==================== div_iter_core_flat
Fig. 1: div_iter_core_flat, I/O pins on the die edge
Drawn at 2 px/um. Pins as bars across the die edge, other pins in gray.
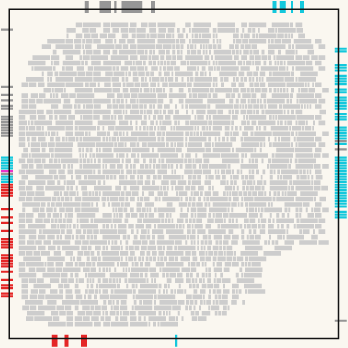
Fig. 2: div_iter_core_flat, the metal 3 layer
Drawn at 3 px/um. Cells faint in the background.
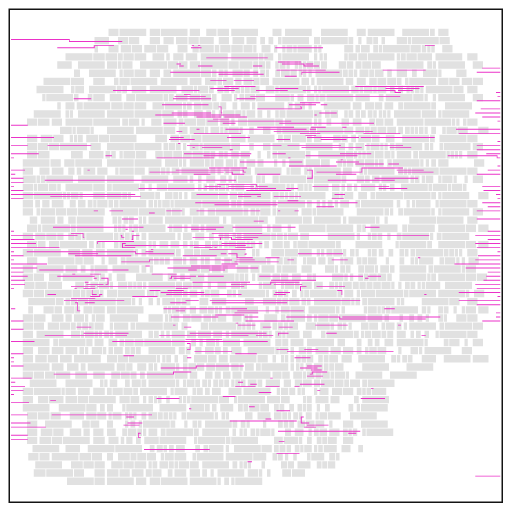
$ cat config.mk
export PLATFORM = sky130hd
export DESIGN_NAME = div_iter_core_flat
export DESIGN_NICKNAME = d
export VERILOG_FILES = /design/src/rtl/div_pkg.sv /design/src/rtl/div_iter_core_if.sv /design/src/rtl/div_operand_slot.sv /design/src/rtl/div_iter_core.sv /design/src/flat_wrapper.sv
export SDC_FILE = /design/constraint.sdc
export NUM_CORES = 1
export LEC_CHECK = 0
export CAP_MARGIN = 10
export CORE_MARGIN = 4
export CORE_UTILIZATION = 65
export CTS_BUF_LIST = sky130_fd_sc_hd__clkbuf_8
export CTS_CLUSTER_DIAMETER = 150
export DETAILED_ROUTE_END_ITERATION = 16
export GPL_ROUTABILITY_DRIVEN = 0
export PLACE_DENSITY = 0.88
export SYNTH_ARGS = -nofsm -noshare
export SYNTH_HDL_FRONTEND = slang
export SYNTH_SLANG_ARGS = --single-unit
$ cat constraint.sdc
create_clock -name aclk -period 11.89 [get_ports aclk]
set_input_delay 1.189 -clock aclk [delete_from_list [all_inputs] [get_ports aclk]]
set_output_delay 1.189 -clock aclk [all_outputs]
set_load 0.1 [all_outputs]
$ cat src/rtl/div_pkg.sv
// rtl/div_pkg.sv - shared types and constants for the iterative divider
package div_pkg;

  typedef enum logic [1:0] {
    DIV_IDLE,
    DIV_CALC,
    DIV_FIX
  } div_state_e;

  localparam int DIV_DATA_W = 32;
  localparam int DIV_LATENCY = DIV_DATA_W + 2;
  // Sliced down to DATA_W at the point of use.
  localparam logic [127:0] DIV0_QUOTIENT = '1;

endpackage

$ cat src/rtl/div_iter_core_if.sv
// rtl/div_iter_core_if.sv - operand and result stream bundle for div_iter_core
interface div_iter_core_if #(
  parameter int DATA_W = 32
);
  logic [DATA_W-1:0]   s_axis_dividend_tdata;
  logic                s_axis_dividend_tvalid;
  logic                s_axis_dividend_tready;
  logic [DATA_W-1:0]   s_axis_divisor_tdata;
  logic                s_axis_divisor_tvalid;
  logic                s_axis_divisor_tready;
  logic [2*DATA_W-1:0] m_axis_dout_tdata;
  logic                m_axis_dout_tuser;
  logic                m_axis_dout_tvalid;

  modport master (
    output s_axis_dividend_tdata, s_axis_dividend_tvalid,
    input  s_axis_dividend_tready,
    output s_axis_divisor_tdata, s_axis_divisor_tvalid,
    input  s_axis_divisor_tready,
    input  m_axis_dout_tdata, m_axis_dout_tuser, m_axis_dout_tvalid
  );

  modport slave (
    input  s_axis_dividend_tdata, s_axis_dividend_tvalid,
    output s_axis_dividend_tready,
    input  s_axis_divisor_tdata, s_axis_divisor_tvalid,
    output s_axis_divisor_tready,
    output m_axis_dout_tdata, m_axis_dout_tuser, m_axis_dout_tvalid
  );
endinterface

$ cat src/rtl/div_operand_slot.sv
// rtl/div_operand_slot.sv - one-entry operand slot with flush
// An operand arriving on the edge it is consumed bypasses the holding register.
module div_operand_slot #(
  parameter int DATA_W = 32
) (
  input  logic              clk,
  input  logic              rst_n,
  input  logic              flush,
  input  logic [DATA_W-1:0] tdata,
  input  logic              tvalid,
  output logic              tready,
  input  logic              take,
  output logic              avail,
  output logic [DATA_W-1:0] data
);
  logic              full;
  logic [DATA_W-1:0] held;

  assign tready = ~full & ~flush;
  assign avail  = full | (tvalid & tready);
  assign data   = full ? held : tdata;

  always_ff @(posedge clk or negedge rst_n) begin
    if (!rst_n) begin
      full <= 1'b0;
      held <= '0;
    end else if (flush || take) begin
      full <= 1'b0;
    end else if (tvalid && tready) begin
      full <= 1'b1;
      held <= tdata;
    end
  end
endmodule

$ cat src/rtl/div_iter_core.sv
// rtl/div_iter_core.sv - iterative radix-2 restoring divider, DATA_W+2 cycle latency
// Works on magnitudes; signs and the divide-by-zero result are applied in DIV_FIX.
module div_iter_core
  import div_pkg::*;
#(
  parameter bit SIGNED = 1'b1,
  parameter int DATA_W = 32
) (
  input logic aclk,
  input logic aresetn,
  input logic flush,
  div_iter_core_if.slave axis
);
  localparam int CW = $clog2(DATA_W);
  localparam logic [CW-1:0] LAST = CW'(DATA_W - 1);

  div_state_e        state;
  logic [CW-1:0]     cnt;
  logic [DATA_W-1:0] rem_q, quo_q, dvs_q, dvd_q;
  logic              neg_q, neg_r, zero_q;

  logic              dvd_avail, dvs_avail, take;
  logic [DATA_W-1:0] dvd_op, dvs_op;
  logic [DATA_W:0]   r_sh, diff;
  logic [DATA_W-1:0] q_fix, r_fix;

  function automatic logic [DATA_W-1:0] mag_of(input logic [DATA_W-1:0] v);
    return (SIGNED && v[DATA_W-1]) ? -v : v;
  endfunction

  div_operand_slot #(.DATA_W(DATA_W)) u_dvd_slot (
    .clk(aclk), .rst_n(aresetn), .flush(flush),
    .tdata(axis.s_axis_dividend_tdata), .tvalid(axis.s_axis_dividend_tvalid),
    .tready(axis.s_axis_dividend_tready), .take(take), .avail(dvd_avail), .data(dvd_op)
  );

  div_operand_slot #(.DATA_W(DATA_W)) u_dvs_slot (
    .clk(aclk), .rst_n(aresetn), .flush(flush),
    .tdata(axis.s_axis_divisor_tdata), .tvalid(axis.s_axis_divisor_tvalid),
    .tready(axis.s_axis_divisor_tready), .take(take), .avail(dvs_avail), .data(dvs_op)
  );

  // FIX doubles as a load slot so a prefetched pair starts with no bubble.
  assign take = ~flush & dvd_avail & dvs_avail & ((state == DIV_IDLE) | (state == DIV_FIX));

  assign r_sh  = {rem_q, quo_q[DATA_W-1]};
  assign diff  = r_sh - {1'b0, dvs_q};
  assign q_fix = zero_q ? DIV0_QUOTIENT[DATA_W-1:0] : (neg_q ? -quo_q : quo_q);
  assign r_fix = zero_q ? dvd_q : (neg_r ? -rem_q : rem_q);

  always_ff @(posedge aclk or negedge aresetn) begin
    if (!aresetn) begin
      state                   <= DIV_IDLE;
      cnt                     <= '0;
      rem_q                   <= '0;
      quo_q                   <= '0;
      dvs_q                   <= '0;
      dvd_q                   <= '0;
      neg_q                   <= 1'b0;
      neg_r                   <= 1'b0;
      zero_q                  <= 1'b0;
      axis.m_axis_dout_tdata  <= '0;
      axis.m_axis_dout_tuser  <= 1'b0;
      axis.m_axis_dout_tvalid <= 1'b0;
    end else begin
      axis.m_axis_dout_tvalid <= 1'b0;
      if (flush) begin
        state <= DIV_IDLE;
      end else begin
        case (state)
          DIV_CALC: begin
            if (!diff[DATA_W]) begin
              rem_q <= diff[DATA_W-1:0];
              quo_q <= {quo_q[DATA_W-2:0], 1'b1};
            end else begin
              rem_q <= r_sh[DATA_W-1:0];
              quo_q <= {quo_q[DATA_W-2:0], 1'b0};
            end
            cnt <= cnt + 1'b1;
            if (cnt == LAST) state <= DIV_FIX;
          end
          DIV_FIX: begin
            axis.m_axis_dout_tdata  <= {q_fix, r_fix};
            axis.m_axis_dout_tuser  <= zero_q;
            axis.m_axis_dout_tvalid <= 1'b1;
            state                   <= DIV_IDLE;
          end
          default: ;
        endcase
        if (take) begin
          state  <= DIV_CALC;
          cnt    <= '0;
          rem_q  <= '0;
          quo_q  <= mag_of(dvd_op);
          dvs_q  <= mag_of(dvs_op);
          dvd_q  <= dvd_op;
          neg_q  <= SIGNED && (dvd_op[DATA_W-1] ^ dvs_op[DATA_W-1]);
          neg_r  <= SIGNED && dvd_op[DATA_W-1];
          zero_q <= (dvs_op == '0);
        end
      end
    end
  end
endmodule
$ cat src/flat_wrapper.sv
// flat-port wrapper written by rule: the top's interface ports become plain ports
module div_iter_core_flat import div_pkg::*;
#(
  parameter bit SIGNED = 1'b1,
  parameter int DATA_W = 32
)
  (aclk, aresetn, flush, axis_s_axis_dividend_tdata, axis_s_axis_dividend_tvalid, axis_s_axis_dividend_tready, axis_s_axis_divisor_tdata, axis_s_axis_divisor_tvalid, axis_s_axis_divisor_tready, axis_m_axis_dout_tdata, axis_m_axis_dout_tuser, axis_m_axis_dout_tvalid);
  div_iter_core_if #(.DATA_W(DATA_W)) axis_i ();
  input logic aclk;
  input logic aresetn;
  input logic flush;
  input wire logic [$bits(axis_i.s_axis_dividend_tdata)-1:0] axis_s_axis_dividend_tdata;
  input wire logic [$bits(axis_i.s_axis_dividend_tvalid)-1:0] axis_s_axis_dividend_tvalid;
  output wire logic [$bits(axis_i.s_axis_dividend_tready)-1:0] axis_s_axis_dividend_tready;
  input wire logic [$bits(axis_i.s_axis_divisor_tdata)-1:0] axis_s_axis_divisor_tdata;
  input wire logic [$bits(axis_i.s_axis_divisor_tvalid)-1:0] axis_s_axis_divisor_tvalid;
  output wire logic [$bits(axis_i.s_axis_divisor_tready)-1:0] axis_s_axis_divisor_tready;
  output wire logic [$bits(axis_i.m_axis_dout_tdata)-1:0] axis_m_axis_dout_tdata;
  output wire logic [$bits(axis_i.m_axis_dout_tuser)-1:0] axis_m_axis_dout_tuser;
  output wire logic [$bits(axis_i.m_axis_dout_tvalid)-1:0] axis_m_axis_dout_tvalid;
  assign axis_i.s_axis_dividend_tdata = axis_s_axis_dividend_tdata;
  assign axis_i.s_axis_dividend_tvalid = axis_s_axis_dividend_tvalid;
  assign axis_s_axis_dividend_tready = axis_i.s_axis_dividend_tready;
  assign axis_i.s_axis_divisor_tdata = axis_s_axis_divisor_tdata;
  assign axis_i.s_axis_divisor_tvalid = axis_s_axis_divisor_tvalid;
  assign axis_s_axis_divisor_tready = axis_i.s_axis_divisor_tready;
  assign axis_m_axis_dout_tdata = axis_i.m_axis_dout_tdata;
  assign axis_m_axis_dout_tuser = axis_i.m_axis_dout_tuser;
  assign axis_m_axis_dout_tvalid = axis_i.m_axis_dout_tvalid;
  div_iter_core #(.SIGNED(SIGNED), .DATA_W(DATA_W)) u_core (.aclk(aclk), .aresetn(aresetn), .flush(flush), .axis(axis_i));
endmodule
==> Changelog: implementation <==
### Metrics

- Outcome: complete, no violations
- DRC viols: 0
- Maximum VDD drop: 0.000135 V
- Filler cell count: 1595
- Tap cell count: 319
- Top cell excl fill/tap: dfrtp_1
- Crit path depth: 3
- Flop share of the area: 0.369
- Final Hold Fails: 0
- # Cells Yosys: 1746
- RR Startpoint: u_core.quo_q[31]
- Count leader, synth: dfrtp_1
- Synth Instances: 1746
- PD cells: 221 nW/um^2
- Number of vias per cell: 6.22
## Picture notes: Fig. 1
- cyan: axis_m_axis_dout_tdata (pins 64; direction output; edge 47 right, 8 left, 8 top, 1 bottom)
- magenta: axis_s_axis_divisor_tready (pins 1; direction output; edge left)
- red: axis_s_axis_divisor_tdata (pins 32; direction input; edge 24 left, 8 bottom)
- all pins by edge: 50 right, 48 left, 30 top, 9 bottom

## Picture notes: Fig. 2
- longest straight run: 69.9 um
- wire length on this layer: 4040 um
- nets with wire on the layer: 296

-- metrics by stage --
stage / instances / hold WS [ns]
floorplan: 1746 / 0.446
global placement: 2118 / 0.456
finish: 2198 / 0.477
global route: 2198 / 0.506
CTS: 2197 / 0.479
detailed placement: 2118 / 0.464
-- tightest hold or removal path, delay by kind of cell (launching register included) --
family | cells | cell delay, ns
simple gates | 2 | 0.11
flops | 1 | 0.34

==================== mem_port_arbiter_flat
`src/rtl/mem_port_arbiter_pkg.sv`:
```
// Package: mem_arb_pkg
// Shared constants for the IF/DM memory port arbiter: requester IDs stored
// in the owner FIFO and the byte-enable pattern used for instruction fetches.
package mem_arb_pkg;

    localparam logic       PORT_IF  = 1'b0;
    localparam logic       PORT_DM  = 1'b1;
    localparam logic [3:0] FETCH_BE = 4'hF;

endpackage

```
`src/rtl/mem_port_arbiter_if.sv`:
```
// Interface: mem_port_arbiter_if
// Bundles the fetch port (if_*), the data port (dm_*), the memory side
// (mem_*) and the sticky error flag of mem_port_arbiter.
//   slave  : arbiter view (takes requests, drives grants/responses/memory)
//   master : environment view (requesters plus memory macro)
// Parameters: AW address width, DW data width (byte enables are DW/8 wide).
interface mem_port_arbiter_if #(
    parameter int unsigned AW = 32,
    parameter int unsigned DW = 32
);
    logic              if_req_i;
    logic [AW-1:0]     if_addr_i;
    logic              if_gnt_o;
    logic              if_rvalid_o;
    logic [DW-1:0]     if_rdata_o;

    logic              dm_req_i;
    logic              dm_we_i;
    logic [AW-1:0]     dm_addr_i;
    logic [DW-1:0]     dm_wdata_i;
    logic [DW/8-1:0]   dm_be_i;
    logic              dm_gnt_o;
    logic              dm_rvalid_o;
    logic [DW-1:0]     dm_rdata_o;

    logic              mem_req_o;
    logic              mem_we_o;
    logic [AW-1:0]     mem_addr_o;
    logic [DW-1:0]     mem_wdata_o;
    logic [DW/8-1:0]   mem_be_o;
    logic              mem_gnt_i;
    logic              mem_rvalid_i;
    logic [DW-1:0]     mem_rdata_i;

    logic              err_o;

    modport slave (
        input  if_req_i, if_addr_i,
        output if_gnt_o, if_rvalid_o, if_rdata_o,
        input  dm_req_i, dm_we_i, dm_addr_i, dm_wdata_i, dm_be_i,
        output dm_gnt_o, dm_rvalid_o, dm_rdata_o,
        output mem_req_o, mem_we_o, mem_addr_o, mem_wdata_o, mem_be_o,
        input  mem_gnt_i, mem_rvalid_i, mem_rdata_i,
        output err_o
    );

    modport master (
        output if_req_i, if_addr_i,
        input  if_gnt_o, if_rvalid_o, if_rdata_o,
        output dm_req_i, dm_we_i, dm_addr_i, dm_wdata_i, dm_be_i,
        input  dm_gnt_o, dm_rvalid_o, dm_rdata_o,
        input  mem_req_o, mem_we_o, mem_addr_o, mem_wdata_o, mem_be_o,
        output mem_gnt_i, mem_rvalid_i, mem_rdata_i,
        input  err_o
    );

endinterface

```
`src/rtl/mem_port_arbiter_owner_fifo.sv`:
```
// Module: arb_owner_fifo
// DEPTH x 1-bit synchronous FIFO recording which port owns each in-flight
// memory request. Head is visible combinationally on pop_id_o.
// Ports: clk, rst_n (async active-low), push_i/push_id_i, pop_i/pop_id_o,
//        full_o, empty_o, count_o.
// Push while full (without pop) and pop while empty are ignored.
module arb_owner_fifo #(
    parameter int unsigned DEPTH = 2,
    localparam int unsigned PW   = (DEPTH > 1) ? $clog2(DEPTH) : 1,
    localparam int unsigned CW   = $clog2(DEPTH + 1)
) (
    input  logic          clk,
    input  logic          rst_n,
    input  logic          push_i,
    input  logic          push_id_i,
    input  logic          pop_i,
    output logic          pop_id_o,
    output logic          full_o,
    output logic          empty_o,
    output logic [CW-1:0] count_o
);

    logic          ids_q [DEPTH];
    logic          ids_d [DEPTH];
    logic [PW-1:0] wr_ptr_q, wr_ptr_d;
    logic [PW-1:0] rd_ptr_q, rd_ptr_d;
    logic [CW-1:0] count_q, count_d;
    logic          do_push, do_pop;

    function automatic logic [PW-1:0] ptr_inc(input logic [PW-1:0] p);
        return (p == PW'(DEPTH - 1)) ? '0 : p + PW'(1);
    endfunction

    always_comb begin
        full_o   = (count_q == CW'(DEPTH));
        empty_o  = (count_q == '0);
        count_o  = count_q;
        pop_id_o = ids_q[rd_ptr_q];

        do_pop   = pop_i & ~empty_o;
        // Full + pop frees the head slot this cycle, so a push may land in it.
        do_push  = push_i & (~full_o | do_pop);

        ids_d    = ids_q;
        wr_ptr_d = wr_ptr_q;
        rd_ptr_d = rd_ptr_q;
        count_d  = count_q;

        if (do_push) begin
            ids_d[wr_ptr_q] = push_id_i;
            wr_ptr_d        = ptr_inc(wr_ptr_q);
        end
        if (do_pop) begin
            rd_ptr_d = ptr_inc(rd_ptr_q);
        end
        case ({do_push, do_pop})
            2'b10:   count_d = count_q + CW'(1);
            2'b01:   count_d = count_q - CW'(1);
            default: count_d = count_q;
        endcase
    end

    always_ff @(posedge clk or negedge rst_n) begin
        if (!rst_n) begin
            for (int unsigned i = 0; i < DEPTH; i++) begin
                ids_q[i] <= 1'b0;
            end
            wr_ptr_q <= '0;
            rd_ptr_q <= '0;
            count_q  <= '0;
        end else begin
            ids_q    <= ids_d;
            wr_ptr_q <= wr_ptr_d;
            rd_ptr_q <= rd_ptr_d;
            count_q  <= count_d;
        end
    end

endmodule

```
`src/rtl/mem_port_arbiter.sv`:
```
// Module: mem_port_arbiter
// Shares one single-ported unified memory between the fetch port (IF) and
// the data port (DM). Arbitrates combinationally, forwards the winner to the
// memory, tracks in-flight ownership in order and routes each response back
// to its issuing port in the same cycle it arrives.
// Ports:
//   clk    core clock
//   rst_n  asynchronous active-low reset
//   bus    mem_port_arbiter_if.slave: if_*, dm_*, mem_* and err_o
// Parameters: AW, DW, MAX_OUTST (1..4, in-flight limit / owner FIFO depth).
// Configuration: define MEM_ARB_RR_EN for round-robin arbitration; otherwise
// DM has fixed priority over IF.
module mem_port_arbiter
    import mem_arb_pkg::*;
#(
    parameter int unsigned AW        = 32,
    parameter int unsigned DW        = 32,
    parameter int unsigned MAX_OUTST = 2
) (
    input logic           clk,
    input logic           rst_n,
    mem_port_arbiter_if.slave bus
);

    localparam int unsigned CW = $clog2(MAX_OUTST + 1);

    logic            fifo_full, fifo_empty, owner_id;
    logic [CW-1:0]   fifo_count;
    logic            any_req, win_dm, req_ok, accept, pop;

    logic [AW-1:0]   addr_mux;
    logic [DW-1:0]   wdata_mux;
    logic [DW/8-1:0] be_mux;
    logic            we_mux;

    logic [DW-1:0]   if_rdata_q, if_rdata_d;
    logic [DW-1:0]   dm_rdata_q, dm_rdata_d;
    logic            err_q, err_d;

`ifdef MEM_ARB_RR_EN
    logic            last_q, last_d;
`endif

    arb_owner_fifo #(
        .DEPTH (MAX_OUTST)
    ) u_owner_fifo (
        .clk       (clk),
        .rst_n     (rst_n),
        .push_i    (accept),
        .push_id_i (win_dm ? PORT_DM : PORT_IF),
        .pop_i     (pop),
        .pop_id_o  (owner_id),
        .full_o    (fifo_full),
        .empty_o   (fifo_empty),
        .count_o   (fifo_count)
    );

    always_comb begin
        any_req = bus.if_req_i | bus.dm_req_i;

`ifdef MEM_ARB_RR_EN
        // On a tie the port not accepted last wins; reset value IF lets DM win first.
        win_dm  = bus.dm_req_i & (~bus.if_req_i | (last_q == PORT_IF));
`else
        win_dm  = bus.dm_req_i;
`endif

        // rst_n gating keeps every output low while reset is asserted even if
        // requesters keep their lines up.
        req_ok  = rst_n & ~fifo_full & any_req;
        accept  = req_ok & bus.mem_gnt_i;
        pop     = rst_n & bus.mem_rvalid_i & ~fifo_empty;

        addr_mux  = '0;
        wdata_mux = '0;
        be_mux    = '0;
        we_mux    = 1'b0;
        if (req_ok) begin
            if (win_dm) begin
                addr_mux  = bus.dm_addr_i;
                wdata_mux = bus.dm_wdata_i;
                be_mux    = bus.dm_be_i;
                we_mux    = bus.dm_we_i;
            end else begin
                addr_mux  = bus.if_addr_i;
                be_mux    = {(DW/32){FETCH_BE}};
            end
        end

        bus.mem_req_o   = req_ok;
        bus.mem_we_o    = we_mux;
        bus.mem_addr_o  = addr_mux;
        bus.mem_wdata_o = wdata_mux;
        bus.mem_be_o    = be_mux;

        bus.dm_gnt_o    = req_ok &  win_dm & bus.mem_gnt_i;
        bus.if_gnt_o    = req_ok & ~win_dm & bus.mem_gnt_i;

        // Response data is passed through combinationally and also captured so
        // the port keeps showing its last response when it is not the owner.
        if_rdata_d      = if_rdata_q;
        dm_rdata_d      = dm_rdata_q;
        bus.if_rvalid_o = 1'b0;
        bus.dm_rvalid_o = 1'b0;
        if (pop) begin
            if (owner_id == PORT_DM) begin
                bus.dm_rvalid_o = 1'b1;
                dm_rdata_d      = bus.mem_rdata_i;
            end else begin
                bus.if_rvalid_o = 1'b1;
                if_rdata_d      = bus.mem_rdata_i;
            end
        end
        bus.if_rdata_o  = if_rdata_d;
        bus.dm_rdata_o  = dm_rdata_d;

        err_d     = err_q | (bus.mem_rvalid_i & fifo_empty);
        bus.err_o = err_q;

`ifdef MEM_ARB_RR_EN
        last_d = accept ? win_dm : last_q;
`endif
    end

    always_ff @(posedge clk or negedge rst_n) begin
        if (!rst_n) begin
            if_rdata_q <= '0;
            dm_rdata_q <= '0;
            err_q      <= 1'b0;
        end else begin
            if_rdata_q <= if_rdata_d;
            dm_rdata_q <= dm_rdata_d;
            err_q      <= err_d;
        end
    end

`ifdef MEM_ARB_RR_EN
    always_ff @(posedge clk or negedge rst_n) begin
        if (!rst_n) begin
            last_q <= PORT_IF;
        end else begin
            last_q <= last_d;
        end
    end
`endif

endmodule

```
`src/flat_wrapper.sv`:
```
// flat-port wrapper written by rule: the top's interface ports become plain ports
module mem_port_arbiter_flat import mem_arb_pkg::*;
#(
    parameter int unsigned AW        = 32,
    parameter int unsigned DW        = 32,
    parameter int unsigned MAX_OUTST = 2
)
  (clk, rst_n, bus_if_req_i, bus_if_addr_i, bus_if_gnt_o, bus_if_rvalid_o, bus_if_rdata_o, bus_dm_req_i, bus_dm_we_i, bus_dm_addr_i, bus_dm_wdata_i, bus_dm_be_i, bus_dm_gnt_o, bus_dm_rvalid_o, bus_dm_rdata_o, bus_mem_req_o, bus_mem_we_o, bus_mem_addr_o, bus_mem_wdata_o, bus_mem_be_o, bus_mem_gnt_i, bus_mem_rvalid_i, bus_mem_rdata_i, bus_err_o);
  mem_port_arbiter_if #(.AW(AW), .DW(DW)) bus_i ();
  input logic clk;
  input logic rst_n;
  input wire logic [$bits(bus_i.if_req_i)-1:0] bus_if_req_i;
  input wire logic [$bits(bus_i.if_addr_i)-1:0] bus_if_addr_i;
  output wire logic [$bits(bus_i.if_gnt_o)-1:0] bus_if_gnt_o;
  output wire logic [$bits(bus_i.if_rvalid_o)-1:0] bus_if_rvalid_o;
  output wire logic [$bits(bus_i.if_rdata_o)-1:0] bus_if_rdata_o;
  input wire logic [$bits(bus_i.dm_req_i)-1:0] bus_dm_req_i;
  input wire logic [$bits(bus_i.dm_we_i)-1:0] bus_dm_we_i;
  input wire logic [$bits(bus_i.dm_addr_i)-1:0] bus_dm_addr_i;
  input wire logic [$bits(bus_i.dm_wdata_i)-1:0] bus_dm_wdata_i;
  input wire logic [$bits(bus_i.dm_be_i)-1:0] bus_dm_be_i;
  output wire logic [$bits(bus_i.dm_gnt_o)-1:0] bus_dm_gnt_o;
  output wire logic [$bits(bus_i.dm_rvalid_o)-1:0] bus_dm_rvalid_o;
  output wire logic [$bits(bus_i.dm_rdata_o)-1:0] bus_dm_rdata_o;
  output wire logic [$bits(bus_i.mem_req_o)-1:0] bus_mem_req_o;
  output wire logic [$bits(bus_i.mem_we_o)-1:0] bus_mem_we_o;
  output wire logic [$bits(bus_i.mem_addr_o)-1:0] bus_mem_addr_o;
  output wire logic [$bits(bus_i.mem_wdata_o)-1:0] bus_mem_wdata_o;
  output wire logic [$bits(bus_i.mem_be_o)-1:0] bus_mem_be_o;
  input wire logic [$bits(bus_i.mem_gnt_i)-1:0] bus_mem_gnt_i;
  input wire logic [$bits(bus_i.mem_rvalid_i)-1:0] bus_mem_rvalid_i;
  input wire logic [$bits(bus_i.mem_rdata_i)-1:0] bus_mem_rdata_i;
  output wire logic [$bits(bus_i.err_o)-1:0] bus_err_o;
  assign bus_i.if_req_i = bus_if_req_i;
  assign bus_i.if_addr_i = bus_if_addr_i;
  assign bus_if_gnt_o = bus_i.if_gnt_o;
  assign bus_if_rvalid_o = bus_i.if_rvalid_o;
  assign bus_if_rdata_o = bus_i.if_rdata_o;
  assign bus_i.dm_req_i = bus_dm_req_i;
  assign bus_i.dm_we_i = bus_dm_we_i;
  assign bus_i.dm_addr_i = bus_dm_addr_i;
  assign bus_i.dm_wdata_i = bus_dm_wdata_i;
  assign bus_i.dm_be_i = bus_dm_be_i;
  assign bus_dm_gnt_o = bus_i.dm_gnt_o;
  assign bus_dm_rvalid_o = bus_i.dm_rvalid_o;
  assign bus_dm_rdata_o = bus_i.dm_rdata_o;
  assign bus_mem_req_o = bus_i.mem_req_o;
  assign bus_mem_we_o = bus_i.mem_we_o;
  assign bus_mem_addr_o = bus_i.mem_addr_o;
  assign bus_mem_wdata_o = bus_i.mem_wdata_o;
  assign bus_mem_be_o = bus_i.mem_be_o;
  assign bus_i.mem_gnt_i = bus_mem_gnt_i;
  assign bus_i.mem_rvalid_i = bus_mem_rvalid_i;
  assign bus_i.mem_rdata_i = bus_mem_rdata_i;
  assign bus_err_o = bus_i.err_o;
  mem_port_arbiter #(.AW(AW), .DW(DW), .MAX_OUTST(MAX_OUTST)) u_core (.clk(clk), .rst_n(rst_n), .bus(bus_i));
endmodule
```
`config.mk`:
```
export PLATFORM = sky130hd
export DESIGN_NAME = mem_port_arbiter_flat
export DESIGN_NICKNAME = d
export VERILOG_FILES = /design/src/rtl/mem_port_arbiter_pkg.sv /design/src/rtl/mem_port_arbiter_if.sv /design/src/rtl/mem_port_arbiter_owner_fifo.sv /design/src/rtl/mem_port_arbiter.sv /design/src/flat_wrapper.sv
export SDC_FILE = /design/constraint.sdc
export NUM_CORES = 1
export LEC_CHECK = 0
export CAP_MARGIN = 10
export CORE_MARGIN = 2
export CORE_UTILIZATION = 33
export DETAILED_ROUTE_END_ITERATION = 12
export PLACE_DENSITY_LB_ADDON = 0.1
export SYNTH_ARGS = -nofsm -noshare
export SYNTH_HDL_FRONTEND = slang
export SYNTH_SLANG_ARGS = --single-unit
```
`constraint.sdc`:
```
create_clock -name clk -period 2.3 [get_ports clk]
set_input_delay 0.46 -clock clk [delete_from_list [all_inputs] [get_ports clk]]
set_output_delay 0.46 -clock clk [all_outputs]
set_load 0.02 [all_outputs]
```
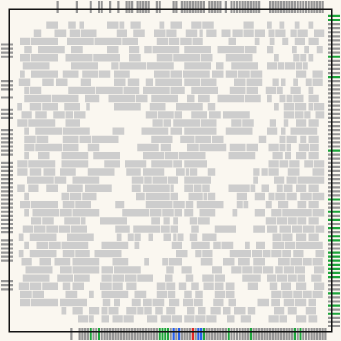
Fig. 3. I/O pins on the die edge (mem_port_arbiter_flat).
Drawn at 3 px/um. Pins as bars across the die edge, other pins in gray.
- green: bus_if_addr_i (pins 32; direction input; edge 21 right, 11 bottom)
- red: bus_mem_rvalid_i (pins 1; direction input; edge bottom)
- blue: bus_dm_be_i (pins 4; direction input; edge bottom)
- all pins by edge: 91 bottom, 77 right, 65 top, 45 left

==> Changelog: implementation <==
### Metrics

- Outcome: complete, but fails checks
- PD cells: 1170 nW/um^2
- Final setup violation count: 69
- PnR worst setup slack: -0.0735 ns
- Number of enable flip-flop cells: 0
- Sequential fraction of design power: 0.256
- Comb area share: 0.235
- WP buf/inv: 3
- Post-Route Utilization: 0.676
- Maximum fanout along the worst path: 7
- Bufs w/o clock: 322
- Worst setup path end: bus_dm_rdata_o[23]
- Failing checks: setup timing
- Comb gate area: 1640 sq um
- RSZ-0062 raised after global routing: yes
- Non-Filler Cell Area, Final: 6980 sq um
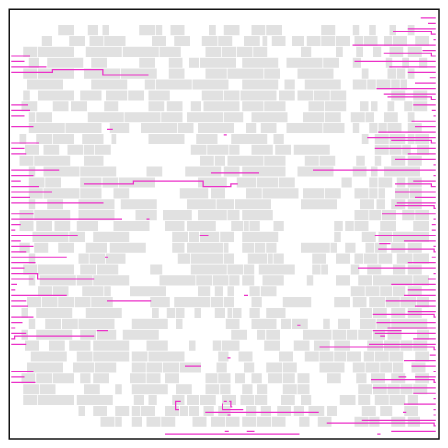
Fig. 4. The metal 3 layer (mem_port_arbiter_flat).
Drawn at 4 px/um. Cells faint in the background.
- nets with wire on the layer: 136
- main direction: horizontal
- share of all routed wire: 8.3%
- longest straight run: 33.4 um
- wire length on this layer: 1170 um

==> Yosys cell counts, types with 2 or more instances <==
cell type | n | area share
mux2_1 | 2 | 0.0064
buf_2 | 2 | 0.0029
dfrtp_1 | 71 | 0.51
nor2_1 | 3 | 0.0032
mux2_4 | 29 | 0.12
a21o_1 | 5 | 0.011
xnor2_1 | 4 | 0.010
and2_1 | 33 | 0.059
buf_6 | 9 | 0.029
mux2_2 | 35 | 0.11
a22o_1 | 32 | 0.080
and3_1 | 2 | 0.0036
buf_4 | 5 | 0.011

==================== ball_engine
**src/rtl/ball_engine.sv**
```systemverilog
// rtl/ball_engine.sv - Pong ball physics: serve/play FSM, wall and paddle bounces, scoring.
module ball_engine #(
  parameter int FIELD_W         = 128,
  parameter int FIELD_H         = 64,
  parameter int BALL_HALF       = 2,
  parameter int PADDLE_HALF     = 8,
  parameter int TOP_PADDLE_Y    = 3,
  parameter int BOTTOM_PADDLE_Y = 60,
  parameter int MAX_DY          = 3,
  parameter int SPEEDUP_HITS    = 4,
  parameter int SERVE_DELAY     = 30
) (
  input  logic                       clk,
  input  logic                       rst,
  input  logic                       move_tick,
  input  logic                       serve_en,
  input  logic [$clog2(FIELD_W)-1:0] topPaddleX,
  input  logic [$clog2(FIELD_W)-1:0] bottomPaddleX,
  output logic [$clog2(FIELD_W)-1:0] ballX,
  output logic [$clog2(FIELD_H)-1:0] ballY,
  output logic signed [2:0]          dx,
  output logic signed [2:0]          dy,
  output logic                       paddle_hit,
  output logic                       score_top,
  output logic                       score_bottom,
  output logic                       in_play
);
  localparam int XW = $clog2(FIELD_W);
  localparam int YW = $clog2(FIELD_H);
  localparam int SW = ((XW > YW) ? XW : YW) + 2;
  localparam int CW = $clog2(SERVE_DELAY + 1);
  localparam int RW = $clog2(SPEEDUP_HITS + 1);

  localparam logic signed [SW-1:0] ZERO_S = '0;
  localparam logic signed [SW-1:0] BH_S   = SW'(BALL_HALF);
  localparam logic signed [SW-1:0] PH_S   = SW'(PADDLE_HALF);
  localparam logic signed [SW-1:0] TLIM_S = SW'(TOP_PADDLE_Y + 1);
  localparam logic signed [SW-1:0] BLIM_S = SW'(BOTTOM_PADDLE_Y - 1);
  localparam logic signed [SW-1:0] XEDGE_S = SW'(FIELD_W - 1);
  localparam logic signed [SW-1:0] YEDGE_S = SW'(FIELD_H - 1);
  localparam logic signed [SW-1:0] XLO_S  = SW'(BALL_HALF);
  localparam logic signed [SW-1:0] XHI_S  = SW'(FIELD_W - 1 - BALL_HALF);
  localparam logic signed [SW-1:0] Z1_S   = SW'(PADDLE_HALF / 4);
  localparam logic signed [SW-1:0] Z2_S   = SW'(3 * PADDLE_HALF / 4);
  localparam logic signed [SW-1:0] NZ1_S  = SW'(-(PADDLE_HALF / 4));
  localparam logic signed [SW-1:0] NZ2_S  = SW'(-(3 * PADDLE_HALF / 4));
  localparam logic [XW-1:0]        X_CTR  = XW'(FIELD_W / 2);
  localparam logic [YW-1:0]        Y_CTR  = YW'(FIELD_H / 2);
  localparam logic [CW-1:0]        CNT_MAX = CW'(SERVE_DELAY);
  localparam logic [RW-1:0]        RALLY_LAST = RW'(SPEEDUP_HITS - 1);
  localparam logic [1:0]           MAG_MAX = 2'(MAX_DY);
  localparam logic signed [2:0]    DY_UP  = 3'sb111;
  localparam logic signed [2:0]    DY_DN  = 3'sb001;

  typedef enum logic {S_SERVE, S_PLAY} state_t;

  state_t             state_q;
  logic [XW-1:0]      ballX_q, x_d;
  logic [YW-1:0]      ballY_q, y_d;
  logic signed [2:0]  dx_q, dy_q, dx_d, dy_d, dx_wall, dx_pad;
  logic [CW-1:0]      cnt_q;
  logic [RW-1:0]      rally_q, rally_d;
  logic               hit_q, st_q, sb_q, play_q;

  logic signed [SW-1:0] bx, by, tpx, bpx, left, right, top, bot, off, xs;
  logic               dx_neg, dx_pos, dy_neg, dy_pos;
  logic               hit_top, hit_bot, hit, miss_top, miss_bot, wrap;
  logic [1:0]         mag, mag_n;

  assign bx  = $signed({{(SW-XW){1'b0}}, ballX_q});
  assign by  = $signed({{(SW-YW){1'b0}}, ballY_q});
  assign tpx = $signed({{(SW-XW){1'b0}}, topPaddleX});
  assign bpx = $signed({{(SW-XW){1'b0}}, bottomPaddleX});

  always_comb begin
    left   = bx - BH_S;
    right  = bx + BH_S;
    top    = by - BH_S;
    bot    = by + BH_S;
    dx_neg = dx_q[2];
    dx_pos = !dx_q[2] && (dx_q != 3'sd0);
    dy_neg = dy_q[2];
    dy_pos = !dy_q[2] && (dy_q != 3'sd0);

    dx_wall = ((left <= ZERO_S && dx_neg) || (right >= XEDGE_S && dx_pos)) ? -dx_q : dx_q;

    hit_top = dy_neg && (top <= TLIM_S) && (right >= tpx - PH_S) && (left <= tpx + PH_S);
    hit_bot = dy_pos && (bot >= BLIM_S) && (right >= bpx - PH_S) && (left <= bpx + PH_S);
    hit     = hit_top || hit_bot;
    miss_top = !hit && dy_neg && (top <= ZERO_S);
    miss_bot = !hit && dy_pos && (bot >= YEDGE_S);

    // English-style deflection: where the ball meets the paddle sets its new horizontal speed
    off = bx - (hit_top ? tpx : bpx);
    if (off <= NZ2_S)      dx_pad = -3'sd2;
    else if (off <= NZ1_S) dx_pad = -3'sd1;
    else if (off < Z1_S)   dx_pad = 3'sd0;
    else if (off < Z2_S)   dx_pad = 3'sd1;
    else                   dx_pad = 3'sd2;

    wrap    = hit && (rally_q == RALLY_LAST);
    rally_d = wrap ? '0 : rally_q + RW'(1);
    mag     = dy_q[2] ? (~dy_q[1:0] + 2'd1) : dy_q[1:0];
    mag_n   = (wrap && mag < MAG_MAX) ? mag + 2'd1 : mag;

    dx_d = hit ? dx_pad : dx_wall;
    if (hit) dy_d = dy_neg ? $signed({1'b0, mag_n}) : -$signed({1'b0, mag_n});
    else     dy_d = dy_q;

    xs = bx + $signed({{(SW-3){dx_d[2]}}, dx_d});
    if (xs < XLO_S)      x_d = XLO_S[XW-1:0];
    else if (xs > XHI_S) x_d = XHI_S[XW-1:0];
    else                 x_d = xs[XW-1:0];
    y_d = ballY_q + {{(YW-3){dy_d[2]}}, dy_d};
  end

  always_ff @(posedge clk or negedge rst) begin
    if (!rst) begin
      state_q <= S_SERVE;
      ballX_q <= X_CTR;
      ballY_q <= Y_CTR;
      dx_q    <= '0;
      dy_q    <= DY_UP;
      cnt_q   <= '0;
      rally_q <= '0;
      hit_q   <= 1'b0;
      st_q    <= 1'b0;
      sb_q    <= 1'b0;
      play_q  <= 1'b0;
    end else begin
      hit_q <= 1'b0;
      st_q  <= 1'b0;
      sb_q  <= 1'b0;
      if (move_tick) begin
        case (state_q)
          S_SERVE: begin
            if (cnt_q == CNT_MAX && serve_en) begin
              state_q <= S_PLAY;
              play_q  <= 1'b1;
              cnt_q   <= '0;
            end else if (cnt_q != CNT_MAX) begin
              cnt_q <= cnt_q + CW'(1);
            end
          end
          S_PLAY: begin
            if (miss_top || miss_bot) begin
              state_q <= S_SERVE;
              play_q  <= 1'b0;
              ballX_q <= X_CTR;
              ballY_q <= Y_CTR;
              dx_q    <= '0;
              dy_q    <= miss_top ? DY_UP : DY_DN;
              rally_q <= '0;
              cnt_q   <= '0;
              sb_q    <= miss_top;
              st_q    <= miss_bot;
            end else begin
              ballX_q <= x_d;
              ballY_q <= y_d;
              dx_q    <= dx_d;
              dy_q    <= dy_d;
              hit_q   <= hit;
              if (hit) rally_q <= rally_d;
            end
          end
          default: state_q <= S_SERVE;
        endcase
      end
    end
  end

  assign ballX        = ballX_q;
  assign ballY        = ballY_q;
  assign dx           = dx_q;
  assign dy           = dy_q;
  assign paddle_hit   = hit_q;
  assign score_top    = st_q;
  assign score_bottom = sb_q;
  assign in_play      = play_q;
endmodule

```
**config.mk**
```make
export PLATFORM = sky130hd
export DESIGN_NAME = ball_engine
export DESIGN_NICKNAME = d
export VERILOG_FILES = /design/src/rtl/ball_engine.sv
export SDC_FILE = /design/constraint.sdc
export NUM_CORES = 1
export LEC_CHECK = 0
export CORE_MARGIN = 2
export CORE_UTILIZATION = 54
export DETAILED_ROUTE_END_ITERATION = 8
export MAX_ROUTING_LAYER = met4
export PLACE_DENSITY = 0.82
export SLEW_MARGIN = 20
export SYNTH_ARGS = -nofsm -noshare
export SYNTH_HDL_FRONTEND = slang
export SYNTH_SLANG_ARGS = --single-unit
```
**constraint.sdc**
```tcl
create_clock -name clk -period 7.1 [get_ports clk]
set_input_delay 1.42 -clock clk [delete_from_list [all_inputs] [get_ports clk]]
set_output_delay 1.42 -clock clk [all_outputs]
set_load 0.01 [all_outputs]
```
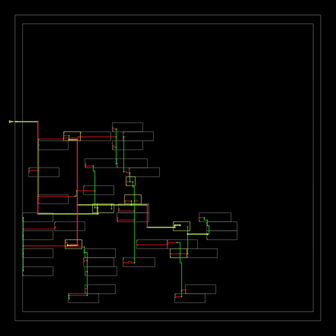
Fig. 5. Clock nets (ball_engine).
worst skew pair latency: 0.29 ns
Clock buffer cells: 7
Num CTS Buffers: 5

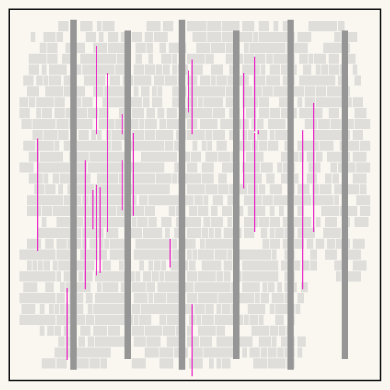
Fig. 6. Metal 4 (ball_engine).
Drawn at 4 px/um. Supply wires on this layer in gray. Cells faint in the background.
- share of all routed wire: 3.2%
- main direction: vertical
- nets with wire on the layer: 17
- wire length on this layer: 426 um

==> per-stage QoR <==
step           setup WS (ns)  instances  power, mW   util  setup TNS (ns)
2_1_floorplan         -0.320        519       1.54      -           -1.96
3_3_place_gp           -1.06        713       2.19  0.697           -7.22
3_5_place_dp           -1.32        713       2.26  0.697           -8.97
4_1_cts               -0.536        736       2.64  0.741           -3.41
5_1_grt               -0.900        743       3.19  0.768           -6.14
6_report              -0.582        743       2.99  0.768           -3.88
==> Changelog: implementation <==
### Metrics

- Internal: 1.57 mW
- Mux area share: 0.0338
- Leading cell kind: multi-input combinational cells
- Row count: 32
- Resized Gates After CTS: 48
- Outcome: complete, but fails checks
- Synth Instances: 519
- Top cell excl fill/tap: buf_4
- Hold Path Depth: 1
- Met1 wire length: 5.59 mm
- Failing checks: setup timing
- Xor/xnor share: 0.0593
- Final setup violation count: 7
- Crit path launch: topPaddleX[4]
- Area after DPL: 5330 sq um
- Max Used Layer: met4
- Grt met1 use: 0.390
- Period utilisation layout: 1.08
- Distinct lib cells: 75
- PnR worst setup slack: -0.582 ns
- #FFs+latches synth: 32
- Number of vias per cell: 6.09
- Relative slew slack: 0.563
- Layout cells sized above 1: 0.276
- Tap cell count: 102
- Slowest Stage Delay on Critical Path: 0.39 ns
- Worst setup path end: ballX[0]
- Clock period minus worst slack: 7.68 ns
- Hold Crit Start: rally_q[0]
- DRC viols: 0
- Tool Warnings: 39
- Post-CTS Setup Repair Bufs: 16
- Comb pwr share: 0.847
- PD cells: 509 nW/um^2
- WP buf/inv: 5
- First-pass GRT wire length: 21.1 mm
- Metal2 WL: 6.67 mm

==================== mod_n
Fig. 7: mod_n, placement by cell class
Drawn at 8 px/um.
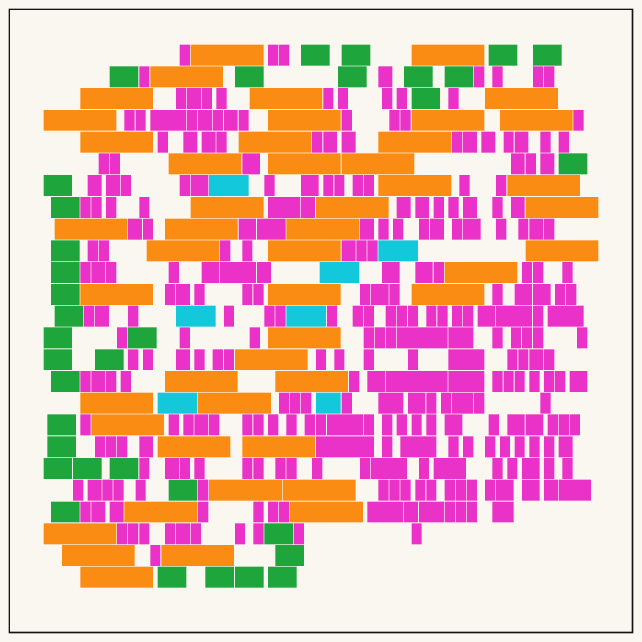
Fig. 8: mod_n, I/O pins on the die edge
Drawn at 4 px/um. Pins as bars across the die edge, other pins in gray.
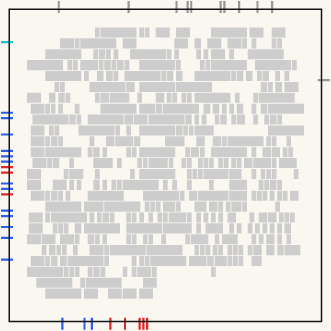
Fig. 9: mod_n, clock nets
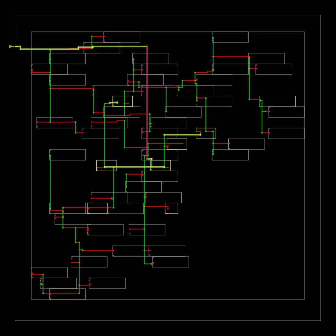
==> src/rtl/mod_n_pkg.sv <==
// mod_n_pkg: shared constants and types for the mod_n modular-reduction unit.
//   A_WIDTH    : default dividend width
//   B_WIDTH    : default modulus / result width
//   ITERATIONS : shift/subtract iterations per operation (one per dividend bit)
//   state_e    : controller states
package mod_n_pkg;

  localparam int A_WIDTH    = 16;
  localparam int B_WIDTH    = 8;
  localparam int ITERATIONS = A_WIDTH;

  typedef enum logic [1:0] {
    IDLE = 2'd0,
    BUSY = 2'd1,
    DONE = 2'd2
  } state_e;

endpackage

==> src/rtl/mod_n_step.sv <==
// mod_n_step: one combinational restoring-division iteration.
// Ports:
//   r_i   : current partial remainder (always < modulus, so B_WIDTH bits suffice)
//   bit_i : next dividend bit, shifted in at the LSB
//   bq_i  : latched modulus
//   r_o   : new partial remainder, B_WIDTH+1 bits wide
module mod_n_step
  import mod_n_pkg::*;
#(
  parameter int B_WIDTH = mod_n_pkg::B_WIDTH
) (
  input  logic [B_WIDTH-1:0] r_i,
  input  logic               bit_i,
  input  logic [B_WIDTH-1:0] bq_i,
  output logic [B_WIDTH:0]   r_o
);

  logic [B_WIDTH:0] r_shift_s;
  logic [B_WIDTH:0] bq_ext_s;

  assign r_shift_s = {r_i, bit_i};
  assign bq_ext_s  = {1'b0, bq_i};

  // Shift in the next bit, then subtract the modulus if it fits (restoring step).
  always_comb begin
    r_o = r_shift_s;
    if (r_shift_s >= bq_ext_s) begin
      r_o = r_shift_s - bq_ext_s;
    end else begin
      r_o = r_shift_s;
    end
  end

endmodule

==> src/rtl/mod_n.sv <==
// mod_n: sequential x = a mod b, one dividend bit per clock.
// Ports:
//   x      : result a mod b (0 when b == 0), valid while ready is high
//   ready  : result valid; held until reset
//   a      : dividend, latched on the load edge
//   b      : modulus, latched on the load edge
//   clock  : rising-edge clock
//   enable : level-sensitive start request, honoured only in IDLE
//   reset  : asynchronous active-high reset, aborts any operation
// Latency: ready and x are valid after the 16th edge following the load edge.
module mod_n
  import mod_n_pkg::*;
#(
  parameter int A_WIDTH = mod_n_pkg::A_WIDTH,
  parameter int B_WIDTH = mod_n_pkg::B_WIDTH
) (
  output logic [B_WIDTH-1:0] x,
  output logic               ready,
  input  logic [A_WIDTH-1:0] a,
  input  logic [B_WIDTH-1:0] b,
  input  logic               clock,
  input  logic               enable,
  input  logic               reset
);

  localparam int CNT_WIDTH = $clog2(A_WIDTH + 1);
  localparam logic [CNT_WIDTH-1:0] LAST_ITER = CNT_WIDTH'(A_WIDTH - 1);

  state_e               state_q, state_d;
  logic [A_WIDTH-1:0]   dvd_q, dvd_d;
  logic [B_WIDTH:0]     r_q, r_d;
  logic [B_WIDTH-1:0]   bq_q, bq_d;
  logic [CNT_WIDTH-1:0] cnt_q, cnt_d;
  logic [B_WIDTH-1:0]   x_q, x_d;
  logic                 ready_q, ready_d;

  logic [B_WIDTH:0]     step_r_s;
  logic                 unused_r_msb_s;

  // The remainder is always below the modulus after a step, so its MSB never
  // feeds the next iteration.
  assign unused_r_msb_s = r_q[B_WIDTH];

  mod_n_step #(
    .B_WIDTH(B_WIDTH)
  ) u_step (
    .r_i  (r_q[B_WIDTH-1:0]),
    .bit_i(dvd_q[A_WIDTH-1]),
    .bq_i (bq_q),
    .r_o  (step_r_s)
  );

  // Controller next-state and datapath update.
  always_comb begin
    state_d = state_q;
    dvd_d   = dvd_q;
    r_d     = r_q;
    bq_d    = bq_q;
    cnt_d   = cnt_q;
    x_d     = x_q;
    ready_d = ready_q;
    case (state_q)
      IDLE: begin
        if (enable) begin
          state_d = BUSY;
          dvd_d   = a;
          bq_d    = b;
          r_d     = '0;
          cnt_d   = '0;
        end else begin
          state_d = IDLE;
        end
      end
      BUSY: begin
        dvd_d = {dvd_q[A_WIDTH-2:0], 1'b0};
        r_d   = step_r_s;
        cnt_d = cnt_q + CNT_WIDTH'(1);
        if (cnt_q == LAST_ITER) begin
          state_d = DONE;
          ready_d = 1'b1;
          // With a zero modulus every step subtracts nothing, leaving the low
          // dividend bits in r; the defined result for b == 0 is zero.
          if (bq_q == '0) begin
            x_d = '0;
          end else begin
            x_d = step_r_s[B_WIDTH-1:0];
          end
        end else begin
          state_d = BUSY;
        end
      end
      DONE: begin
        state_d = DONE;
      end
      default: begin
        state_d = IDLE;
      end
    endcase
  end

  // State and datapath registers, cleared asynchronously by reset.
  always_ff @(posedge clock or posedge reset) begin
    if (reset) begin
      state_q <= IDLE;
      dvd_q   <= '0;
      r_q     <= '0;
      bq_q    <= '0;
      cnt_q   <= '0;
      x_q     <= '0;
      ready_q <= 1'b0;
    end else begin
      state_q <= state_d;
      dvd_q   <= dvd_d;
      r_q     <= r_d;
      bq_q    <= bq_d;
      cnt_q   <= cnt_d;
      x_q     <= x_d;
      ready_q <= ready_d;
    end
  end

  assign x     = x_q;
  assign ready = ready_q;

endmodule

==> config.mk <==
export PLATFORM = sky130hd
export DESIGN_NAME = mod_n
export DESIGN_NICKNAME = d
export VERILOG_FILES = /design/src/rtl/mod_n_pkg.sv /design/src/rtl/mod_n_step.sv /design/src/rtl/mod_n.sv
export SDC_FILE = /design/constraint.sdc
export NUM_CORES = 1
export LEC_CHECK = 0
export ABC_AREA = 1
export CORE_MARGIN = 4
export CORE_UTILIZATION = 55
export DETAILED_ROUTE_END_ITERATION = 10
export PLACE_DENSITY_LB_ADDON = 0.2
export SLEW_MARGIN = 20
export SYNTH_ARGS = -nofsm -noshare
export SYNTH_HDL_FRONTEND = slang
export SYNTH_HIERARCHICAL = 1
export SYNTH_SLANG_ARGS = --single-unit
==> constraint.sdc <==
create_clock -name clock -period 4.25 [get_ports clock]
set_clock_uncertainty 0.1 [all_clocks]
set_input_delay 0.85 -clock clock [delete_from_list [all_inputs] [get_ports clock]]
set_output_delay 0.85 -clock clock [all_outputs]
set_load 0.1 [all_outputs]
==> Changelog: implementation <==
### Metrics

- Outcome: complete, no violations
- Detail Route Antenna Nets: 0
- Seq. pwr: 0.456 mW
- Initial Utilization: 0.566
- Antenna diode count: 0
- Area after DPL: 3050 sq um
- Crit path launch: x[3]
- Non-Filler Cell Area, Final: 3140 sq um
- Worst R2R Path Depth: 13
- Hold Crit Start: ready
- Synth Instances: 354
- Flop share of the area: 0.382
- Storage cell area: 1200 sq um
- Top cell excl fill/tap: nand2_1
- Startpoint Class: flop
About Fig. 7:
- green: remaining buffers and delay cells (cells 35; share of their area 11%)
- magenta: combinational and other logic (cells 299; share of their area 46%)
- orange: sequential cells (cells 48; share of their area 39%)
- cyan: clock drivers and dummy loads (cells 7; share of their area 3.0%)

About Fig. 8:
- cyan: clock (pins 1; direction input; edge left)
- blue: a (pins 16; direction input; edge 13 left, 3 bottom)
- red: b (pins 8; direction input; edge 5 bottom, 3 left)
- all pins by edge: 17 left, 10 top, 8 bottom, 1 right

About Fig. 9:
clock group power: 0.276 mW
worst skew pair latency: 0.29 ns
clk sinks: 48
Num CTS Buffers: 5
Clock buffer cells: 6

[per-layer routing]
| layer | share of wire | wire (um) |
|---|---|---|
| met1 | 0.45 | 2400 |
| met2 | 0.51 | 2740 |
| met3 | 0.036 | 195 |
| met4 | 0.0052 | 28 |
| met5 | 0 | 0 |
[tightest hold or removal path, stage by stage, from the launching register on]
cell and delay (ns):
dfrtp_1 0.35, inv_1 0.04, nand2_1 0.05
[registers in the layout, summed over array words and instances (netlist names)]
| name | flops |
|---|---|
| bq_q | 8 |
| cnt_q | 5 |
| dvd_q | 16 |
| r_q | 8 |
| ready | 1 |
| state_q | 2 |
| x | 8 |

==================== writeback_stage
### src/rtl/writeback_stage.sv
// Writeback stage: selects and extracts the result, registers it for the
// register file, and counts retired instructions.
module writeback_stage #(
  parameter int CNT_W = 32
) (
  input  logic             Clock,
  input  logic             Reset,
  input  logic             Stall,
  input  logic             Flush,
  input  logic             MemValid,
  input  logic             MemRegWrite,
  input  logic [4:0]       MemWriteAddr,
  input  logic [1:0]       MemToReg,
  input  logic [31:0]      MemAluResult,
  input  logic [31:0]      MemLoadData,
  input  logic [31:0]      MemLinkAddr,
  input  logic [1:0]       MemLoadSize,
  input  logic             MemLoadSigned,
  output logic             RegWrite,
  output logic [4:0]       WriteAddr,
  output logic [31:0]      WriteData,
  output logic             WbValid,
  output logic [CNT_W-1:0] RetireCount
);

  logic [7:0]  ld_byte;
  logic [15:0] ld_half;
  logic [31:0] ld_val;
  logic [31:0] wb_data;
  logic        wb_we;

  // Extraction sits ahead of the register so WriteData leaves a flop.
  always_comb begin
    ld_byte = MemLoadData[{MemAluResult[1:0], 3'b000} +: 8];
    ld_half = MemAluResult[1] ? MemLoadData[31:16] : MemLoadData[15:0];
    ld_val  = MemLoadData;
    case (MemLoadSize)
      2'b01:   ld_val = {{16{MemLoadSigned & ld_half[15]}}, ld_half};
      2'b10:   ld_val = {{24{MemLoadSigned & ld_byte[7]}}, ld_byte};
      default: ld_val = MemLoadData;
    endcase
    case (MemToReg)
      2'b01:   wb_data = ld_val;
      2'b10:   wb_data = MemLinkAddr;
      default: wb_data = MemAluResult;
    endcase
    wb_we = MemValid & MemRegWrite & (MemWriteAddr != 5'd0);
  end

  always_ff @(posedge Clock) begin
    if (Reset) begin
      RegWrite    <= 1'b0;
      WbValid     <= 1'b0;
      WriteAddr   <= '0;
      WriteData   <= '0;
      RetireCount <= '0;
    end else if (Flush) begin
      RegWrite <= 1'b0;
      WbValid  <= 1'b0;
    end else if (!Stall) begin
      RegWrite  <= wb_we;
      WbValid   <= MemValid;
      WriteAddr <= MemWriteAddr;
      WriteData <= wb_data;
      if (MemValid)
        RetireCount <= RetireCount + 1'b1;
    end
  end

endmodule

### config.mk
export PLATFORM = sky130hd
export DESIGN_NAME = writeback_stage
export DESIGN_NICKNAME = d
export VERILOG_FILES = /design/src/rtl/writeback_stage.sv
export SDC_FILE = /design/constraint.sdc
export NUM_CORES = 1
export LEC_CHECK = 0
export CORE_UTILIZATION = 43
export DETAILED_ROUTE_END_ITERATION = 8
export PLACE_DENSITY = 0.85
export SYNTH_ARGS = -nofsm -noshare
export SYNTH_HDL_FRONTEND = slang
export SYNTH_SLANG_ARGS = --single-unit
### constraint.sdc
create_clock -name Clock -period 2.16 [get_ports Clock]
set_clock_uncertainty 0.15 [all_clocks]
set_input_delay 0.432 -clock Clock [delete_from_list [all_inputs] [get_ports Clock]]
set_output_delay 0.432 -clock Clock [all_outputs]
set_load 0.005 [all_outputs]
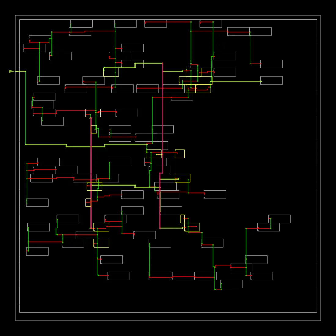
Fig. 10. Clock nets (writeback_stage).
Num CTS Buffers: 9
clock group power: 1.09 mW
Clock buffer cells: 11
registers: 71
worst skew pair latency: 0.35 ns

==> Changelog: implementation <==
### Metrics

- Xor/xnor share: 0.0183
- Synth area leader: dfxtp_1
- #FFs+latches synth: 71
- Synthesis Warnings: 0
- Post-Route Utilization: 0.704
- H-tree depth: 3
- Initial Utilization: 0.442
- Sequential-to-total area share from yosys stat: 0.330
- Buffers on Ports: 182
- Max-slew violations: 0
- Clock transition at path regs: 0.07 ns
- Met3 wire len: 1.64 mm
- Antenna violations before repair: 0
- Most numerous logic cells after layout: 177 x clkdlybuf4s50_1, 71 x dfxtp_1, 63 x a21oi_1, 50 x buf_4
- Sequential fraction of design power: 0.415
- Dpl hpwl: 12.3 mm
- WP buf/inv: 2
- RSZ-0062 raised after global routing: yes
- Number of enable flip-flop cells: 0
- Number of placed I/O pins: 183
- Clock period minus worst slack: 2.09 ns
- Ys async rst share: 0
- Gr ovfl total: 0
- Filler-free cell count of the finished design: 869
- Slowest Stage Delay on Critical Path: 0.46 ns
- Setup TNS: 0 ns
- Met1 wire length: 6.65 mm
- Final Hold Fails: 0
- Post-placement cell count: 853
- Top cells by area: dfxtp_1 33%, a21oi_1 7.3%, o211ai_1 4.0%
- Outcome: complete, no violations
- Storage cell area: 1420 sq um
- Synth Cell Area: 4300 sq um
- Simple Share, Synth: 0.246
- CP max-delay cell: clkdlybuf4s50_1
- CTS Root Cell: clkbuf_8
- Internal: 2.39 mW
- Pre-CTS setup slack: -0.553 ns
- Area Growth Syn to Fin: 59.1%
- First-pass GRT wire length: 24.7 mm
- Crit. End Element: flop
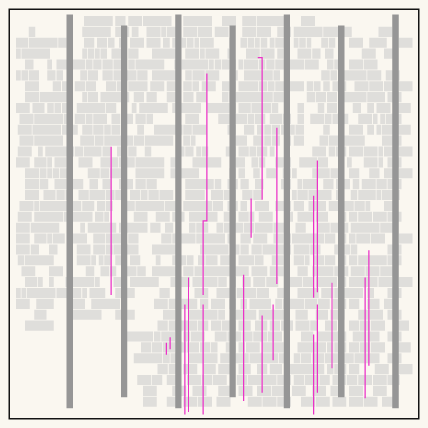
Fig. 11. Metal 4 (writeback_stage).
Drawn at 4 px/um. Supply wires on this layer in gray. Cells faint in the background.
- wire length on this layer: 513 um
- nets with wire on the layer: 19
- share of all routed wire: 3.2%
- longest straight run: 38.8 um

## path summary, 6_finish.rpt
check,startpoint,end,slack [ns],depth (start not counted)
max,Stall,RetireCount[30],0.07,6
min reg2reg,WriteAddr[4],WriteAddr[4],0.31,2
max reg2reg,RetireCount[10],RetireCount[20],0.11,4
min,Reset,RetireCount[2],0.25,2
## per-layer routing
layer  GRT usage  up-vias
met5           0        -
met4       0.134        0
met3      0.0814       45
met2       0.500      269
met1       0.378     2424
li1            -     2427

==================== pft_ctrl
### config.mk
export PLATFORM = sky130hd
export DESIGN_NAME = pft_ctrl
export DESIGN_NICKNAME = d
export VERILOG_FILES = /design/src/rtl/pft_pkg.sv /design/src/rtl/pft_fill_tracker.sv /design/src/rtl/pft_ctrl.sv
export SDC_FILE = /design/constraint.sdc
export NUM_CORES = 1
export LEC_CHECK = 0
export CORE_AREA = 2 2 234 236
export DETAILED_ROUTE_END_ITERATION = 8
export DIE_AREA = 0 0 236 238
export PLACE_DENSITY_LB_ADDON = 0.25
export SYNTH_ARGS = -nofsm -noshare
export SYNTH_HDL_FRONTEND = slang
export SYNTH_HIERARCHICAL = 1
export SYNTH_SLANG_ARGS = --single-unit
### constraint.sdc
create_clock -name clk -period 151.3 [get_ports clk]
set_input_delay 45.39 -clock clk [delete_from_list [all_inputs] [get_ports clk]]
set_output_delay 45.39 -clock clk [all_outputs]
set_load 0.005 [all_outputs]
### src/rtl/pft_pkg.sv
// Shared definitions for the point-feature-table controller slice.
//   pft_state_t : sweep sequencer states
//   PFT_DEPTH   : rows per bank
//   PFT_CNT_W   : fill-count width (holds 0..PFT_DEPTH)
//   PFT_PAD     : element value the BRAM substitutes for invalid banks
package pft_pkg;

  typedef enum logic [1:0] {
    IDLE  = 2'd0,
    SWEEP = 2'd1,
    DRAIN = 2'd2
  } pft_state_t;

  localparam int unsigned PFT_DEPTH = 32;
  localparam int unsigned PFT_CNT_W = 6;
  localparam logic [7:0]  PFT_PAD   = 8'h80;

endpackage

### src/rtl/pft_fill_tracker.sv
// Per-bank fill counters for the point-feature table.
//   clk, rst        : clock, async active-high reset
//   clear           : zero every count
//   inc, inc_bank   : append one row to inc_bank
//   query_bank      : bank looked up for the write path
//   query_addr      : current fill pointer of query_bank (next free row)
//   query_full      : query_bank holds a full bank of rows
//   sel_mask        : banks taking part in the max reduction
//   max_cnt         : largest count among sel_mask banks (0 if none)
//   row_k           : row index under test
//   row_live        : per bank, row_k is a filled row
module pft_fill_tracker #(
  parameter int unsigned PFT_addr_width = 5,
  parameter int unsigned PFT_bank       = 32
) (
  input  logic                            clk,
  input  logic                            rst,
  input  logic                            clear,
  input  logic                            inc,
  input  logic [$clog2(PFT_bank)-1:0]     inc_bank,
  input  logic [$clog2(PFT_bank)-1:0]     query_bank,
  output logic [PFT_addr_width-1:0]       query_addr,
  output logic                            query_full,
  input  logic [PFT_bank-1:0]             sel_mask,
  output logic [PFT_addr_width:0]         max_cnt,
  input  logic [PFT_addr_width-1:0]       row_k,
  output logic [PFT_bank-1:0]             row_live
);

  localparam int unsigned CW = PFT_addr_width + 1;
  localparam logic [CW-1:0] DEPTH = {1'b1, {PFT_addr_width{1'b0}}};

  logic [CW-1:0] cnt [PFT_bank];
  logic [CW-1:0] q_cnt;

  always_ff @(posedge clk or posedge rst) begin
    if (rst) begin
      for (int unsigned i = 0; i < PFT_bank; i++) cnt[i] <= '0;
    end else if (clear) begin
      for (int unsigned i = 0; i < PFT_bank; i++) cnt[i] <= '0;
    end else if (inc && (cnt[inc_bank] != DEPTH)) begin
      cnt[inc_bank] <= cnt[inc_bank] + 1'b1;
    end
  end

  always_comb begin
    q_cnt      = cnt[query_bank];
    query_addr = q_cnt[PFT_addr_width-1:0];
    query_full = (q_cnt == DEPTH);
  end

  // Purely combinational max over the selected banks; feeds the sweep
  // length latched on rd_start.
  always_comb begin
    max_cnt = '0;
    for (int unsigned i = 0; i < PFT_bank; i++) begin
      if (sel_mask[i] && (cnt[i] > max_cnt)) max_cnt = cnt[i];
    end
  end

  always_comb begin
    row_live = '0;
    for (int unsigned i = 0; i < PFT_bank; i++) begin
      row_live[i] = (cnt[i] > {1'b0, row_k});
    end
  end

endmodule

### src/rtl/pft_ctrl.sv
// Sequencing controller for the 32-bank point-feature-table BRAM.
// Fills banks row by row from a write handshake and sweeps the filled rows
// of selected banks in lockstep (normal or single-bank centroid mode).
//   clk, rst               : clock, async active-high reset
//   wr_valid/wr_ready      : row write handshake; wr_bank, wr_data payload
//   clear                  : zero all fill counts, abort any sweep
//   rd_start               : start sweep; rd_mask, rd_centroid sampled here
//   rd_busy, rd_done       : sweep in progress / one-cycle end pulse
//   dout_valid, dout_idx   : BRAM dout holds sweep row dout_idx
//   PFT_raddr              : per-bank read address (all banks equal)
//   write, PFT_waddr, din  : BRAM port A write (combinational)
//   valid, is_centroid     : BRAM bank-valid mask and centroid path select
module pft_ctrl
  import pft_pkg::*;
#(
  parameter int unsigned PFT_addr_width = 5,
  parameter int unsigned PFT_data_width = 8,
  parameter int unsigned PE_COL         = 16,
  parameter int unsigned PFT_bank       = 32
) (
  input  logic                                clk,
  input  logic                                rst,
  input  logic                                wr_valid,
  output logic                                wr_ready,
  input  logic [$clog2(PFT_bank)-1:0]         wr_bank,
  input  logic [PFT_data_width*PE_COL-1:0]    wr_data,
  input  logic                                clear,
  input  logic                                rd_start,
  input  logic [PFT_bank-1:0]                 rd_mask,
  input  logic                                rd_centroid,
  output logic                                rd_busy,
  output logic                                rd_done,
  output logic                                dout_valid,
  output logic [PFT_addr_width-1:0]           dout_idx,
  output logic [PFT_addr_width*PFT_bank-1:0]  PFT_raddr,
  output logic [PFT_bank-1:0]                 write,
  output logic [PFT_addr_width-1:0]           PFT_waddr,
  output logic [PFT_data_width*PE_COL-1:0]    din,
  output logic [PFT_bank-1:0]                 valid,
  output logic                                is_centroid
);

  localparam int unsigned CW = PFT_addr_width + 1;

  pft_state_t                state;
  logic [PFT_addr_width-1:0] k;
  logic [CW-1:0]             sweep_len;
  logic [PFT_bank-1:0]       lat_mask;
  logic [PFT_bank-1:0]       sel_mask;
  logic [PFT_bank-1:0]       row_live;
  logic [CW-1:0]             max_cnt;
  logic                      bank_full;
  logic                      wr_accept;
  logic                      found;

  // Centroid mode keeps only the lowest requested bank.
  always_comb begin
    sel_mask = rd_mask;
    found    = 1'b0;
    if (rd_centroid) begin
      sel_mask = '0;
      for (int unsigned i = 0; i < PFT_bank; i++) begin
        if (rd_mask[i] && !found) begin
          sel_mask[i] = 1'b1;
          found       = 1'b1;
        end
      end
    end
  end

  pft_fill_tracker #(
    .PFT_addr_width (PFT_addr_width),
    .PFT_bank       (PFT_bank)
  ) u_tracker (
    .clk        (clk),
    .rst        (rst),
    .clear      (clear),
    .inc        (wr_accept),
    .inc_bank   (wr_bank),
    .query_bank (wr_bank),
    .query_addr (PFT_waddr),
    .query_full (bank_full),
    .sel_mask   (sel_mask),
    .max_cnt    (max_cnt),
    .row_k      (k),
    .row_live   (row_live)
  );

  assign rd_busy   = (state != IDLE);
  assign wr_ready  = !rd_busy && !bank_full;
  // clear wins over a coincident write: nothing reaches the BRAM.
  assign wr_accept = wr_valid && wr_ready && !clear;
  assign din       = wr_data;
  assign PFT_raddr = {PFT_bank{k}};

  always_comb begin
    write = '0;
    if (wr_accept) write[wr_bank] = 1'b1;
  end

  always_ff @(posedge clk or posedge rst) begin
    if (rst) begin
      state       <= IDLE;
      k           <= '0;
      sweep_len   <= '0;
      lat_mask    <= '0;
      rd_done     <= 1'b0;
      dout_valid  <= 1'b0;
      dout_idx    <= '0;
      valid       <= '0;
      is_centroid <= 1'b0;
    end else if (clear) begin
      state       <= IDLE;
      k           <= '0;
      rd_done     <= 1'b0;
      dout_valid  <= 1'b0;
      valid       <= '0;
      is_centroid <= 1'b0;
    end else begin
      rd_done    <= 1'b0;
      dout_valid <= 1'b0;
      case (state)
        IDLE: begin
          if (rd_start) begin
            lat_mask    <= sel_mask;
            sweep_len   <= max_cnt;
            k           <= '0;
            is_centroid <= rd_centroid;
            if (max_cnt == '0) begin
              state   <= DRAIN;
              rd_done <= 1'b1;
              valid   <= '0;
            end else begin
              state <= SWEEP;
              // Centroid valid rides with the address (registered encoder
              // in the BRAM); normal valid follows the data one cycle later.
              valid <= rd_centroid ? sel_mask : '0;
            end
          end
        end
        SWEEP: begin
          dout_valid <= 1'b1;
          dout_idx   <= k;
          if (!is_centroid) valid <= lat_mask & row_live;
          if ({1'b0, k} == sweep_len - 1'b1) begin
            state   <= DRAIN;
            rd_done <= 1'b1;
            if (is_centroid) valid <= '0;
          end else begin
            k <= k + 1'b1;
          end
        end
        DRAIN: begin
          state       <= IDLE;
          k           <= '0;
          valid       <= '0;
          is_centroid <= 1'b0;
        end
        default: state <= IDLE;
      endcase
    end
  end

endmodule

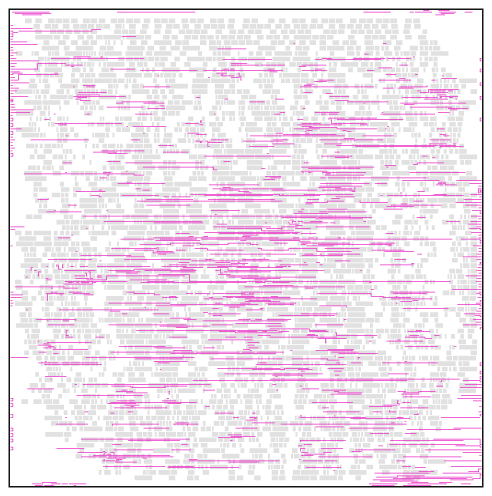
Fig. 12. The metal 3 layer (pft_ctrl).
Drawn at 2 px/um. Cells faint in the background.
- main direction: horizontal
- longest straight run: 125 um
- nets with wire on the layer: 585
- share of all routed wire: 10%

state kept, by name, summed over array words and instances, names as in the netlist:
register / flops
dout_valid: 1
k: 5
valid: 32
dout_idx: 5
lat_mask: 32
u_tracker/cnt: 192
is_centroid: 1
sweep_len: 6
rd_done: 1
state: 2
metal layers:
| layer | up-vias | global-route usage | wire (um) |
|---|---|---|---|
| met3 | 270 | 0.0779 | 10400 |
| li1 | 12600 | - | - |
| met4 | 0 | 0.141 | 3730 |
| met5 | - | 0 | 0 |
| met2 | 1585 | 0.599 | 49700 |
| met1 | 13700 | 0.462 | 40600 |
==> Changelog: implementation <==
### Metrics

- Filler cell count: 4450
- First DRT Iteration DRCs: 3270
- Max Cap Viol: 0
- Maximum VDD drop: 0.0000671 V
- Die Width: 236 um
- Bufs w/o clock: 310
- Critical R2R Capture: valid[24]
- Iteration tally of the first detailed-router pass: 6
- Worst R2R Path Depth: 224
- Outcome: complete, no violations
- Gr ovfl total: 0
- Lkg Pwr: 13.9 nW
- Post-Route WL: 104 mm
- Nets: 3914
- Clock transition at path regs: 0.06 ns
- P_sw: 0.386 mW
- DR vias: 28200
- Hold Path Depth: 2
- Num CTS Buffers: 35
- Worst setup path end: valid[24]
- Largest net degree at the start of global routing: 102
- Synth Instances: 3602
- Maximum fanout along the worst path: 17
- Comb area leader: AND-OR/OR-AND gates
- Period utilisation layout: 0.662
- Max-slew violations: 0
- Tap cell count: 696
- Family with the most delay on the worst path: AND-OR/OR-AND gates
- Layout cells sized above 1: 0.129
- RR Startpoint: u_tracker/cnt[191]
- Synth top cells by count: 404 x nor2_1, 305 x buf_4, 277 x dfrtp_1, 268 x ha_1, 201 x inv_1
- Internal: 0.358 mW

==================== pipe_hazard_ctrl
Fig. 13: pipe_hazard_ctrl, signal metal coverage by tile
Drawn at 4 px/um. The die is cut into 13 by 13 equal tiles; dark purple is low, yellow is high, scaled to the fullest tile. Values are wire area over tile area, all layers added.
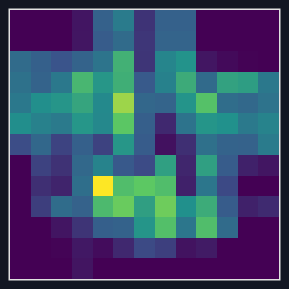
--- src/rtl/pipe_hazard_pkg.sv ---
// pipe_hazard_pkg: shared types and the forwarding-select helper for the hazard controller.
//   fwd_sel_t  : ALU operand source select (FWD_NONE / FWD_W / FWD_M)
//   hz_state_t : sequencer states (BOOT / RUN / MEM_WAIT / FAULT)
//   fwd_sel()  : select for one source register; the younger M result wins over W
package pipe_hazard_pkg;

    typedef enum logic [1:0] {
        FWD_NONE = 2'b00,
        FWD_W    = 2'b01,
        FWD_M    = 2'b10
    } fwd_sel_t;

    typedef enum logic [1:0] {
        BOOT,
        RUN,
        MEM_WAIT,
        FAULT
    } hz_state_t;

    function automatic fwd_sel_t fwd_sel(input logic [4:0] rs, input logic [4:0] rd_m,
                                         input logic [4:0] rd_w, input logic we_m,
                                         input logic we_w);
        return (we_m && rd_m != 5'd0 && rd_m == rs) ? FWD_M :
               (we_w && rd_w != 5'd0 && rd_w == rs) ? FWD_W : FWD_NONE;
    endfunction

endpackage

--- src/rtl/hazard_fwd_unit.sv ---
// hazard_fwd_unit: combinational E-stage forwarding compare for both ALU operands.
//   rs1_i, rs2_i   : source registers of the instruction in E
//   rd_m_i, we_m_i : destination / write enable in M
//   rd_w_i, we_w_i : destination / write enable in W
//   fwd_a_o, fwd_b_o : operand A / B source select
module hazard_fwd_unit
    import pipe_hazard_pkg::*;
(
    input  logic [4:0] rs1_i,
    input  logic [4:0] rs2_i,
    input  logic [4:0] rd_m_i,
    input  logic [4:0] rd_w_i,
    input  logic       we_m_i,
    input  logic       we_w_i,
    output fwd_sel_t   fwd_a_o,
    output fwd_sel_t   fwd_b_o
);

    assign fwd_a_o = fwd_sel(rs1_i, rd_m_i, rd_w_i, we_m_i, we_w_i);
    assign fwd_b_o = fwd_sel(rs2_i, rd_m_i, rd_w_i, we_m_i, we_w_i);

endmodule

--- src/rtl/pipe_hazard_ctrl.sv ---
// pipe_hazard_ctrl: stall/flush sequencer and forwarding control for the five-stage pipeline.
//   clk, reset (async, active-low)
//   Rs1D/Rs2D, Rs1E/Rs2E/RdE, RdM/RdW, RegWriteM/W, ResultSrcE0, PCSrcE, DMemReqM, DMemReadyM
//   StallF..StallW, FlushD, FlushE : same-cycle pipeline register controls
//   ForwardAE/BE : operand selects, MemFault : sticky memory-timeout fault
//   HAZARD_PERF_CNT_EN adds StallCnt/FlushCnt (32-bit wrapping event counters)
module pipe_hazard_ctrl
    import pipe_hazard_pkg::*;
#(
    parameter int MEM_TIMEOUT = 255
) (
    input  logic        clk,
    input  logic        reset,
    input  logic [4:0]  Rs1D,
    input  logic [4:0]  Rs2D,
    input  logic [4:0]  Rs1E,
    input  logic [4:0]  Rs2E,
    input  logic [4:0]  RdE,
    input  logic [4:0]  RdM,
    input  logic [4:0]  RdW,
    input  logic        RegWriteM,
    input  logic        RegWriteW,
    input  logic        ResultSrcE0,
    input  logic        PCSrcE,
    input  logic        DMemReqM,
    input  logic        DMemReadyM,
    output logic        StallF,
    output logic        StallD,
    output logic        StallE,
    output logic        StallM,
    output logic        StallW,
    output logic        FlushD,
    output logic        FlushE,
    output fwd_sel_t    ForwardAE,
    output fwd_sel_t    ForwardBE,
`ifdef HAZARD_PERF_CNT_EN
    output logic [31:0] StallCnt,
    output logic [31:0] FlushCnt,
`endif
    output logic        MemFault
);

    localparam int WW = $clog2(MEM_TIMEOUT + 1);

    hz_state_t   state_q, state_d;
    logic [WW-1:0] wcnt_q, wcnt_d;
    logic        active, boot, fault, lw_stall, mem_stall, br, ld;

    hazard_fwd_unit u_fwd (
        .rs1_i  (Rs1E),
        .rs2_i  (Rs2E),
        .rd_m_i (RdM),
        .rd_w_i (RdW),
        .we_m_i (RegWriteM),
        .we_w_i (RegWriteW),
        .fwd_a_o(ForwardAE),
        .fwd_b_o(ForwardBE)
    );

    always_comb begin
        boot      = state_q == BOOT;
        fault     = state_q == FAULT;
        active    = state_q == RUN || state_q == MEM_WAIT;
        lw_stall  = ResultSrcE0 && RdE != 5'd0 && (RdE == Rs1D || RdE == Rs2D);
        mem_stall = active && DMemReqM && !DMemReadyM;
        // a memory stall holds E, so a pending branch flush is deferred until it releases
        br        = active && !mem_stall && PCSrcE;
        ld        = active && !mem_stall && !PCSrcE && lw_stall;
        StallF    = boot || fault || mem_stall || ld;
        StallD    = fault || mem_stall || ld;
        StallE    = fault || mem_stall;
        StallM    = fault || mem_stall;
        StallW    = fault || mem_stall;
        FlushD    = boot || fault || br;
        FlushE    = boot || fault || br || ld;
        MemFault  = fault;
    end

    // wcnt counts memStall cycles already spent in MEM_WAIT; the cycle that would make
    // the total reach MEM_TIMEOUT moves to FAULT instead
    always_comb begin
        state_d = state_q;
        wcnt_d  = wcnt_q;
        case (state_q)
            BOOT: state_d = RUN;
            RUN: if (mem_stall) begin
                state_d = (MEM_TIMEOUT == 1) ? FAULT : MEM_WAIT;
                wcnt_d  = WW'(1);
            end
            MEM_WAIT: if (mem_stall) begin
                state_d = (wcnt_q == WW'(MEM_TIMEOUT - 1)) ? FAULT : MEM_WAIT;
                wcnt_d  = wcnt_q + WW'(1);
            end else begin
                state_d = RUN;
                wcnt_d  = '0;
            end
            FAULT: state_d = FAULT;
        endcase
    end

    always_ff @(posedge clk or negedge reset) begin
        if (!reset) begin
            state_q <= BOOT;
            wcnt_q  <= '0;
        end else begin
            state_q <= state_d;
            wcnt_q  <= wcnt_d;
        end
    end

`ifdef HAZARD_PERF_CNT_EN
    logic [31:0] stall_cnt_q, flush_cnt_q;

    always_ff @(posedge clk or negedge reset) begin
        if (!reset) begin
            stall_cnt_q <= '0;
            flush_cnt_q <= '0;
        end else begin
            stall_cnt_q <= stall_cnt_q + 32'(active && StallD);
            flush_cnt_q <= flush_cnt_q + 32'(active && FlushE);
        end
    end

    assign StallCnt = stall_cnt_q;
    assign FlushCnt = flush_cnt_q;
`endif

endmodule
--- config.mk ---
export PLATFORM = sky130hd
export DESIGN_NAME = pipe_hazard_ctrl
export DESIGN_NICKNAME = d
export VERILOG_FILES = /design/src/rtl/pipe_hazard_pkg.sv /design/src/rtl/hazard_fwd_unit.sv /design/src/rtl/pipe_hazard_ctrl.sv
export SDC_FILE = /design/constraint.sdc
export NUM_CORES = 1
export LEC_CHECK = 0
export CORE_MARGIN = 8
export CORE_UTILIZATION = 40
export DETAILED_ROUTE_END_ITERATION = 16
export PLACE_DENSITY_LB_ADDON = 0.1
export SLEW_MARGIN = 20
export SYNTH_ARGS = -nofsm -noshare
export SYNTH_HDL_FRONTEND = slang
export SYNTH_SLANG_ARGS = --single-unit
--- constraint.sdc ---
create_clock -name clk -period 5.66 [get_ports clk]
set_input_delay 1.698 -clock clk [delete_from_list [all_inputs] [get_ports clk]]
set_output_delay 1.698 -clock clk [all_outputs]
set_load 0.01 [all_outputs]
==> Changelog: implementation <==
### Metrics

- Outcome: complete, no violations
- Sequential-to-total area share from yosys stat: 0.238
- Metal2 WL: 1.68 mm
- Clock transition at path regs: 0.06 ns
- Leading registers by flop count: wcnt_q x8, state_q x2
- Dpl hpwl: 2.76 mm
- Crit. End Element: primary output
- Hold Slack: 0.507 ns
- Die Y: 67.3 um
- Comb area share: 0.465
- Synthesis Warnings: 0
- Die Width: 67.3 um
- Total die area: 4520 sq um
- Mux area share: 0.00952
- WP buf/inv: 2
- Met3 usage: 0.0563
- Nets: 228
- Number of placed I/O pins: 55
- Maximum VDD drop: 0.000231 V
- Clock buffer cells: 4
- Max Cap Viol: 0
- Crit-path cells: clkdlybuf4s50_1 -> or4_1 -> o21ai_2 -> nor4_1 -> nor4_2 -> clkdlybuf4s50_1
- Startpoint Class: primary input
- Number of vias per cell: 5.32
- M2 GR Usage: 0.260
- Clk_skew: 0.00970 ns
- Layout cells sized above 1: 0.0506
- PnR worst setup slack: 0.153 ns
- Comb area leader: XOR/XNOR gates
- Critical R2R Capture: wcnt_q[5]
- Pre-CTS setup slack: 0.145 ns
- Antenna diode count: 0
- Family with the most delay on the worst path: buffers and inverters
- Clock period minus worst slack: 5.51 ns
- Num CTS Buffers: 3
- Hold Path Depth: 1
- Buffering overhead: 0.329
- Yosys adder share: 0.0714
- Storage cell area: 250 sq um
About Fig. 13:
- tiles over half the peak: 18%
- emptiest ninth of the die: lower left
- fullest tile: 0.42
- mean over tiles: 0.11
- nearly empty tiles: 25%

==> power by group through the flow <==
stage	Sequential (mW)	Combinational (mW)	Clock, mW
6_report	0.107	0.296	0.0650
4_1_cts	0.107	0.299	0.0665
3_3_place_gp	0.107	0.292	0
5_1_grt	0.110	0.327	0.0706
2_1_floorplan	0.103	0.169	0
3_5_place_dp	0.108	0.299	0

==================== vga_fb_arbiter
## config.mk

```make
export PLATFORM = sky130hd
export DESIGN_NAME = vga_fb_arbiter
export DESIGN_NICKNAME = d
export VERILOG_FILES = /design/src/rtl/vga_pkg.sv /design/src/rtl/fb_read_tag_pipe.sv /design/src/rtl/vga_fb_arbiter.sv
export SDC_FILE = /design/constraint.sdc
export NUM_CORES = 1
export LEC_CHECK = 0
export CAP_MARGIN = 20
export CORE_ASPECT_RATIO = 2
export CORE_UTILIZATION = 42
export DETAILED_ROUTE_END_ITERATION = 6
export PLACE_DENSITY_LB_ADDON = 0.1
export SLEW_MARGIN = 20
export SYNTH_ARGS = -nofsm -noshare
export SYNTH_HDL_FRONTEND = slang
export SYNTH_SLANG_ARGS = --single-unit
export TNS_END_PERCENT = 10
```

## constraint.sdc

```tcl
create_clock -name clock -period 1.7 [get_ports clock]
set_input_delay 0.255 -clock clock [delete_from_list [all_inputs] [get_ports clock]]
set_output_delay 0.255 -clock clock [all_outputs]
set_load 0.05 [all_outputs]
```

## src/rtl/vga_pkg.sv

```systemverilog
// vga_pkg: framebuffer geometry, scan fetch spacing and arbiter state shared by the VGA blocks
package vga_pkg;
  localparam int FB_ADDR_W    = 13;
  localparam int FB_DATA_W    = 24;
  localparam int SCAN_MIN_GAP = 8;
  typedef enum logic [1:0] {IDLE, SCAN_RD, HOST_WR, HOST_RD} fb_state_t;
endpackage

```

## src/rtl/fb_read_tag_pipe.sv

```systemverilog
// fb_read_tag_pipe: follows each granted operation through the RAM latency and steers ram_rdata to its requester
module fb_read_tag_pipe import vga_pkg::*; #(
  parameter int DATA_W = FB_DATA_W
) (
  input  logic              clock,
  input  logic              reset_n,
  input  fb_state_t         tag,
  input  logic [DATA_W-1:0] ram_rdata,
  output logic [DATA_W-1:0] scan_data,
  output logic              scan_valid,
  output logic [DATA_W-1:0] host_rdata,
  output logic              host_rvalid
);
  fb_state_t s1, s2;
  logic [DATA_W-1:0] scan_q, host_q;
  always_ff @(posedge clock or negedge reset_n) begin
    if (!reset_n) begin
      s1     <= IDLE;
      s2     <= IDLE;
      scan_q <= '0;
      host_q <= '0;
    end else begin
      s1 <= tag;
      s2 <= s1;
      if (scan_valid) scan_q <= ram_rdata;
      if (host_rvalid) host_q <= ram_rdata;
    end
  end
  // the returning word is forwarded in its arrival cycle and held afterwards
  assign scan_valid  = s2 == SCAN_RD;
  assign host_rvalid = s2 == HOST_RD;
  assign scan_data   = scan_valid ? ram_rdata : scan_q;
  assign host_rdata  = host_rvalid ? ram_rdata : host_q;
endmodule

```

## src/rtl/vga_fb_arbiter.sv

```systemverilog
// vga_fb_arbiter: single-port framebuffer sharing with absolute scanout priority over a host port
module vga_fb_arbiter #(
  parameter int ADDR_W       = vga_pkg::FB_ADDR_W,
  parameter int DATA_W       = vga_pkg::FB_DATA_W,
  parameter int SCAN_MIN_GAP = vga_pkg::SCAN_MIN_GAP
) (
  input  logic              clock,
  input  logic              reset_n,
  input  logic              scan_req,
  input  logic [ADDR_W-1:0] scan_addr,
  output logic [DATA_W-1:0] scan_data,
  output logic              scan_valid,
  input  logic              host_valid,
  output logic              host_ready,
  input  logic              host_we,
  input  logic [ADDR_W-1:0] host_addr,
  input  logic [DATA_W-1:0] host_wdata,
  output logic [DATA_W-1:0] host_rdata,
  output logic              host_rvalid,
  output logic              ram_en,
  output logic              ram_we,
  output logic [ADDR_W-1:0] ram_addr,
  output logic [DATA_W-1:0] ram_wdata,
  input  logic [DATA_W-1:0] ram_rdata,
  output logic              overrun,
  input  logic              overrun_clr
);
  import vga_pkg::*;
  fb_state_t state, next_state;
  logic [3:0] gap;
  logic host_g, viol;
  always_comb begin
    host_g     = host_valid && !scan_req;
    next_state = scan_req ? SCAN_RD : host_g ? (host_we ? HOST_WR : HOST_RD) : IDLE;
    viol       = scan_req && gap != 4'd0;
  end
  assign host_ready = host_g;
  assign ram_en     = state != IDLE;
  assign ram_we     = state == HOST_WR;
  always_ff @(posedge clock or negedge reset_n) begin
    if (!reset_n) begin
      state     <= IDLE;
      ram_addr  <= '0;
      ram_wdata <= '0;
      gap       <= '0;
      overrun   <= 1'b0;
    end else begin
      state <= next_state;
      if (scan_req) ram_addr <= scan_addr;
      else if (host_g) ram_addr <= host_addr;
      if (host_g && host_we) ram_wdata <= host_wdata;
      if (scan_req) gap <= 4'(SCAN_MIN_GAP - 1);
      else if (gap != 4'd0) gap <= gap - 4'd1;
      overrun <= viol || (overrun && !overrun_clr);
    end
  end
  fb_read_tag_pipe #(.DATA_W(DATA_W)) u_tag (
    .clock      (clock),
    .reset_n    (reset_n),
    .tag        (next_state),
    .ram_rdata  (ram_rdata),
    .scan_data  (scan_data),
    .scan_valid (scan_valid),
    .host_rdata (host_rdata),
    .host_rvalid(host_rvalid)
  );
endmodule

```

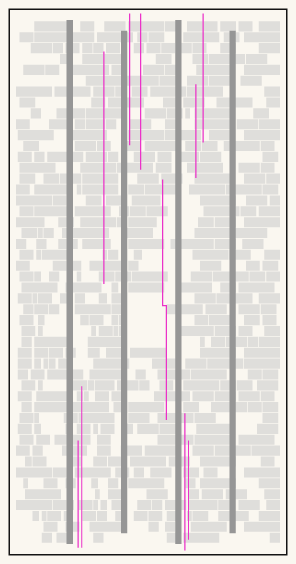
Fig. 14. Metal 4 (vga_fb_arbiter).
Drawn at 4 px/um. Supply wires on this layer in gray. Cells faint in the background.
- main direction: vertical
- wire length on this layer: 370 um
- nets with wire on the layer: 9
- longest straight run: 57.8 um
- share of all routed wire: 3.8%

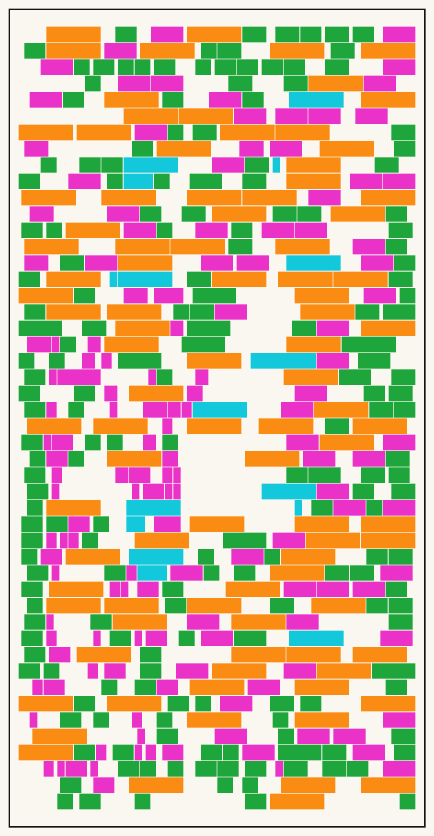
Fig. 15. Placement by cell class (vga_fb_arbiter).
Drawn at 6 px/um.
- cyan: clock drivers and dummy loads (cells 16; share of their area 5.0%)
- green: remaining buffers and delay cells (cells 186; share of their area 32%)
- orange: sequential cells (cells 94; share of their area 39%)
- magenta: combinational and other logic (cells 140; share of their area 25%)

==> Changelog: implementation <==
### Metrics

- Die Y: 136 um
- CTS Root Cell: clkbuf_16
- Syn nets: 327
- Hold Slack: 0.381 ns
- Gr ovfl total: 0
- First DRT Iteration DRCs: 122
- Final setup violation count: 48
- Reg2Reg Setup Slack: 0.26 ns
- PnR worst setup slack: -0.241 ns
- Ys async rst share: 1.00
- Average size of a mapped cell: 15.3 sq um
- Data arrival, critical path: 1.69 ns
- Setup TNS: -7.47 ns
- Clk_skew: 0.00501 ns
- Worst setup path end: scan_data[6]
- Failing checks: setup timing
- Placer Congestion: 0.768
- Storage cell area: 2350 sq um
- Bufs w/o clock: 186
- Clock transition at path regs: 0.06 ns
- Synth Cell Area: 3770 sq um
- Crit path depth: 5
- # Cells Yosys: 246
- Switch share: 0.349
- Number of enable flip-flop cells: 0
- Total die area: 9390 sq um
- First-pass GRT wire length: 14.8 mm
- Post-CTS Setup Repair Bufs: 3
- Comb pwr share: 0.384
- Clock buffer depth: 2
- Core ar.: 8650 sq um
- Post-Route WL: 9.69 mm
- Outcome: complete, but fails checks
- Tap cell count: 100
- Yosys aoi share: 0.0202
- Most numerous logic cells after layout: 94 x dfrtp_1, 78 x clkdlybuf4s50_1, 66 x mux2_4, 49 x buf_4, 43 x buf_6
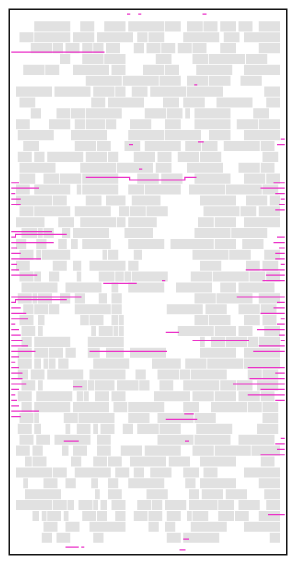
Fig. 16. The metal 3 layer (vga_fb_arbiter).
Drawn at 4 px/um. Cells faint in the background.
- share of all routed wire: 4.4%
- wire length on this layer: 426 um
- main direction: horizontal
- longest straight run: 23.0 um
- nets with wire on the layer: 87

power by group through the flow:
stage	registers [mW]	logic [mW]	clock network, mW
floorplan	3.21	1.25	0
global placement	2.73	2.62	0
detailed placement	2.74	2.64	0
CTS	2.71	2.88	2.09
global route	2.75	3.08	2.18
finish	2.72	2.97	2.03
metal layers:
metal  global-route usage  part of all wire
met1                0.220              0.36
met2                0.368              0.56
met3               0.0460             0.044
met4                0.117             0.038
met5                    0                 0
state kept, by name, indices dropped and copies added (netlist names):
signal,flops
ram_addr,13
u_tag.scan_q,24
u_tag.s2,2
u_tag.s1,2
overrun,1
u_tag.host_q,24
ram_wdata,24
gap,4

==================== layer0_input_assembler
Fig. 17: layer0_input_assembler, the metal 3 layer
Drawn at 4 px/um. Cells faint in the background.
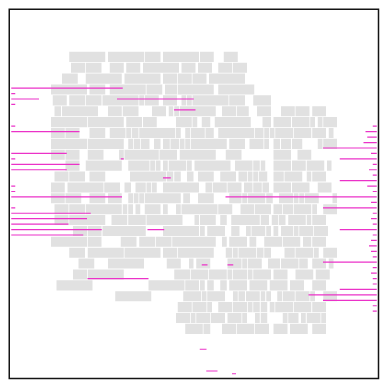
Fig. 18: layer0_input_assembler, I/O pins on the die edge
Drawn at 4 px/um. Pins as bars across the die edge, other pins in gray.
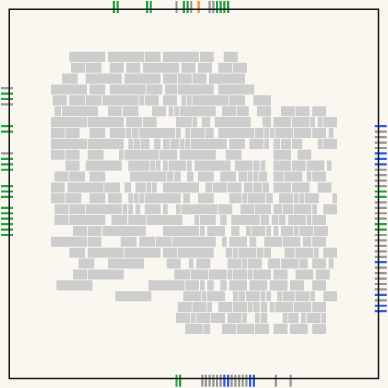
$ cat src/rtl/layer0_in_pkg.sv
// layer0_in_pkg
//   Shared definitions for the layer0 input assembler: the assembler FSM
//   state encoding and the quantizer code width.
package layer0_in_pkg;

  // Code bits per feature (a 3-threshold quantizer yields 0..3).
  localparam int LAYER0_QBITS = 2;
  localparam int CODE_W       = 2;

  typedef logic [CODE_W-1:0] code_t;

  // FILL: collecting samples of a frame; HOLD: complete frame on the output.
  typedef enum logic {
    FILL = 1'b0,
    HOLD = 1'b1
  } asm_state_t;

endpackage

$ cat src/rtl/layer0_quantizer.sv
// layer0_quantizer
//   Combinational 3-threshold quantizer. Signed compare of a sample
//   against three ordered thresholds; code = number of thresholds the
//   sample is greater than or equal to (0..3).
// Ports:
//   sample                : signed readout sample
//   thr_lo/thr_mid/thr_hi : signed thresholds (thr_lo <= thr_mid <= thr_hi)
//   code                  : 2-bit quantized code
module layer0_quantizer
  import layer0_in_pkg::*;
#(
  parameter int SAMPLE_W = 12
) (
  input  logic [SAMPLE_W-1:0] sample,
  input  logic [SAMPLE_W-1:0] thr_lo,
  input  logic [SAMPLE_W-1:0] thr_mid,
  input  logic [SAMPLE_W-1:0] thr_hi,
  output code_t               code
);

  logic ge_lo;
  logic ge_mid;
  logic ge_hi;

  always_comb begin
    ge_lo  = $signed(sample) >= $signed(thr_lo);
    ge_mid = $signed(sample) >= $signed(thr_mid);
    ge_hi  = $signed(sample) >= $signed(thr_hi);
    code   = CODE_W'(ge_lo) + CODE_W'(ge_mid) + CODE_W'(ge_hi);
  end

endmodule

$ cat src/rtl/layer0_input_assembler.sv
// layer0_input_assembler
//   Collects FEAT_COUNT quantized samples into one packed frame vector for
//   the layer0 neuron bank. Each accepted sample is quantized against the
//   thresholds present in its accept cycle and written to feature n, where n
//   is its position in the frame. s_sof on a mid-frame sample restarts the
//   frame at that sample and sets the sticky frame_err flag.
//
//   Optional feature: define LAYER0_IN_DBLBUF_EN to add a separate fill
//   buffer so a new frame can be collected while the previous one is held
//   on the output. Without it, s_ready is low while a frame is held.
//
// Ports:
//   clk, rst_n              : clock (rising edge), async active-low reset
//   s_valid/s_ready/s_data  : sample stream, s_sof marks feature 0
//   thr_lo/thr_mid/thr_hi   : signed quantizer thresholds
//   m_valid/m_ready/m_feat  : frame output, feature k at bits [2k+1:2k]
//   frame_err               : sticky, set on an s_sof mid-frame
module layer0_input_assembler
  import layer0_in_pkg::*;
#(
  parameter int FEAT_COUNT = 16,
  parameter int SAMPLE_W   = 12,
  parameter int QBITS      = LAYER0_QBITS
) (
  input  logic                        clk,
  input  logic                        rst_n,
  input  logic                        s_valid,
  output logic                        s_ready,
  input  logic [SAMPLE_W-1:0]         s_data,
  input  logic                        s_sof,
  input  logic [SAMPLE_W-1:0]         thr_lo,
  input  logic [SAMPLE_W-1:0]         thr_mid,
  input  logic [SAMPLE_W-1:0]         thr_hi,
  output logic                        m_valid,
  input  logic                        m_ready,
  output logic [FEAT_COUNT*QBITS-1:0] m_feat,
  output logic                        frame_err
);

  localparam int CNT_W = $clog2(FEAT_COUNT);
  localparam int VEC_W = FEAT_COUNT * QBITS;
  localparam logic [CNT_W-1:0] LAST = CNT_W'(FEAT_COUNT - 1);

  asm_state_t       state;
  asm_state_t       state_next;
  logic             ready_en;
  logic [CNT_W-1:0] cnt;
  logic [CNT_W-1:0] cnt_next;
  logic [CNT_W-1:0] wr_idx;
  logic [VEC_W-1:0] fill_q;
  logic [VEC_W-1:0] fill_next;
  logic             err_q;
  code_t            code;
  logic             accept;
  logic             restart;
  logic             fill_done;

`ifdef LAYER0_IN_DBLBUF_EN
  logic [VEC_W-1:0] out_q;
  logic [VEC_W-1:0] out_next;
  logic             pend_q;
  logic             pend_next;
  logic             load_out;
  logic             hold_release;
`endif

  layer0_quantizer #(
    .SAMPLE_W (SAMPLE_W)
  ) u_quant (
    .sample  (s_data),
    .thr_lo  (thr_lo),
    .thr_mid (thr_mid),
    .thr_hi  (thr_hi),
    .code    (code)
  );

  // Fill buffer with the incoming code written into its slot. A mid-frame
  // s_sof redirects the write to feature 0.
  always_comb begin
    wr_idx    = restart ? '0 : cnt;
    fill_next = fill_q;
    for (int unsigned k = 0; k < FEAT_COUNT; k++) begin
      if (k == 32'(wr_idx)) begin
        fill_next[k*QBITS +: QBITS] = QBITS'(code);
      end
    end
  end

  always_comb begin
    cnt_next = cnt;
    if (restart) begin
      cnt_next = CNT_W'(1);
    end else if (fill_done) begin
      cnt_next = '0;
    end else if (accept) begin
      cnt_next = cnt + CNT_W'(1);
    end
  end

`ifdef LAYER0_IN_DBLBUF_EN
  // Output register and fill buffer are independent. A completed fill goes
  // straight to the output when it is free or being released this cycle;
  // otherwise it waits in the fill buffer (pend_q) with s_ready low.
  always_comb begin
    state_next   = state;
    s_ready      = ready_en && !pend_q;
    accept       = s_valid && s_ready;
    restart      = accept && s_sof && (cnt != '0);
    fill_done    = accept && !restart && (cnt == LAST);
    hold_release = (state == HOLD) && m_ready;
    load_out     = 1'b0;
    pend_next    = pend_q;
    out_next     = fill_done ? fill_next : fill_q;
    if (fill_done) begin
      if ((state == FILL) || hold_release) begin
        load_out   = 1'b1;
        state_next = HOLD;
      end else begin
        pend_next  = 1'b1;
      end
    end else if (hold_release) begin
      if (pend_q) begin
        load_out   = 1'b1;
        pend_next  = 1'b0;
      end else begin
        state_next = FILL;
      end
    end
  end

  always_ff @(posedge clk or negedge rst_n) begin
    if (!rst_n) begin
      state    <= FILL;
      ready_en <= 1'b0;
      cnt      <= '0;
      fill_q   <= '0;
      err_q    <= 1'b0;
      out_q    <= '0;
      pend_q   <= 1'b0;
    end else begin
      state    <= state_next;
      ready_en <= 1'b1;
      cnt      <= cnt_next;
      pend_q   <= pend_next;
      if (accept) begin
        fill_q <= fill_next;
      end
      if (restart) begin
        err_q  <= 1'b1;
      end
      if (load_out) begin
        out_q  <= out_next;
      end
    end
  end

  assign m_feat = out_q;
`else
  // Single buffer: the fill buffer doubles as the output register, so
  // sampling stops while a frame is held.
  always_comb begin
    state_next = state;
    s_ready    = 1'b0;
    if (state == FILL) begin
      s_ready = ready_en;
    end else if (m_ready) begin
      state_next = FILL;
    end
    accept    = s_valid && s_ready;
    restart   = accept && s_sof && (cnt != '0);
    fill_done = accept && !restart && (cnt == LAST);
    if (fill_done) begin
      state_next = HOLD;
    end
  end

  always_ff @(posedge clk or negedge rst_n) begin
    if (!rst_n) begin
      state    <= FILL;
      ready_en <= 1'b0;
      cnt      <= '0;
      fill_q   <= '0;
      err_q    <= 1'b0;
    end else begin
      state    <= state_next;
      ready_en <= 1'b1;
      cnt      <= cnt_next;
      if (accept) begin
        fill_q <= fill_next;
      end
      if (restart) begin
        err_q  <= 1'b1;
      end
    end
  end

  assign m_feat = fill_q;
`endif

  assign m_valid   = (state == HOLD);
  assign frame_err = err_q;

endmodule
$ cat config.mk
export PLATFORM = sky130hd
export DESIGN_NAME = layer0_input_assembler
export DESIGN_NICKNAME = d
export VERILOG_FILES = /design/src/rtl/layer0_in_pkg.sv /design/src/rtl/layer0_quantizer.sv /design/src/rtl/layer0_input_assembler.sv
export SDC_FILE = /design/constraint.sdc
export NUM_CORES = 1
export LEC_CHECK = 0
export CORE_MARGIN = 10
export CORE_UTILIZATION = 50
export CTS_BUF_LIST = sky130_fd_sc_hd__clkbuf_16
export DETAILED_ROUTE_END_ITERATION = 10
export PLACE_DENSITY = 0.94
export REMOVE_ABC_BUFFERS = 1
export SLEW_MARGIN = 30
export SYNTH_ARGS = -nofsm -noshare
export SYNTH_HDL_FRONTEND = slang
export SYNTH_SLANG_ARGS = --single-unit
export TNS_END_PERCENT = 30
$ cat constraint.sdc
create_clock -name clk -period 4.2 [get_ports clk]
set_clock_uncertainty 0.2 [all_clocks]
set_input_delay 0.84 -clock clk [delete_from_list [all_inputs] [get_ports clk]]
set_output_delay 0.84 -clock clk [all_outputs]
set_load 0.005 [all_outputs]
==> Changelog: implementation <==
### Metrics

- Outcome: complete, no violations
- Data arrival, critical path: 3.72 ns
- Maximum fanout along the worst path: 16
- Power, Total: 1.57 mW
- Die Width: 92.0 um
- Worst R2R Path Depth: 6
- Antenna violations before repair: 0
- Storage cell area: 976 sq um
- Worst Hold Path EP: frame_err
- Final Hold Fails: 0
- Average size of a mapped cell: 10.2 sq um
- Clk sinks: 39
- Post-placement cell count: 406
- Synth Cell Area: 2590 sq um
- Vias in the first global route: 2359
- Crit. End Element: flop
- Area Growth Syn to Fin: 43.2%
- Comb pwr share: 0.340
## Picture notes: Fig. 17
- longest straight run: 37.5 um
- wire length on this layer: 442 um
- share of all routed wire: 6.2%
- main direction: horizontal

## Picture notes: Fig. 18
- orange: m_ready (pins 1; direction input; edge top)
- blue: s_data (pins 12; direction input; edge 8 right, 4 bottom)
- green: m_feat (pins 32; direction output; edge 16 left, 10 top, 4 right, 2 bottom)
- all pins by edge: 35 right, 19 left, 19 bottom, 15 top

==> kinds of logic (layout without fill, tap and decap cells) <==
kind of cell               count (synthesis)  count (layout)  share of synthesized area
and+or+nand+nor                           61              61                      0.130
buffers and inverters                     45             134                     0.0662
adders and majority gates                 39              39                      0.191
DFF                                       39              39                      0.377
AOI/OAI and AO/OA                         37              37                     0.0899
muxes                                     33              33                      0.144
other                                      1               1                    0.00145
==> flip-flops by register name, indices dropped and copies added (netlist names) <==
signal / flops
cnt: 4
m_feat: 32
ready_en: 1
m_valid: 1
frame_err: 1

==================== pulse_width_decoder
Fig. 19: pulse_width_decoder, the metal 3 layer
Drawn at 8 px/um. Cells faint in the background.
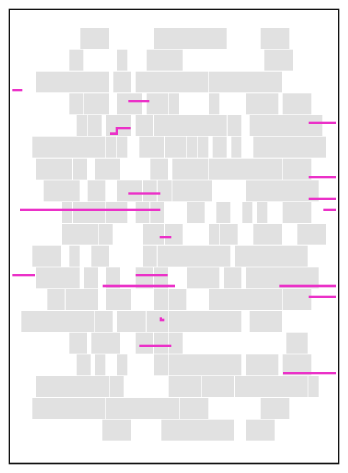
Fig. 20: pulse_width_decoder, placement by cell class
Drawn at 10 px/um.
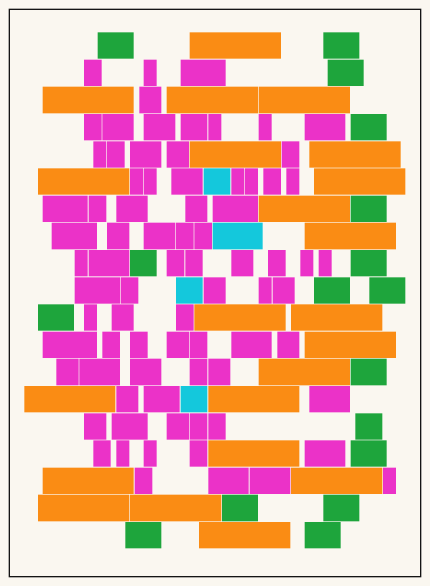
Fig. 21: pulse_width_decoder, I/O pins on the die edge
Drawn at 6 px/um. Pins as bars across the die edge, other pins in gray.
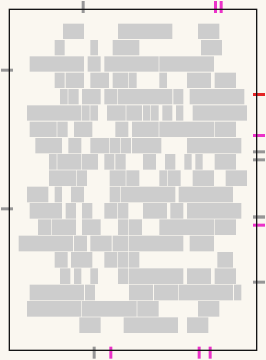
<file path="src/rtl/pulse_width_decoder.sv">
// rtl/pulse_width_decoder.sv - stretched-pulse receiver: start/end strobes, width measure and classification
//
// Purpose: decodes a level pulse produced by an N-cycle pulse stretcher. Emits a
// 1-cycle strobe at the start and end of each pulse, measures the high width and
// classifies it as nominal, short, long, or stuck high beyond MAX_W cycles.
//
// Ports:
//   clk         in   clock, all logic on posedge
//   rst         in   asynchronous active-high reset
//   in_pulse    in   stretched pulse (level), optionally from another clock domain
//   evt_pulse   out  1-cycle strobe, start of pulse
//   done_pulse  out  1-cycle strobe, end of a non-stuck pulse
//   width_out   out  measured high width, held until the next done_pulse
//   width_ok    out  with done_pulse: width == N
//   err_short   out  with done_pulse: width < N
//   err_long    out  with done_pulse: N < width <= MAX_W
//   stuck       out  level: input high for more than MAX_W cycles
module pulse_width_decoder #(
  parameter int N           = 4,
  parameter int MAX_W       = 64,
  parameter int SYNC_STAGES = 0,
  localparam int W          = $clog2(MAX_W + 1)
) (
  input  logic         clk,
  input  logic         rst,
  input  logic         in_pulse,
  output logic         evt_pulse,
  output logic         done_pulse,
  output logic [W-1:0] width_out,
  output logic         width_ok,
  output logic         err_short,
  output logic         err_long,
  output logic         stuck
);

  localparam logic [W-1:0] MAX_C = W'(MAX_W);
  localparam logic [W-1:0] N_C   = W'(N);

  typedef enum logic [1:0] {ST_ARM, ST_IDLE, ST_HIGH, ST_STUCK} state_t;

  logic in_s;
  logic sync_vld;

  // sync_vld marks the point where the synchroniser has been refilled after
  // reset; before that in_s shows the reset zeros, not the real line level,
  // and leaving ARM on them would report a level that was high through reset.
  if (SYNC_STAGES == 0) begin : g_nosync
    assign in_s     = in_pulse;
    assign sync_vld = 1'b1;
  end else begin : g_sync
    logic [SYNC_STAGES-1:0] sync_q;
    logic [SYNC_STAGES-1:0] vld_q;
    always_ff @(posedge clk or posedge rst) begin
      if (rst) begin
        sync_q <= '0;
        vld_q  <= '0;
      end else begin
        sync_q <= {sync_q[SYNC_STAGES-2:0], in_pulse};
        vld_q  <= {vld_q[SYNC_STAGES-2:0], 1'b1};
      end
    end
    assign in_s     = sync_q[SYNC_STAGES-1];
    assign sync_vld = vld_q[SYNC_STAGES-1];
  end

  state_t         state_q, state_d;
  logic [W-1:0]   cnt_q, cnt_d;
  logic [W-1:0]   width_q, width_d;
  logic           evt_q, evt_d;
  logic           done_q, done_d;
  logic           ok_q, ok_d;
  logic           short_q, short_d;
  logic           long_q, long_d;
  logic           stuck_q, stuck_d;

  // State and output registers
  always_ff @(posedge clk or posedge rst) begin
    if (rst) begin
      state_q <= ST_ARM;
      cnt_q   <= '0;
      width_q <= '0;
      evt_q   <= 1'b0;
      done_q  <= 1'b0;
      ok_q    <= 1'b0;
      short_q <= 1'b0;
      long_q  <= 1'b0;
      stuck_q <= 1'b0;
    end else begin
      state_q <= state_d;
      cnt_q   <= cnt_d;
      width_q <= width_d;
      evt_q   <= evt_d;
      done_q  <= done_d;
      ok_q    <= ok_d;
      short_q <= short_d;
      long_q  <= long_d;
      stuck_q <= stuck_d;
    end
  end

  // Next state
  always_comb begin
    state_d = state_q;
    case (state_q)
      ST_ARM:   if (sync_vld && !in_s) state_d = ST_IDLE;
      ST_IDLE:  if (in_s) state_d = ST_HIGH;
      ST_HIGH: begin
        if (!in_s)               state_d = ST_IDLE;
        else if (cnt_q == MAX_C) state_d = ST_STUCK;
      end
      ST_STUCK: if (!in_s) state_d = ST_IDLE;
      default:  state_d = ST_ARM;
    endcase
  end

  // Outputs and datapath
  always_comb begin
    cnt_d   = cnt_q;
    width_d = width_q;
    evt_d   = 1'b0;
    done_d  = 1'b0;
    ok_d    = 1'b0;
    short_d = 1'b0;
    long_d  = 1'b0;
    stuck_d = stuck_q;
    case (state_q)
      ST_IDLE: begin
        if (in_s) begin
          cnt_d = W'(1);
          evt_d = 1'b1;
        end
      end
      ST_HIGH: begin
        if (!in_s) begin
          done_d  = 1'b1;
          width_d = cnt_q;
          ok_d    = (cnt_q == N_C);
          short_d = (cnt_q < N_C);
          long_d  = (cnt_q > N_C);
        end else if (cnt_q == MAX_C) begin
          stuck_d = 1'b1;
        end else begin
          cnt_d = cnt_q + W'(1);
        end
      end
      ST_STUCK: begin
        if (!in_s) stuck_d = 1'b0;
      end
      default: ;
    endcase
  end

  assign evt_pulse  = evt_q;
  assign done_pulse = done_q;
  assign width_out  = width_q;
  assign width_ok   = ok_q;
  assign err_short  = short_q;
  assign err_long   = long_q;
  assign stuck      = stuck_q;

endmodule
</file>
<file path="config.mk">
export PLATFORM = sky130hd
export DESIGN_NAME = pulse_width_decoder
export DESIGN_NICKNAME = d
export VERILOG_FILES = /design/src/rtl/pulse_width_decoder.sv
export SDC_FILE = /design/constraint.sdc
export NUM_CORES = 1
export LEC_CHECK = 0
export ABC_AREA = 0
export CORE_ASPECT_RATIO = 1.4
export CORE_UTILIZATION = 52
export DETAILED_ROUTE_END_ITERATION = 6
export GPL_ROUTABILITY_DRIVEN = 1
export PLACE_DENSITY = 0.77
export SLEW_MARGIN = 20
export SYNTH_ARGS = -nofsm -noshare
export SYNTH_HDL_FRONTEND = slang
export SYNTH_SLANG_ARGS = --single-unit
</file>
<file path="constraint.sdc">
create_clock -name clk -period 2.05 [get_ports clk]
set_input_delay 0.205 -clock clk [delete_from_list [all_inputs] [get_ports clk]]
set_output_delay 0.205 -clock clk [all_outputs]
set_load 0.05 [all_outputs]
</file>
==> Changelog: implementation <==
### Metrics

- PD cells: 1260 nW/um^2
- Row count: 19
- CTS tree: done
- Cts-stage hold buffer count: 0
- Global Route Usage Sum: 0.208
- Worst R2R Path Depth: 5
- Synth Cell Area: 1110 sq um
- Clk_skew: 0.00577 ns
- Max Used Layer: met4
- Synth Instances: 104
- Post-Route Utilization: 0.660
- Worst setup path end: cnt_q[0]
- Clk tree area frac: 0.0279
- Nets: 130
- Filler cell count: 167
- P_sw: 0.701 mW
- Storage cell area: 551 sq um
- Main flop type: dfrtp_1
- Clock period minus worst slack: 1.74 ns
- Family with the most delay on the worst path: AND-OR/OR-AND gates
- M2 GR Usage: 0.330
- Area after DPL: 1270 sq um
- Outcome: complete, no violations
- Clock buffer depth: 2
- RR Startpoint: state_q[0]
- Leading cell kind: registers
- Clock power share: 0.140
- First-pass GRT wire length: 3.45 mm
- Met1 wire length: 875 um
- GRT busiest layer: met2
- Placer Congestion: 0.871
Notes on Fig. 19 above:
- share of all routed wire: 3.7%
- main direction: horizontal

Notes on Fig. 20 above:
- orange: sequential cells (cells 22; share of their area 43%)
- green: remaining buffers and delay cells (cells 17; share of their area 13%)
- magenta: combinational and other logic (cells 78; share of their area 41%)
- cyan: clock drivers and dummy loads (cells 4; share of their area 2.8%)

Notes on Fig. 21 above:
- magenta: width_out (pins 7; direction output; edge 3 bottom, 2 top, 2 right)
- red: done_pulse (pins 1; direction output; edge right)

-- kinds of logic after synthesis --
logic type               Yosys count  share of synthesized area
multiplexers                       7                     0.0689
flip-flops                        22                      0.497
AND-OR/OR-AND                     23                      0.138
buffers and inverters             12                     0.0565
adder cells (fa/ha/maj)            5                     0.0565
AND/OR/NAND/NOR                   35                      0.183
-- power by group through the flow --
stage	clock network [mW]	registers [mW]	logic (mW)
finish	0.230	0.663	0.752
global route	0.258	0.683	0.828
CTS	0.239	0.662	0.757
detailed placement	0	0.672	0.754
global placement	0	0.666	0.742
floorplan	0	0.810	0.408

==================== lfsr_addr_sequencer
$ cat config.mk
export PLATFORM = sky130hd
export DESIGN_NAME = lfsr_addr_sequencer
export DESIGN_NICKNAME = d
export VERILOG_FILES = /design/src/rtl/lfsr_addr_sequencer.sv
export SDC_FILE = /design/constraint.sdc
export NUM_CORES = 1
export LEC_CHECK = 0
export ABC_AREA = 0
export CAP_MARGIN = 20
export CELL_PAD_IN_SITES_DETAIL_PLACEMENT = 1
export CELL_PAD_IN_SITES_GLOBAL_PLACEMENT = 2
export CORE_MARGIN = 10
export CORE_UTILIZATION = 34
export DETAILED_ROUTE_END_ITERATION = 8
export HOLD_SLACK_MARGIN = 0.08
export PLACE_DENSITY_LB_ADDON = 0.1
export SYNTH_ARGS = -nofsm -noshare
export SYNTH_HDL_FRONTEND = slang
export SYNTH_SLANG_ARGS = --single-unit
export TNS_END_PERCENT = 10
$ cat constraint.sdc
create_clock -name clk -period 2.7 [get_ports clk]
set_clock_uncertainty 0.05 [all_clocks]
set_input_delay 0.54 -clock clk [delete_from_list [all_inputs] [get_ports clk]]
set_output_delay 0.54 -clock clk [all_outputs]
set_load 0.1 [all_outputs]
$ cat src/rtl/lfsr_addr_sequencer.sv
// Frame address sequencer: walks a 14-bit maximal-length LFSR, discards states above N_MAX,
// and offers each legal address once per frame over a valid/ready handshake.
module lfsr_addr_sequencer #(
  parameter logic [13:0] N_MAX = 14'd12282,
  parameter logic [13:0] SEED  = 14'h0001
) (
  input  logic        clk,
  input  logic        rst_n,
  input  logic        start,
  input  logic        abort,
  output logic [13:0] addr_out,
  output logic        addr_valid,
  input  logic        addr_ready,
  output logic        busy,
  output logic        done,
  output logic [13:0] skip_cnt
);

  typedef enum logic {
    IDLE,
    RUN
  } state_e;

  state_e      state_q, state_d;
  logic [13:0] lfsr_q, lfsr_d;
  logic [13:0] accept_cnt_q, accept_cnt_d;
  logic [13:0] skip_cnt_q, skip_cnt_d;
  logic        done_q, done_d;
  logic [13:0] lfsr_next;
  logic        legal;

  assign lfsr_next = {lfsr_q[12:0], lfsr_q[13] ^ lfsr_q[12] ^ lfsr_q[11] ^ lfsr_q[1]};
  assign legal     = (lfsr_q <= N_MAX);

  always_ff @(posedge clk or negedge rst_n) begin
    if (!rst_n) begin
      state_q      <= IDLE;
      lfsr_q       <= SEED;
      accept_cnt_q <= '0;
      skip_cnt_q   <= '0;
      done_q       <= 1'b0;
    end else begin
      state_q      <= state_d;
      lfsr_q       <= lfsr_d;
      accept_cnt_q <= accept_cnt_d;
      skip_cnt_q   <= skip_cnt_d;
      done_q       <= done_d;
    end
  end

  always_comb begin
    state_d      = state_q;
    lfsr_d       = lfsr_q;
    accept_cnt_d = accept_cnt_q;
    skip_cnt_d   = skip_cnt_q;
    done_d       = 1'b0;
    case (state_q)
      IDLE: begin
        if (start) begin
          lfsr_d       = SEED;
          accept_cnt_d = '0;
          skip_cnt_d   = '0;
          state_d      = RUN;
        end
      end
      RUN: begin
        if (!legal) begin
          // Out-of-range states are dropped without involving the consumer.
          lfsr_d     = lfsr_next;
          skip_cnt_d = (skip_cnt_q == '1) ? skip_cnt_q : skip_cnt_q + 14'd1;
        end else if (addr_ready) begin
          lfsr_d       = lfsr_next;
          accept_cnt_d = accept_cnt_q + 14'd1;
          if (accept_cnt_q == N_MAX - 14'd1) begin
            state_d = IDLE;
            done_d  = 1'b1;
          end
        end
        // Abort overrides the frame but lets a coincident accept count.
        if (abort) begin
          state_d = IDLE;
          done_d  = 1'b1;
        end
      end
      default: state_d = IDLE;
    endcase
  end

  assign addr_out   = lfsr_q;
  assign addr_valid = (state_q == RUN) && legal;
  assign busy       = (state_q == RUN);
  assign done       = done_q;
  assign skip_cnt   = skip_cnt_q;

endmodule

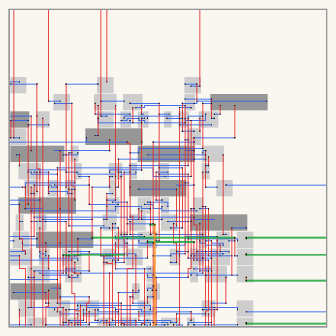
Fig. 22. Layout detail (lfsr_addr_sequencer).
Region (53, 53) to (103, 103) um. Cells in gray, sequential cells in the stronger gray; small squares are vias.
- orange: metal 4
- green: metal 3
- red: metal 2
- blue: metal 1
- netlist names of flops here include: skip_cnt (8), done (1)
- cells with their middle in the window: 84
- most frequent: buf_4 (16), dfrtp_1 (9), nand2_1 (7)
- sequential cells in the window: 9

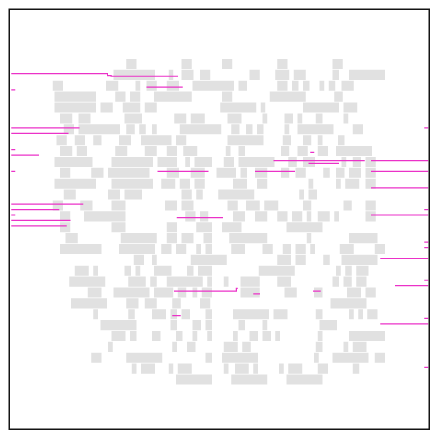
Fig. 23. The metal 3 layer (lfsr_addr_sequencer).
Drawn at 4 px/um. Cells faint in the background.
- wire length on this layer: 326 um
- nets with wire on the layer: 34
- share of all routed wire: 4.8%
- main direction: horizontal

==> Changelog: implementation <==
### Metrics

- Grt met1 use: 0.161
- Tool Warnings: 28
- Num CTS Buffers: 5
- GRT busiest layer: met2
- Average size of a mapped cell: 9.94 sq um
- Synth area leader: dfrtp_1
- Worst skew pair latency: 0.29 ns
- Post-Route WL: 6.86 mm
- RSZ-0062 raised after global routing: no
- Max-slew violations: 0
- Placer Congestion: 0.777
- Most numerous logic cells after layout: 44 x buf_4, 29 x dfrtp_1, 28 x nand2_1, 14 x mux2i_1, 13 x a22o_1
- Outcome: complete, no violations
- Clock buffer depth: 2
- Layout cells sized above 1: 0.277
- Drt wl/cell: 17.8 um
- PnR worst setup slack: 0.0826 ns
- Crit path launch: addr_out[12]
- Reg2Reg Setup Slack: 0.39 ns
- Global Route Usage Sum: 0.125
- Dpl hpwl: 5.02 mm
- Clock transition at path regs: 0.09 ns
kinds of logic after synthesis:
family,after synthesis,synth area share
fa+ha+maj,5,0.0257
mux,14,0.0576
buf+inv,20,0.0334
xor+xnor,4,0.0144
simple gates,101,0.237
flops,44,0.453
compound gates,57,0.179
report_power, final:
part           internal (mW)  total, mW  switching, mW
sequential             0.724      0.819         0.0948
clock                  0.209      0.434          0.225
combinational          0.173      0.632          0.458
total                   1.11       1.88          0.778

==================== multi_int_ctrl
Fig. 24: multi_int_ctrl, I/O pins on the die edge
Drawn at 4 px/um. Pins as bars across the die edge, other pins in gray.
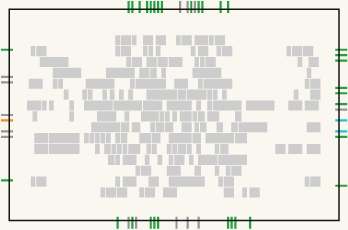
Fig. 25: multi_int_ctrl, signal metal coverage by tile
Drawn at 3 px/um. The die is cut into 16 by 10 equal tiles; dark purple is low, yellow is high, scaled to the fullest tile. Values are wire area over tile area, all layers added.
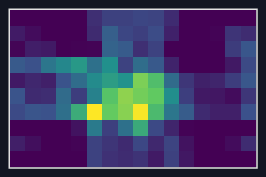
===== src/rtl/int_pkg.sv =====
// rtl/int_pkg.sv - shared source ids, default vectors and flag encoders for the interrupt controller
package int_pkg;

  localparam logic [1:0] SRC_NONE = 2'd0;
  localparam logic [1:0] SRC1     = 2'd1;
  localparam logic [1:0] SRC2     = 2'd2;
  localparam logic [1:0] SRC3     = 2'd3;

  localparam logic [31:0] DEF_VEC1 = 32'h0000_0100;
  localparam logic [31:0] DEF_VEC2 = 32'h0000_0200;
  localparam logic [31:0] DEF_VEC3 = 32'h0000_0300;

  // Highest set flag wins; bit 0 is source 1, bit 2 is source 3.
  function automatic logic [1:0] prio_enc(input logic [2:0] flags);
    if (flags[2]) return SRC3;
    else if (flags[1]) return SRC2;
    else if (flags[0]) return SRC1;
    else return SRC_NONE;
  endfunction

  // One-hot flag position for a source id; SRC_NONE maps to no bit.
  function automatic logic [2:0] src_mask(input logic [1:0] id);
    case (id)
      SRC1:    return 3'b001;
      SRC2:    return 3'b010;
      SRC3:    return 3'b100;
      default: return 3'b000;
    endcase
  endfunction

endpackage


===== src/rtl/edge_sync.sv =====
// rtl/edge_sync.sv - two-flop synchroniser with rising-edge pulse for one request line
module edge_sync (
  input  logic clk,
  input  logic RST,
  input  logic din,
  output logic rise
);

  logic r_s1;
  logic r_s2;
  logic r_s3;

  // Two metastability stages, then a delayed copy for edge detection
  always_ff @(posedge clk) begin
    if (RST) begin
      r_s1 <= 1'b0;
      r_s2 <= 1'b0;
      r_s3 <= 1'b0;
    end else begin
      r_s1 <= din;
      r_s2 <= r_s1;
      r_s3 <= r_s2;
    end
  end

  assign rise = r_s2 & ~r_s3;

endmodule


===== src/rtl/multi_int_ctrl.sv =====
// rtl/multi_int_ctrl.sv - three-source fixed-priority nesting interrupt controller
module multi_int_ctrl
  import int_pkg::*;
#(
  parameter logic [31:0] VEC1 = DEF_VEC1,
  parameter logic [31:0] VEC2 = DEF_VEC2,
  parameter logic [31:0] VEC3 = DEF_VEC3
) (
  input  logic        clk,
  input  logic        RST,
  input  logic        break1,
  input  logic        break2,
  input  logic        break3,
  input  logic        int_en,
  input  logic        int_ack,
  input  logic        eret,
  output logic        interrupt,
  output logic [1:0]  int_id,
  output logic [31:0] int_pc,
  output logic        IW1,
  output logic        IW2,
  output logic        IW3,
  output logic        ir1_sig,
  output logic        ir2_sig,
  output logic        ir3_sig
);

  logic [2:0]  w_rise;
  logic [2:0]  r_iw;
  logic [2:0]  r_ir;
  logic [1:0]  r_id;
  logic [31:0] r_pc;

  logic [1:0]  w_pend_top;
  logic [1:0]  w_srv_top;
  logic        w_ack;
  logic        w_eret;
  logic [2:0]  w_ack_mask;
  logic [2:0]  w_eret_mask;
  logic [2:0]  w_iw_next;
  logic [2:0]  w_ir_next;
  logic [1:0]  w_id_next;

  edge_sync u_sync1 (.clk(clk), .RST(RST), .din(break1), .rise(w_rise[0]));
  edge_sync u_sync2 (.clk(clk), .RST(RST), .din(break2), .rise(w_rise[1]));
  edge_sync u_sync3 (.clk(clk), .RST(RST), .din(break3), .rise(w_rise[2]));

  function automatic logic [31:0] vec_of(input logic [1:0] id);
    case (id)
      SRC1:    return VEC1;
      SRC2:    return VEC2;
      SRC3:    return VEC3;
      default: return 32'h0000_0000;
    endcase
  endfunction

  assign w_pend_top = prio_enc(r_iw);
  assign w_srv_top  = prio_enc(r_ir);
  assign interrupt  = int_en & (w_pend_top > w_srv_top);

  // Ack and eret both act on pre-edge state; the acked bit is applied after the eret clear
  // so a combined ack+eret leaves the new handler in service, and a fresh edge beats an ack clear.
  always_comb begin
    w_ack       = int_ack & interrupt;
    w_eret      = eret & (w_srv_top != SRC_NONE);
    w_ack_mask  = w_ack  ? src_mask(w_pend_top) : 3'b000;
    w_eret_mask = w_eret ? src_mask(w_srv_top)  : 3'b000;
    w_iw_next   = (r_iw & ~w_ack_mask) | w_rise;
    w_ir_next   = (r_ir & ~w_eret_mask) | w_ack_mask;
    w_id_next   = r_id;
    if (w_ack) begin
      w_id_next = w_pend_top;
    end else if (w_eret) begin
      w_id_next = prio_enc(w_ir_next);
    end
  end

  // Pending, in-service and current-handler registers
  always_ff @(posedge clk) begin
    if (RST) begin
      r_iw <= 3'b000;
      r_ir <= 3'b000;
      r_id <= SRC_NONE;
      r_pc <= 32'h0000_0000;
    end else begin
      r_iw <= w_iw_next;
      r_ir <= w_ir_next;
      r_id <= w_id_next;
      r_pc <= vec_of(w_id_next);
    end
  end

  assign int_id  = r_id;
  assign int_pc  = r_pc;
  assign IW1     = r_iw[0];
  assign IW2     = r_iw[1];
  assign IW3     = r_iw[2];
  assign ir1_sig = r_ir[0];
  assign ir2_sig = r_ir[1];
  assign ir3_sig = r_ir[2];

endmodule


===== config.mk =====
export PLATFORM = sky130hd
export DESIGN_NAME = multi_int_ctrl
export DESIGN_NICKNAME = d
export VERILOG_FILES = /design/src/rtl/int_pkg.sv /design/src/rtl/edge_sync.sv /design/src/rtl/multi_int_ctrl.sv
export SDC_FILE = /design/constraint.sdc
export NUM_CORES = 1
export LEC_CHECK = 0
export ABC_AREA = 1
export CAP_MARGIN = 20
export CORE_ASPECT_RATIO = 0.6
export CORE_MARGIN = 4
export CORE_UTILIZATION = 30
export DETAILED_ROUTE_END_ITERATION = 10
export GPL_TIMING_DRIVEN = 0
export SLEW_MARGIN = 20
export SYNTH_ARGS = -nofsm -noshare
export SYNTH_HDL_FRONTEND = slang
export SYNTH_SLANG_ARGS = --single-unit

===== constraint.sdc =====
create_clock -name clk -period 2.05 [get_ports clk]
set_input_delay 0.3075 -clock clk [delete_from_list [all_inputs] [get_ports clk]]
set_output_delay 0.3075 -clock clk [all_outputs]
set_load 0.02 [all_outputs]

==> Changelog: implementation <==
### Metrics

- Outcome: complete, no violations
- Dpl hpwl: 1.66 mm
- Comb gate area: 438 sq um
- Met3 wire len: 150 um
- Met1 wire length: 857 um
- Min-Delay Path Class: primary input to flop
- Area Growth Syn to Fin: 42.1%
- Detail Route Antenna Nets: 0
- H-tree depth: 1
- Grt met1 use: 0.117
- Global Route Usage Sum: 0.0988
- Post-placement cell count: 216
- Xor/xnor share: 0
- Gr ovfl total: 0
- Cts-stage hold buffer count: 0
- Total die area: 4300 sq um
- Average size of a mapped cell: 7.71 sq um
- Maximum fanout along the worst path: 5
- Antenna violations before repair: 0
- DR vias: 796
- Post-Route WL: 1.95 mm
- Bufs w/o clock: 51
- Filler cell count: 298
- Buffering overhead: 0.294
- Leading cell kind: multi-input combinational cells
- Distinct lib cells: 20
- Crit path top cell by count: nand2_2
About Fig. 24:
- cyan: int_id (pins 2; direction output; edge right)
- orange: RST (pins 1; direction input; edge left)
- green: int_pc (pins 32; direction output; edge 13 top, 9 bottom, 8 right, 2 left)
- all pins by edge: 16 top, 14 bottom, 11 right, 8 left

About Fig. 25:
- nearly empty tiles: 31%
- fullest tile: 0.39
- mean over tiles: 0.074

==> kinds of logic after synthesis <==
group / Yosys count
AOI/OAI and AO/OA: 14
adders and majority gates: 2
buffers and inverters: 54
DFF: 18
other: 1
and+or+nand+nor: 39
==> repair_timing <==
action	4_1_cts	5_1_grt
pin swaps	1	0
gates resized	8	6
setup endpoints to repair	1	1
setup buffers	1	0
endpoints found under the hold margin	0	0
==> where the power goes <==
group | internal (mW) | switching, mW | leakage [nW] | total, mW
combinational | 0.0992 | 0.126 | 0.536 | 0.225
sequential | 0.366 | 0.00859 | 0.149 | 0.375
clock | 0.171 | 0.113 | 0.0288 | 0.283


==> gallery <==
Placement by cell class.
image #1
Drawn at 6 px/um.
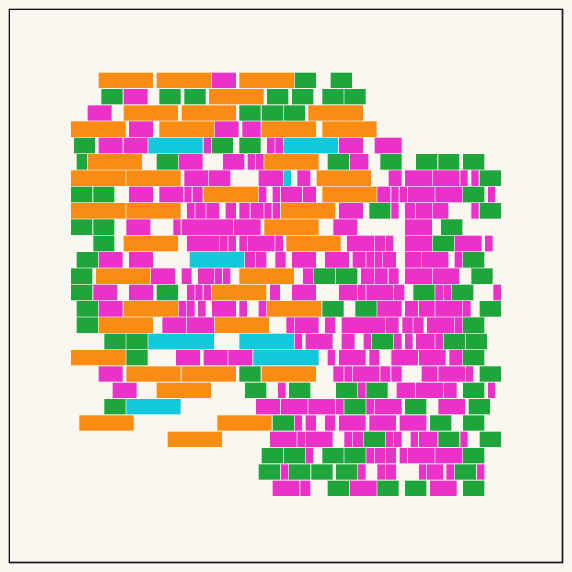
image #2
Drawn at 8 px/um.
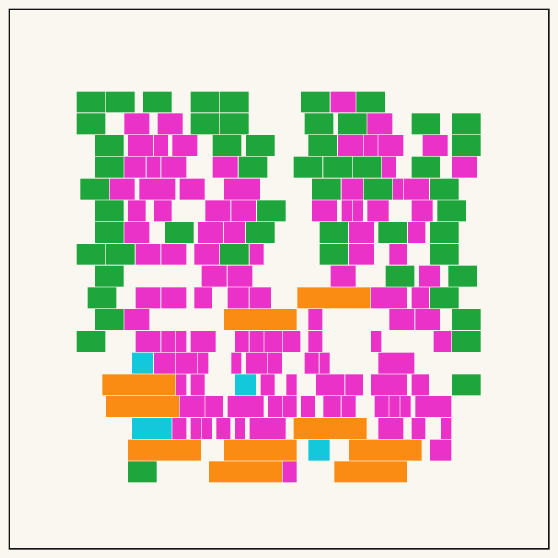
image #3
Drawn at 6 px/um.
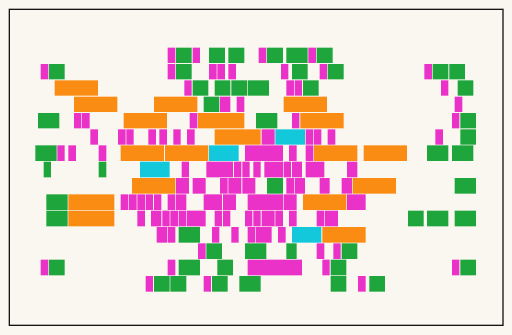
image #4
Drawn at 6 px/um.
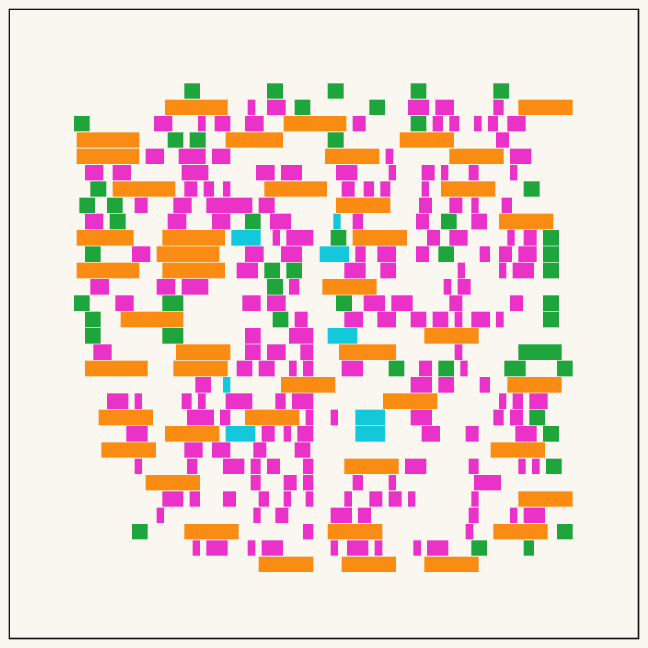
layer0_input_assembler is image #1.
pipe_hazard_ctrl is image #2.
multi_int_ctrl is image #3.
lfsr_addr_sequencer is image #4.
The one with the largest die is image #4.
The one with the fewest sequential cells is image #2.

Key to image #3:
- green: remaining buffers and delay cells (cells 51; share of their area 31%)
- magenta: combinational and other logic (cells 106; share of their area 38%)
- orange: sequential cells (cells 18; share of their area 27%)
- cyan: clock drivers and dummy loads (cells 4; share of their area 4.1%)


## Gallery

I/O pins on the die edge.
Plate I
Drawn at 4 px/um. Pins as bars across the die edge, other pins in gray.
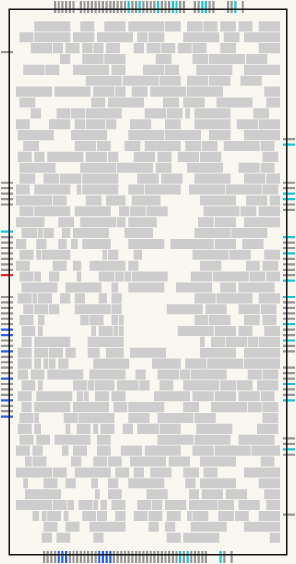
Plate II
Drawn at 4 px/um. Pins as bars across the die edge, other pins in gray.
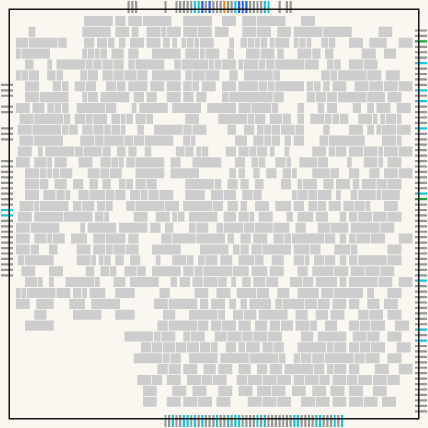
Plate III
Drawn at 1.5 px/um. Pins as bars across the die edge, other pins in gray.
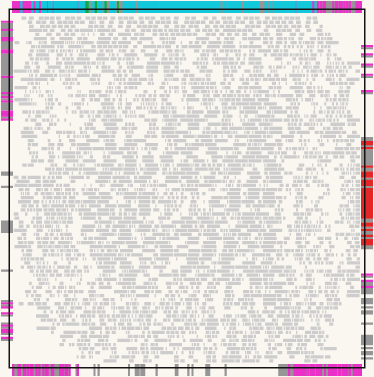
Plate IV
Drawn at 4 px/um. Pins as bars across the die edge, other pins in gray.
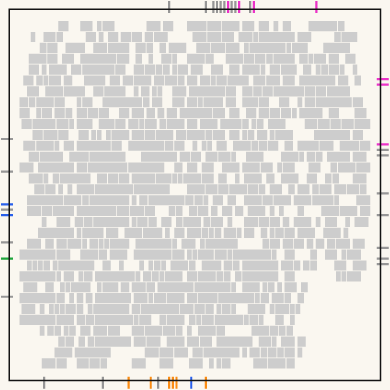
Plate V
Drawn at 4 px/um. Pins as bars across the die edge, other pins in gray.
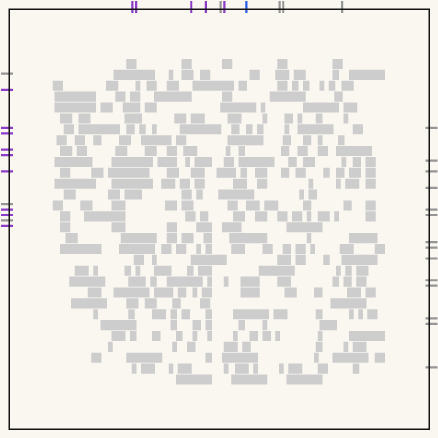
Plate VI
Drawn at 6 px/um. Pins as bars across the die edge, other pins in gray.
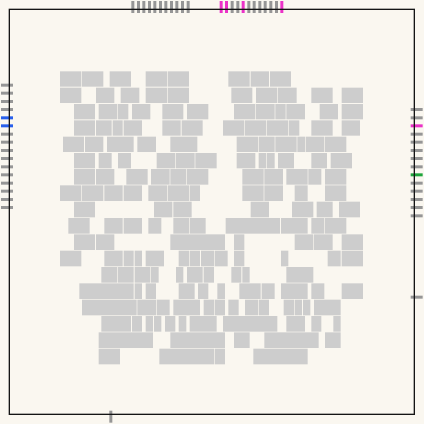
Plate V comes from lfsr_addr_sequencer.
Plate VI comes from pipe_hazard_ctrl.
Plate IV comes from ball_engine.
Plate I comes from vga_fb_arbiter.
Plate III comes from pft_ctrl.
Plate II comes from writeback_stage.
- largest die: Plate III

Key to Plate I:
- red: overrun (pins 1; direction output; edge left)
- cyan: host_rdata (pins 24; direction output; edge 12 right, 8 top, 3 bottom, 1 left)
- blue: host_addr (pins 13; direction input; edge 7 bottom, 6 left)
- all pins by edge: 48 bottom, 45 top, 40 right, 38 left

Power and IR drop assume default switching activity.
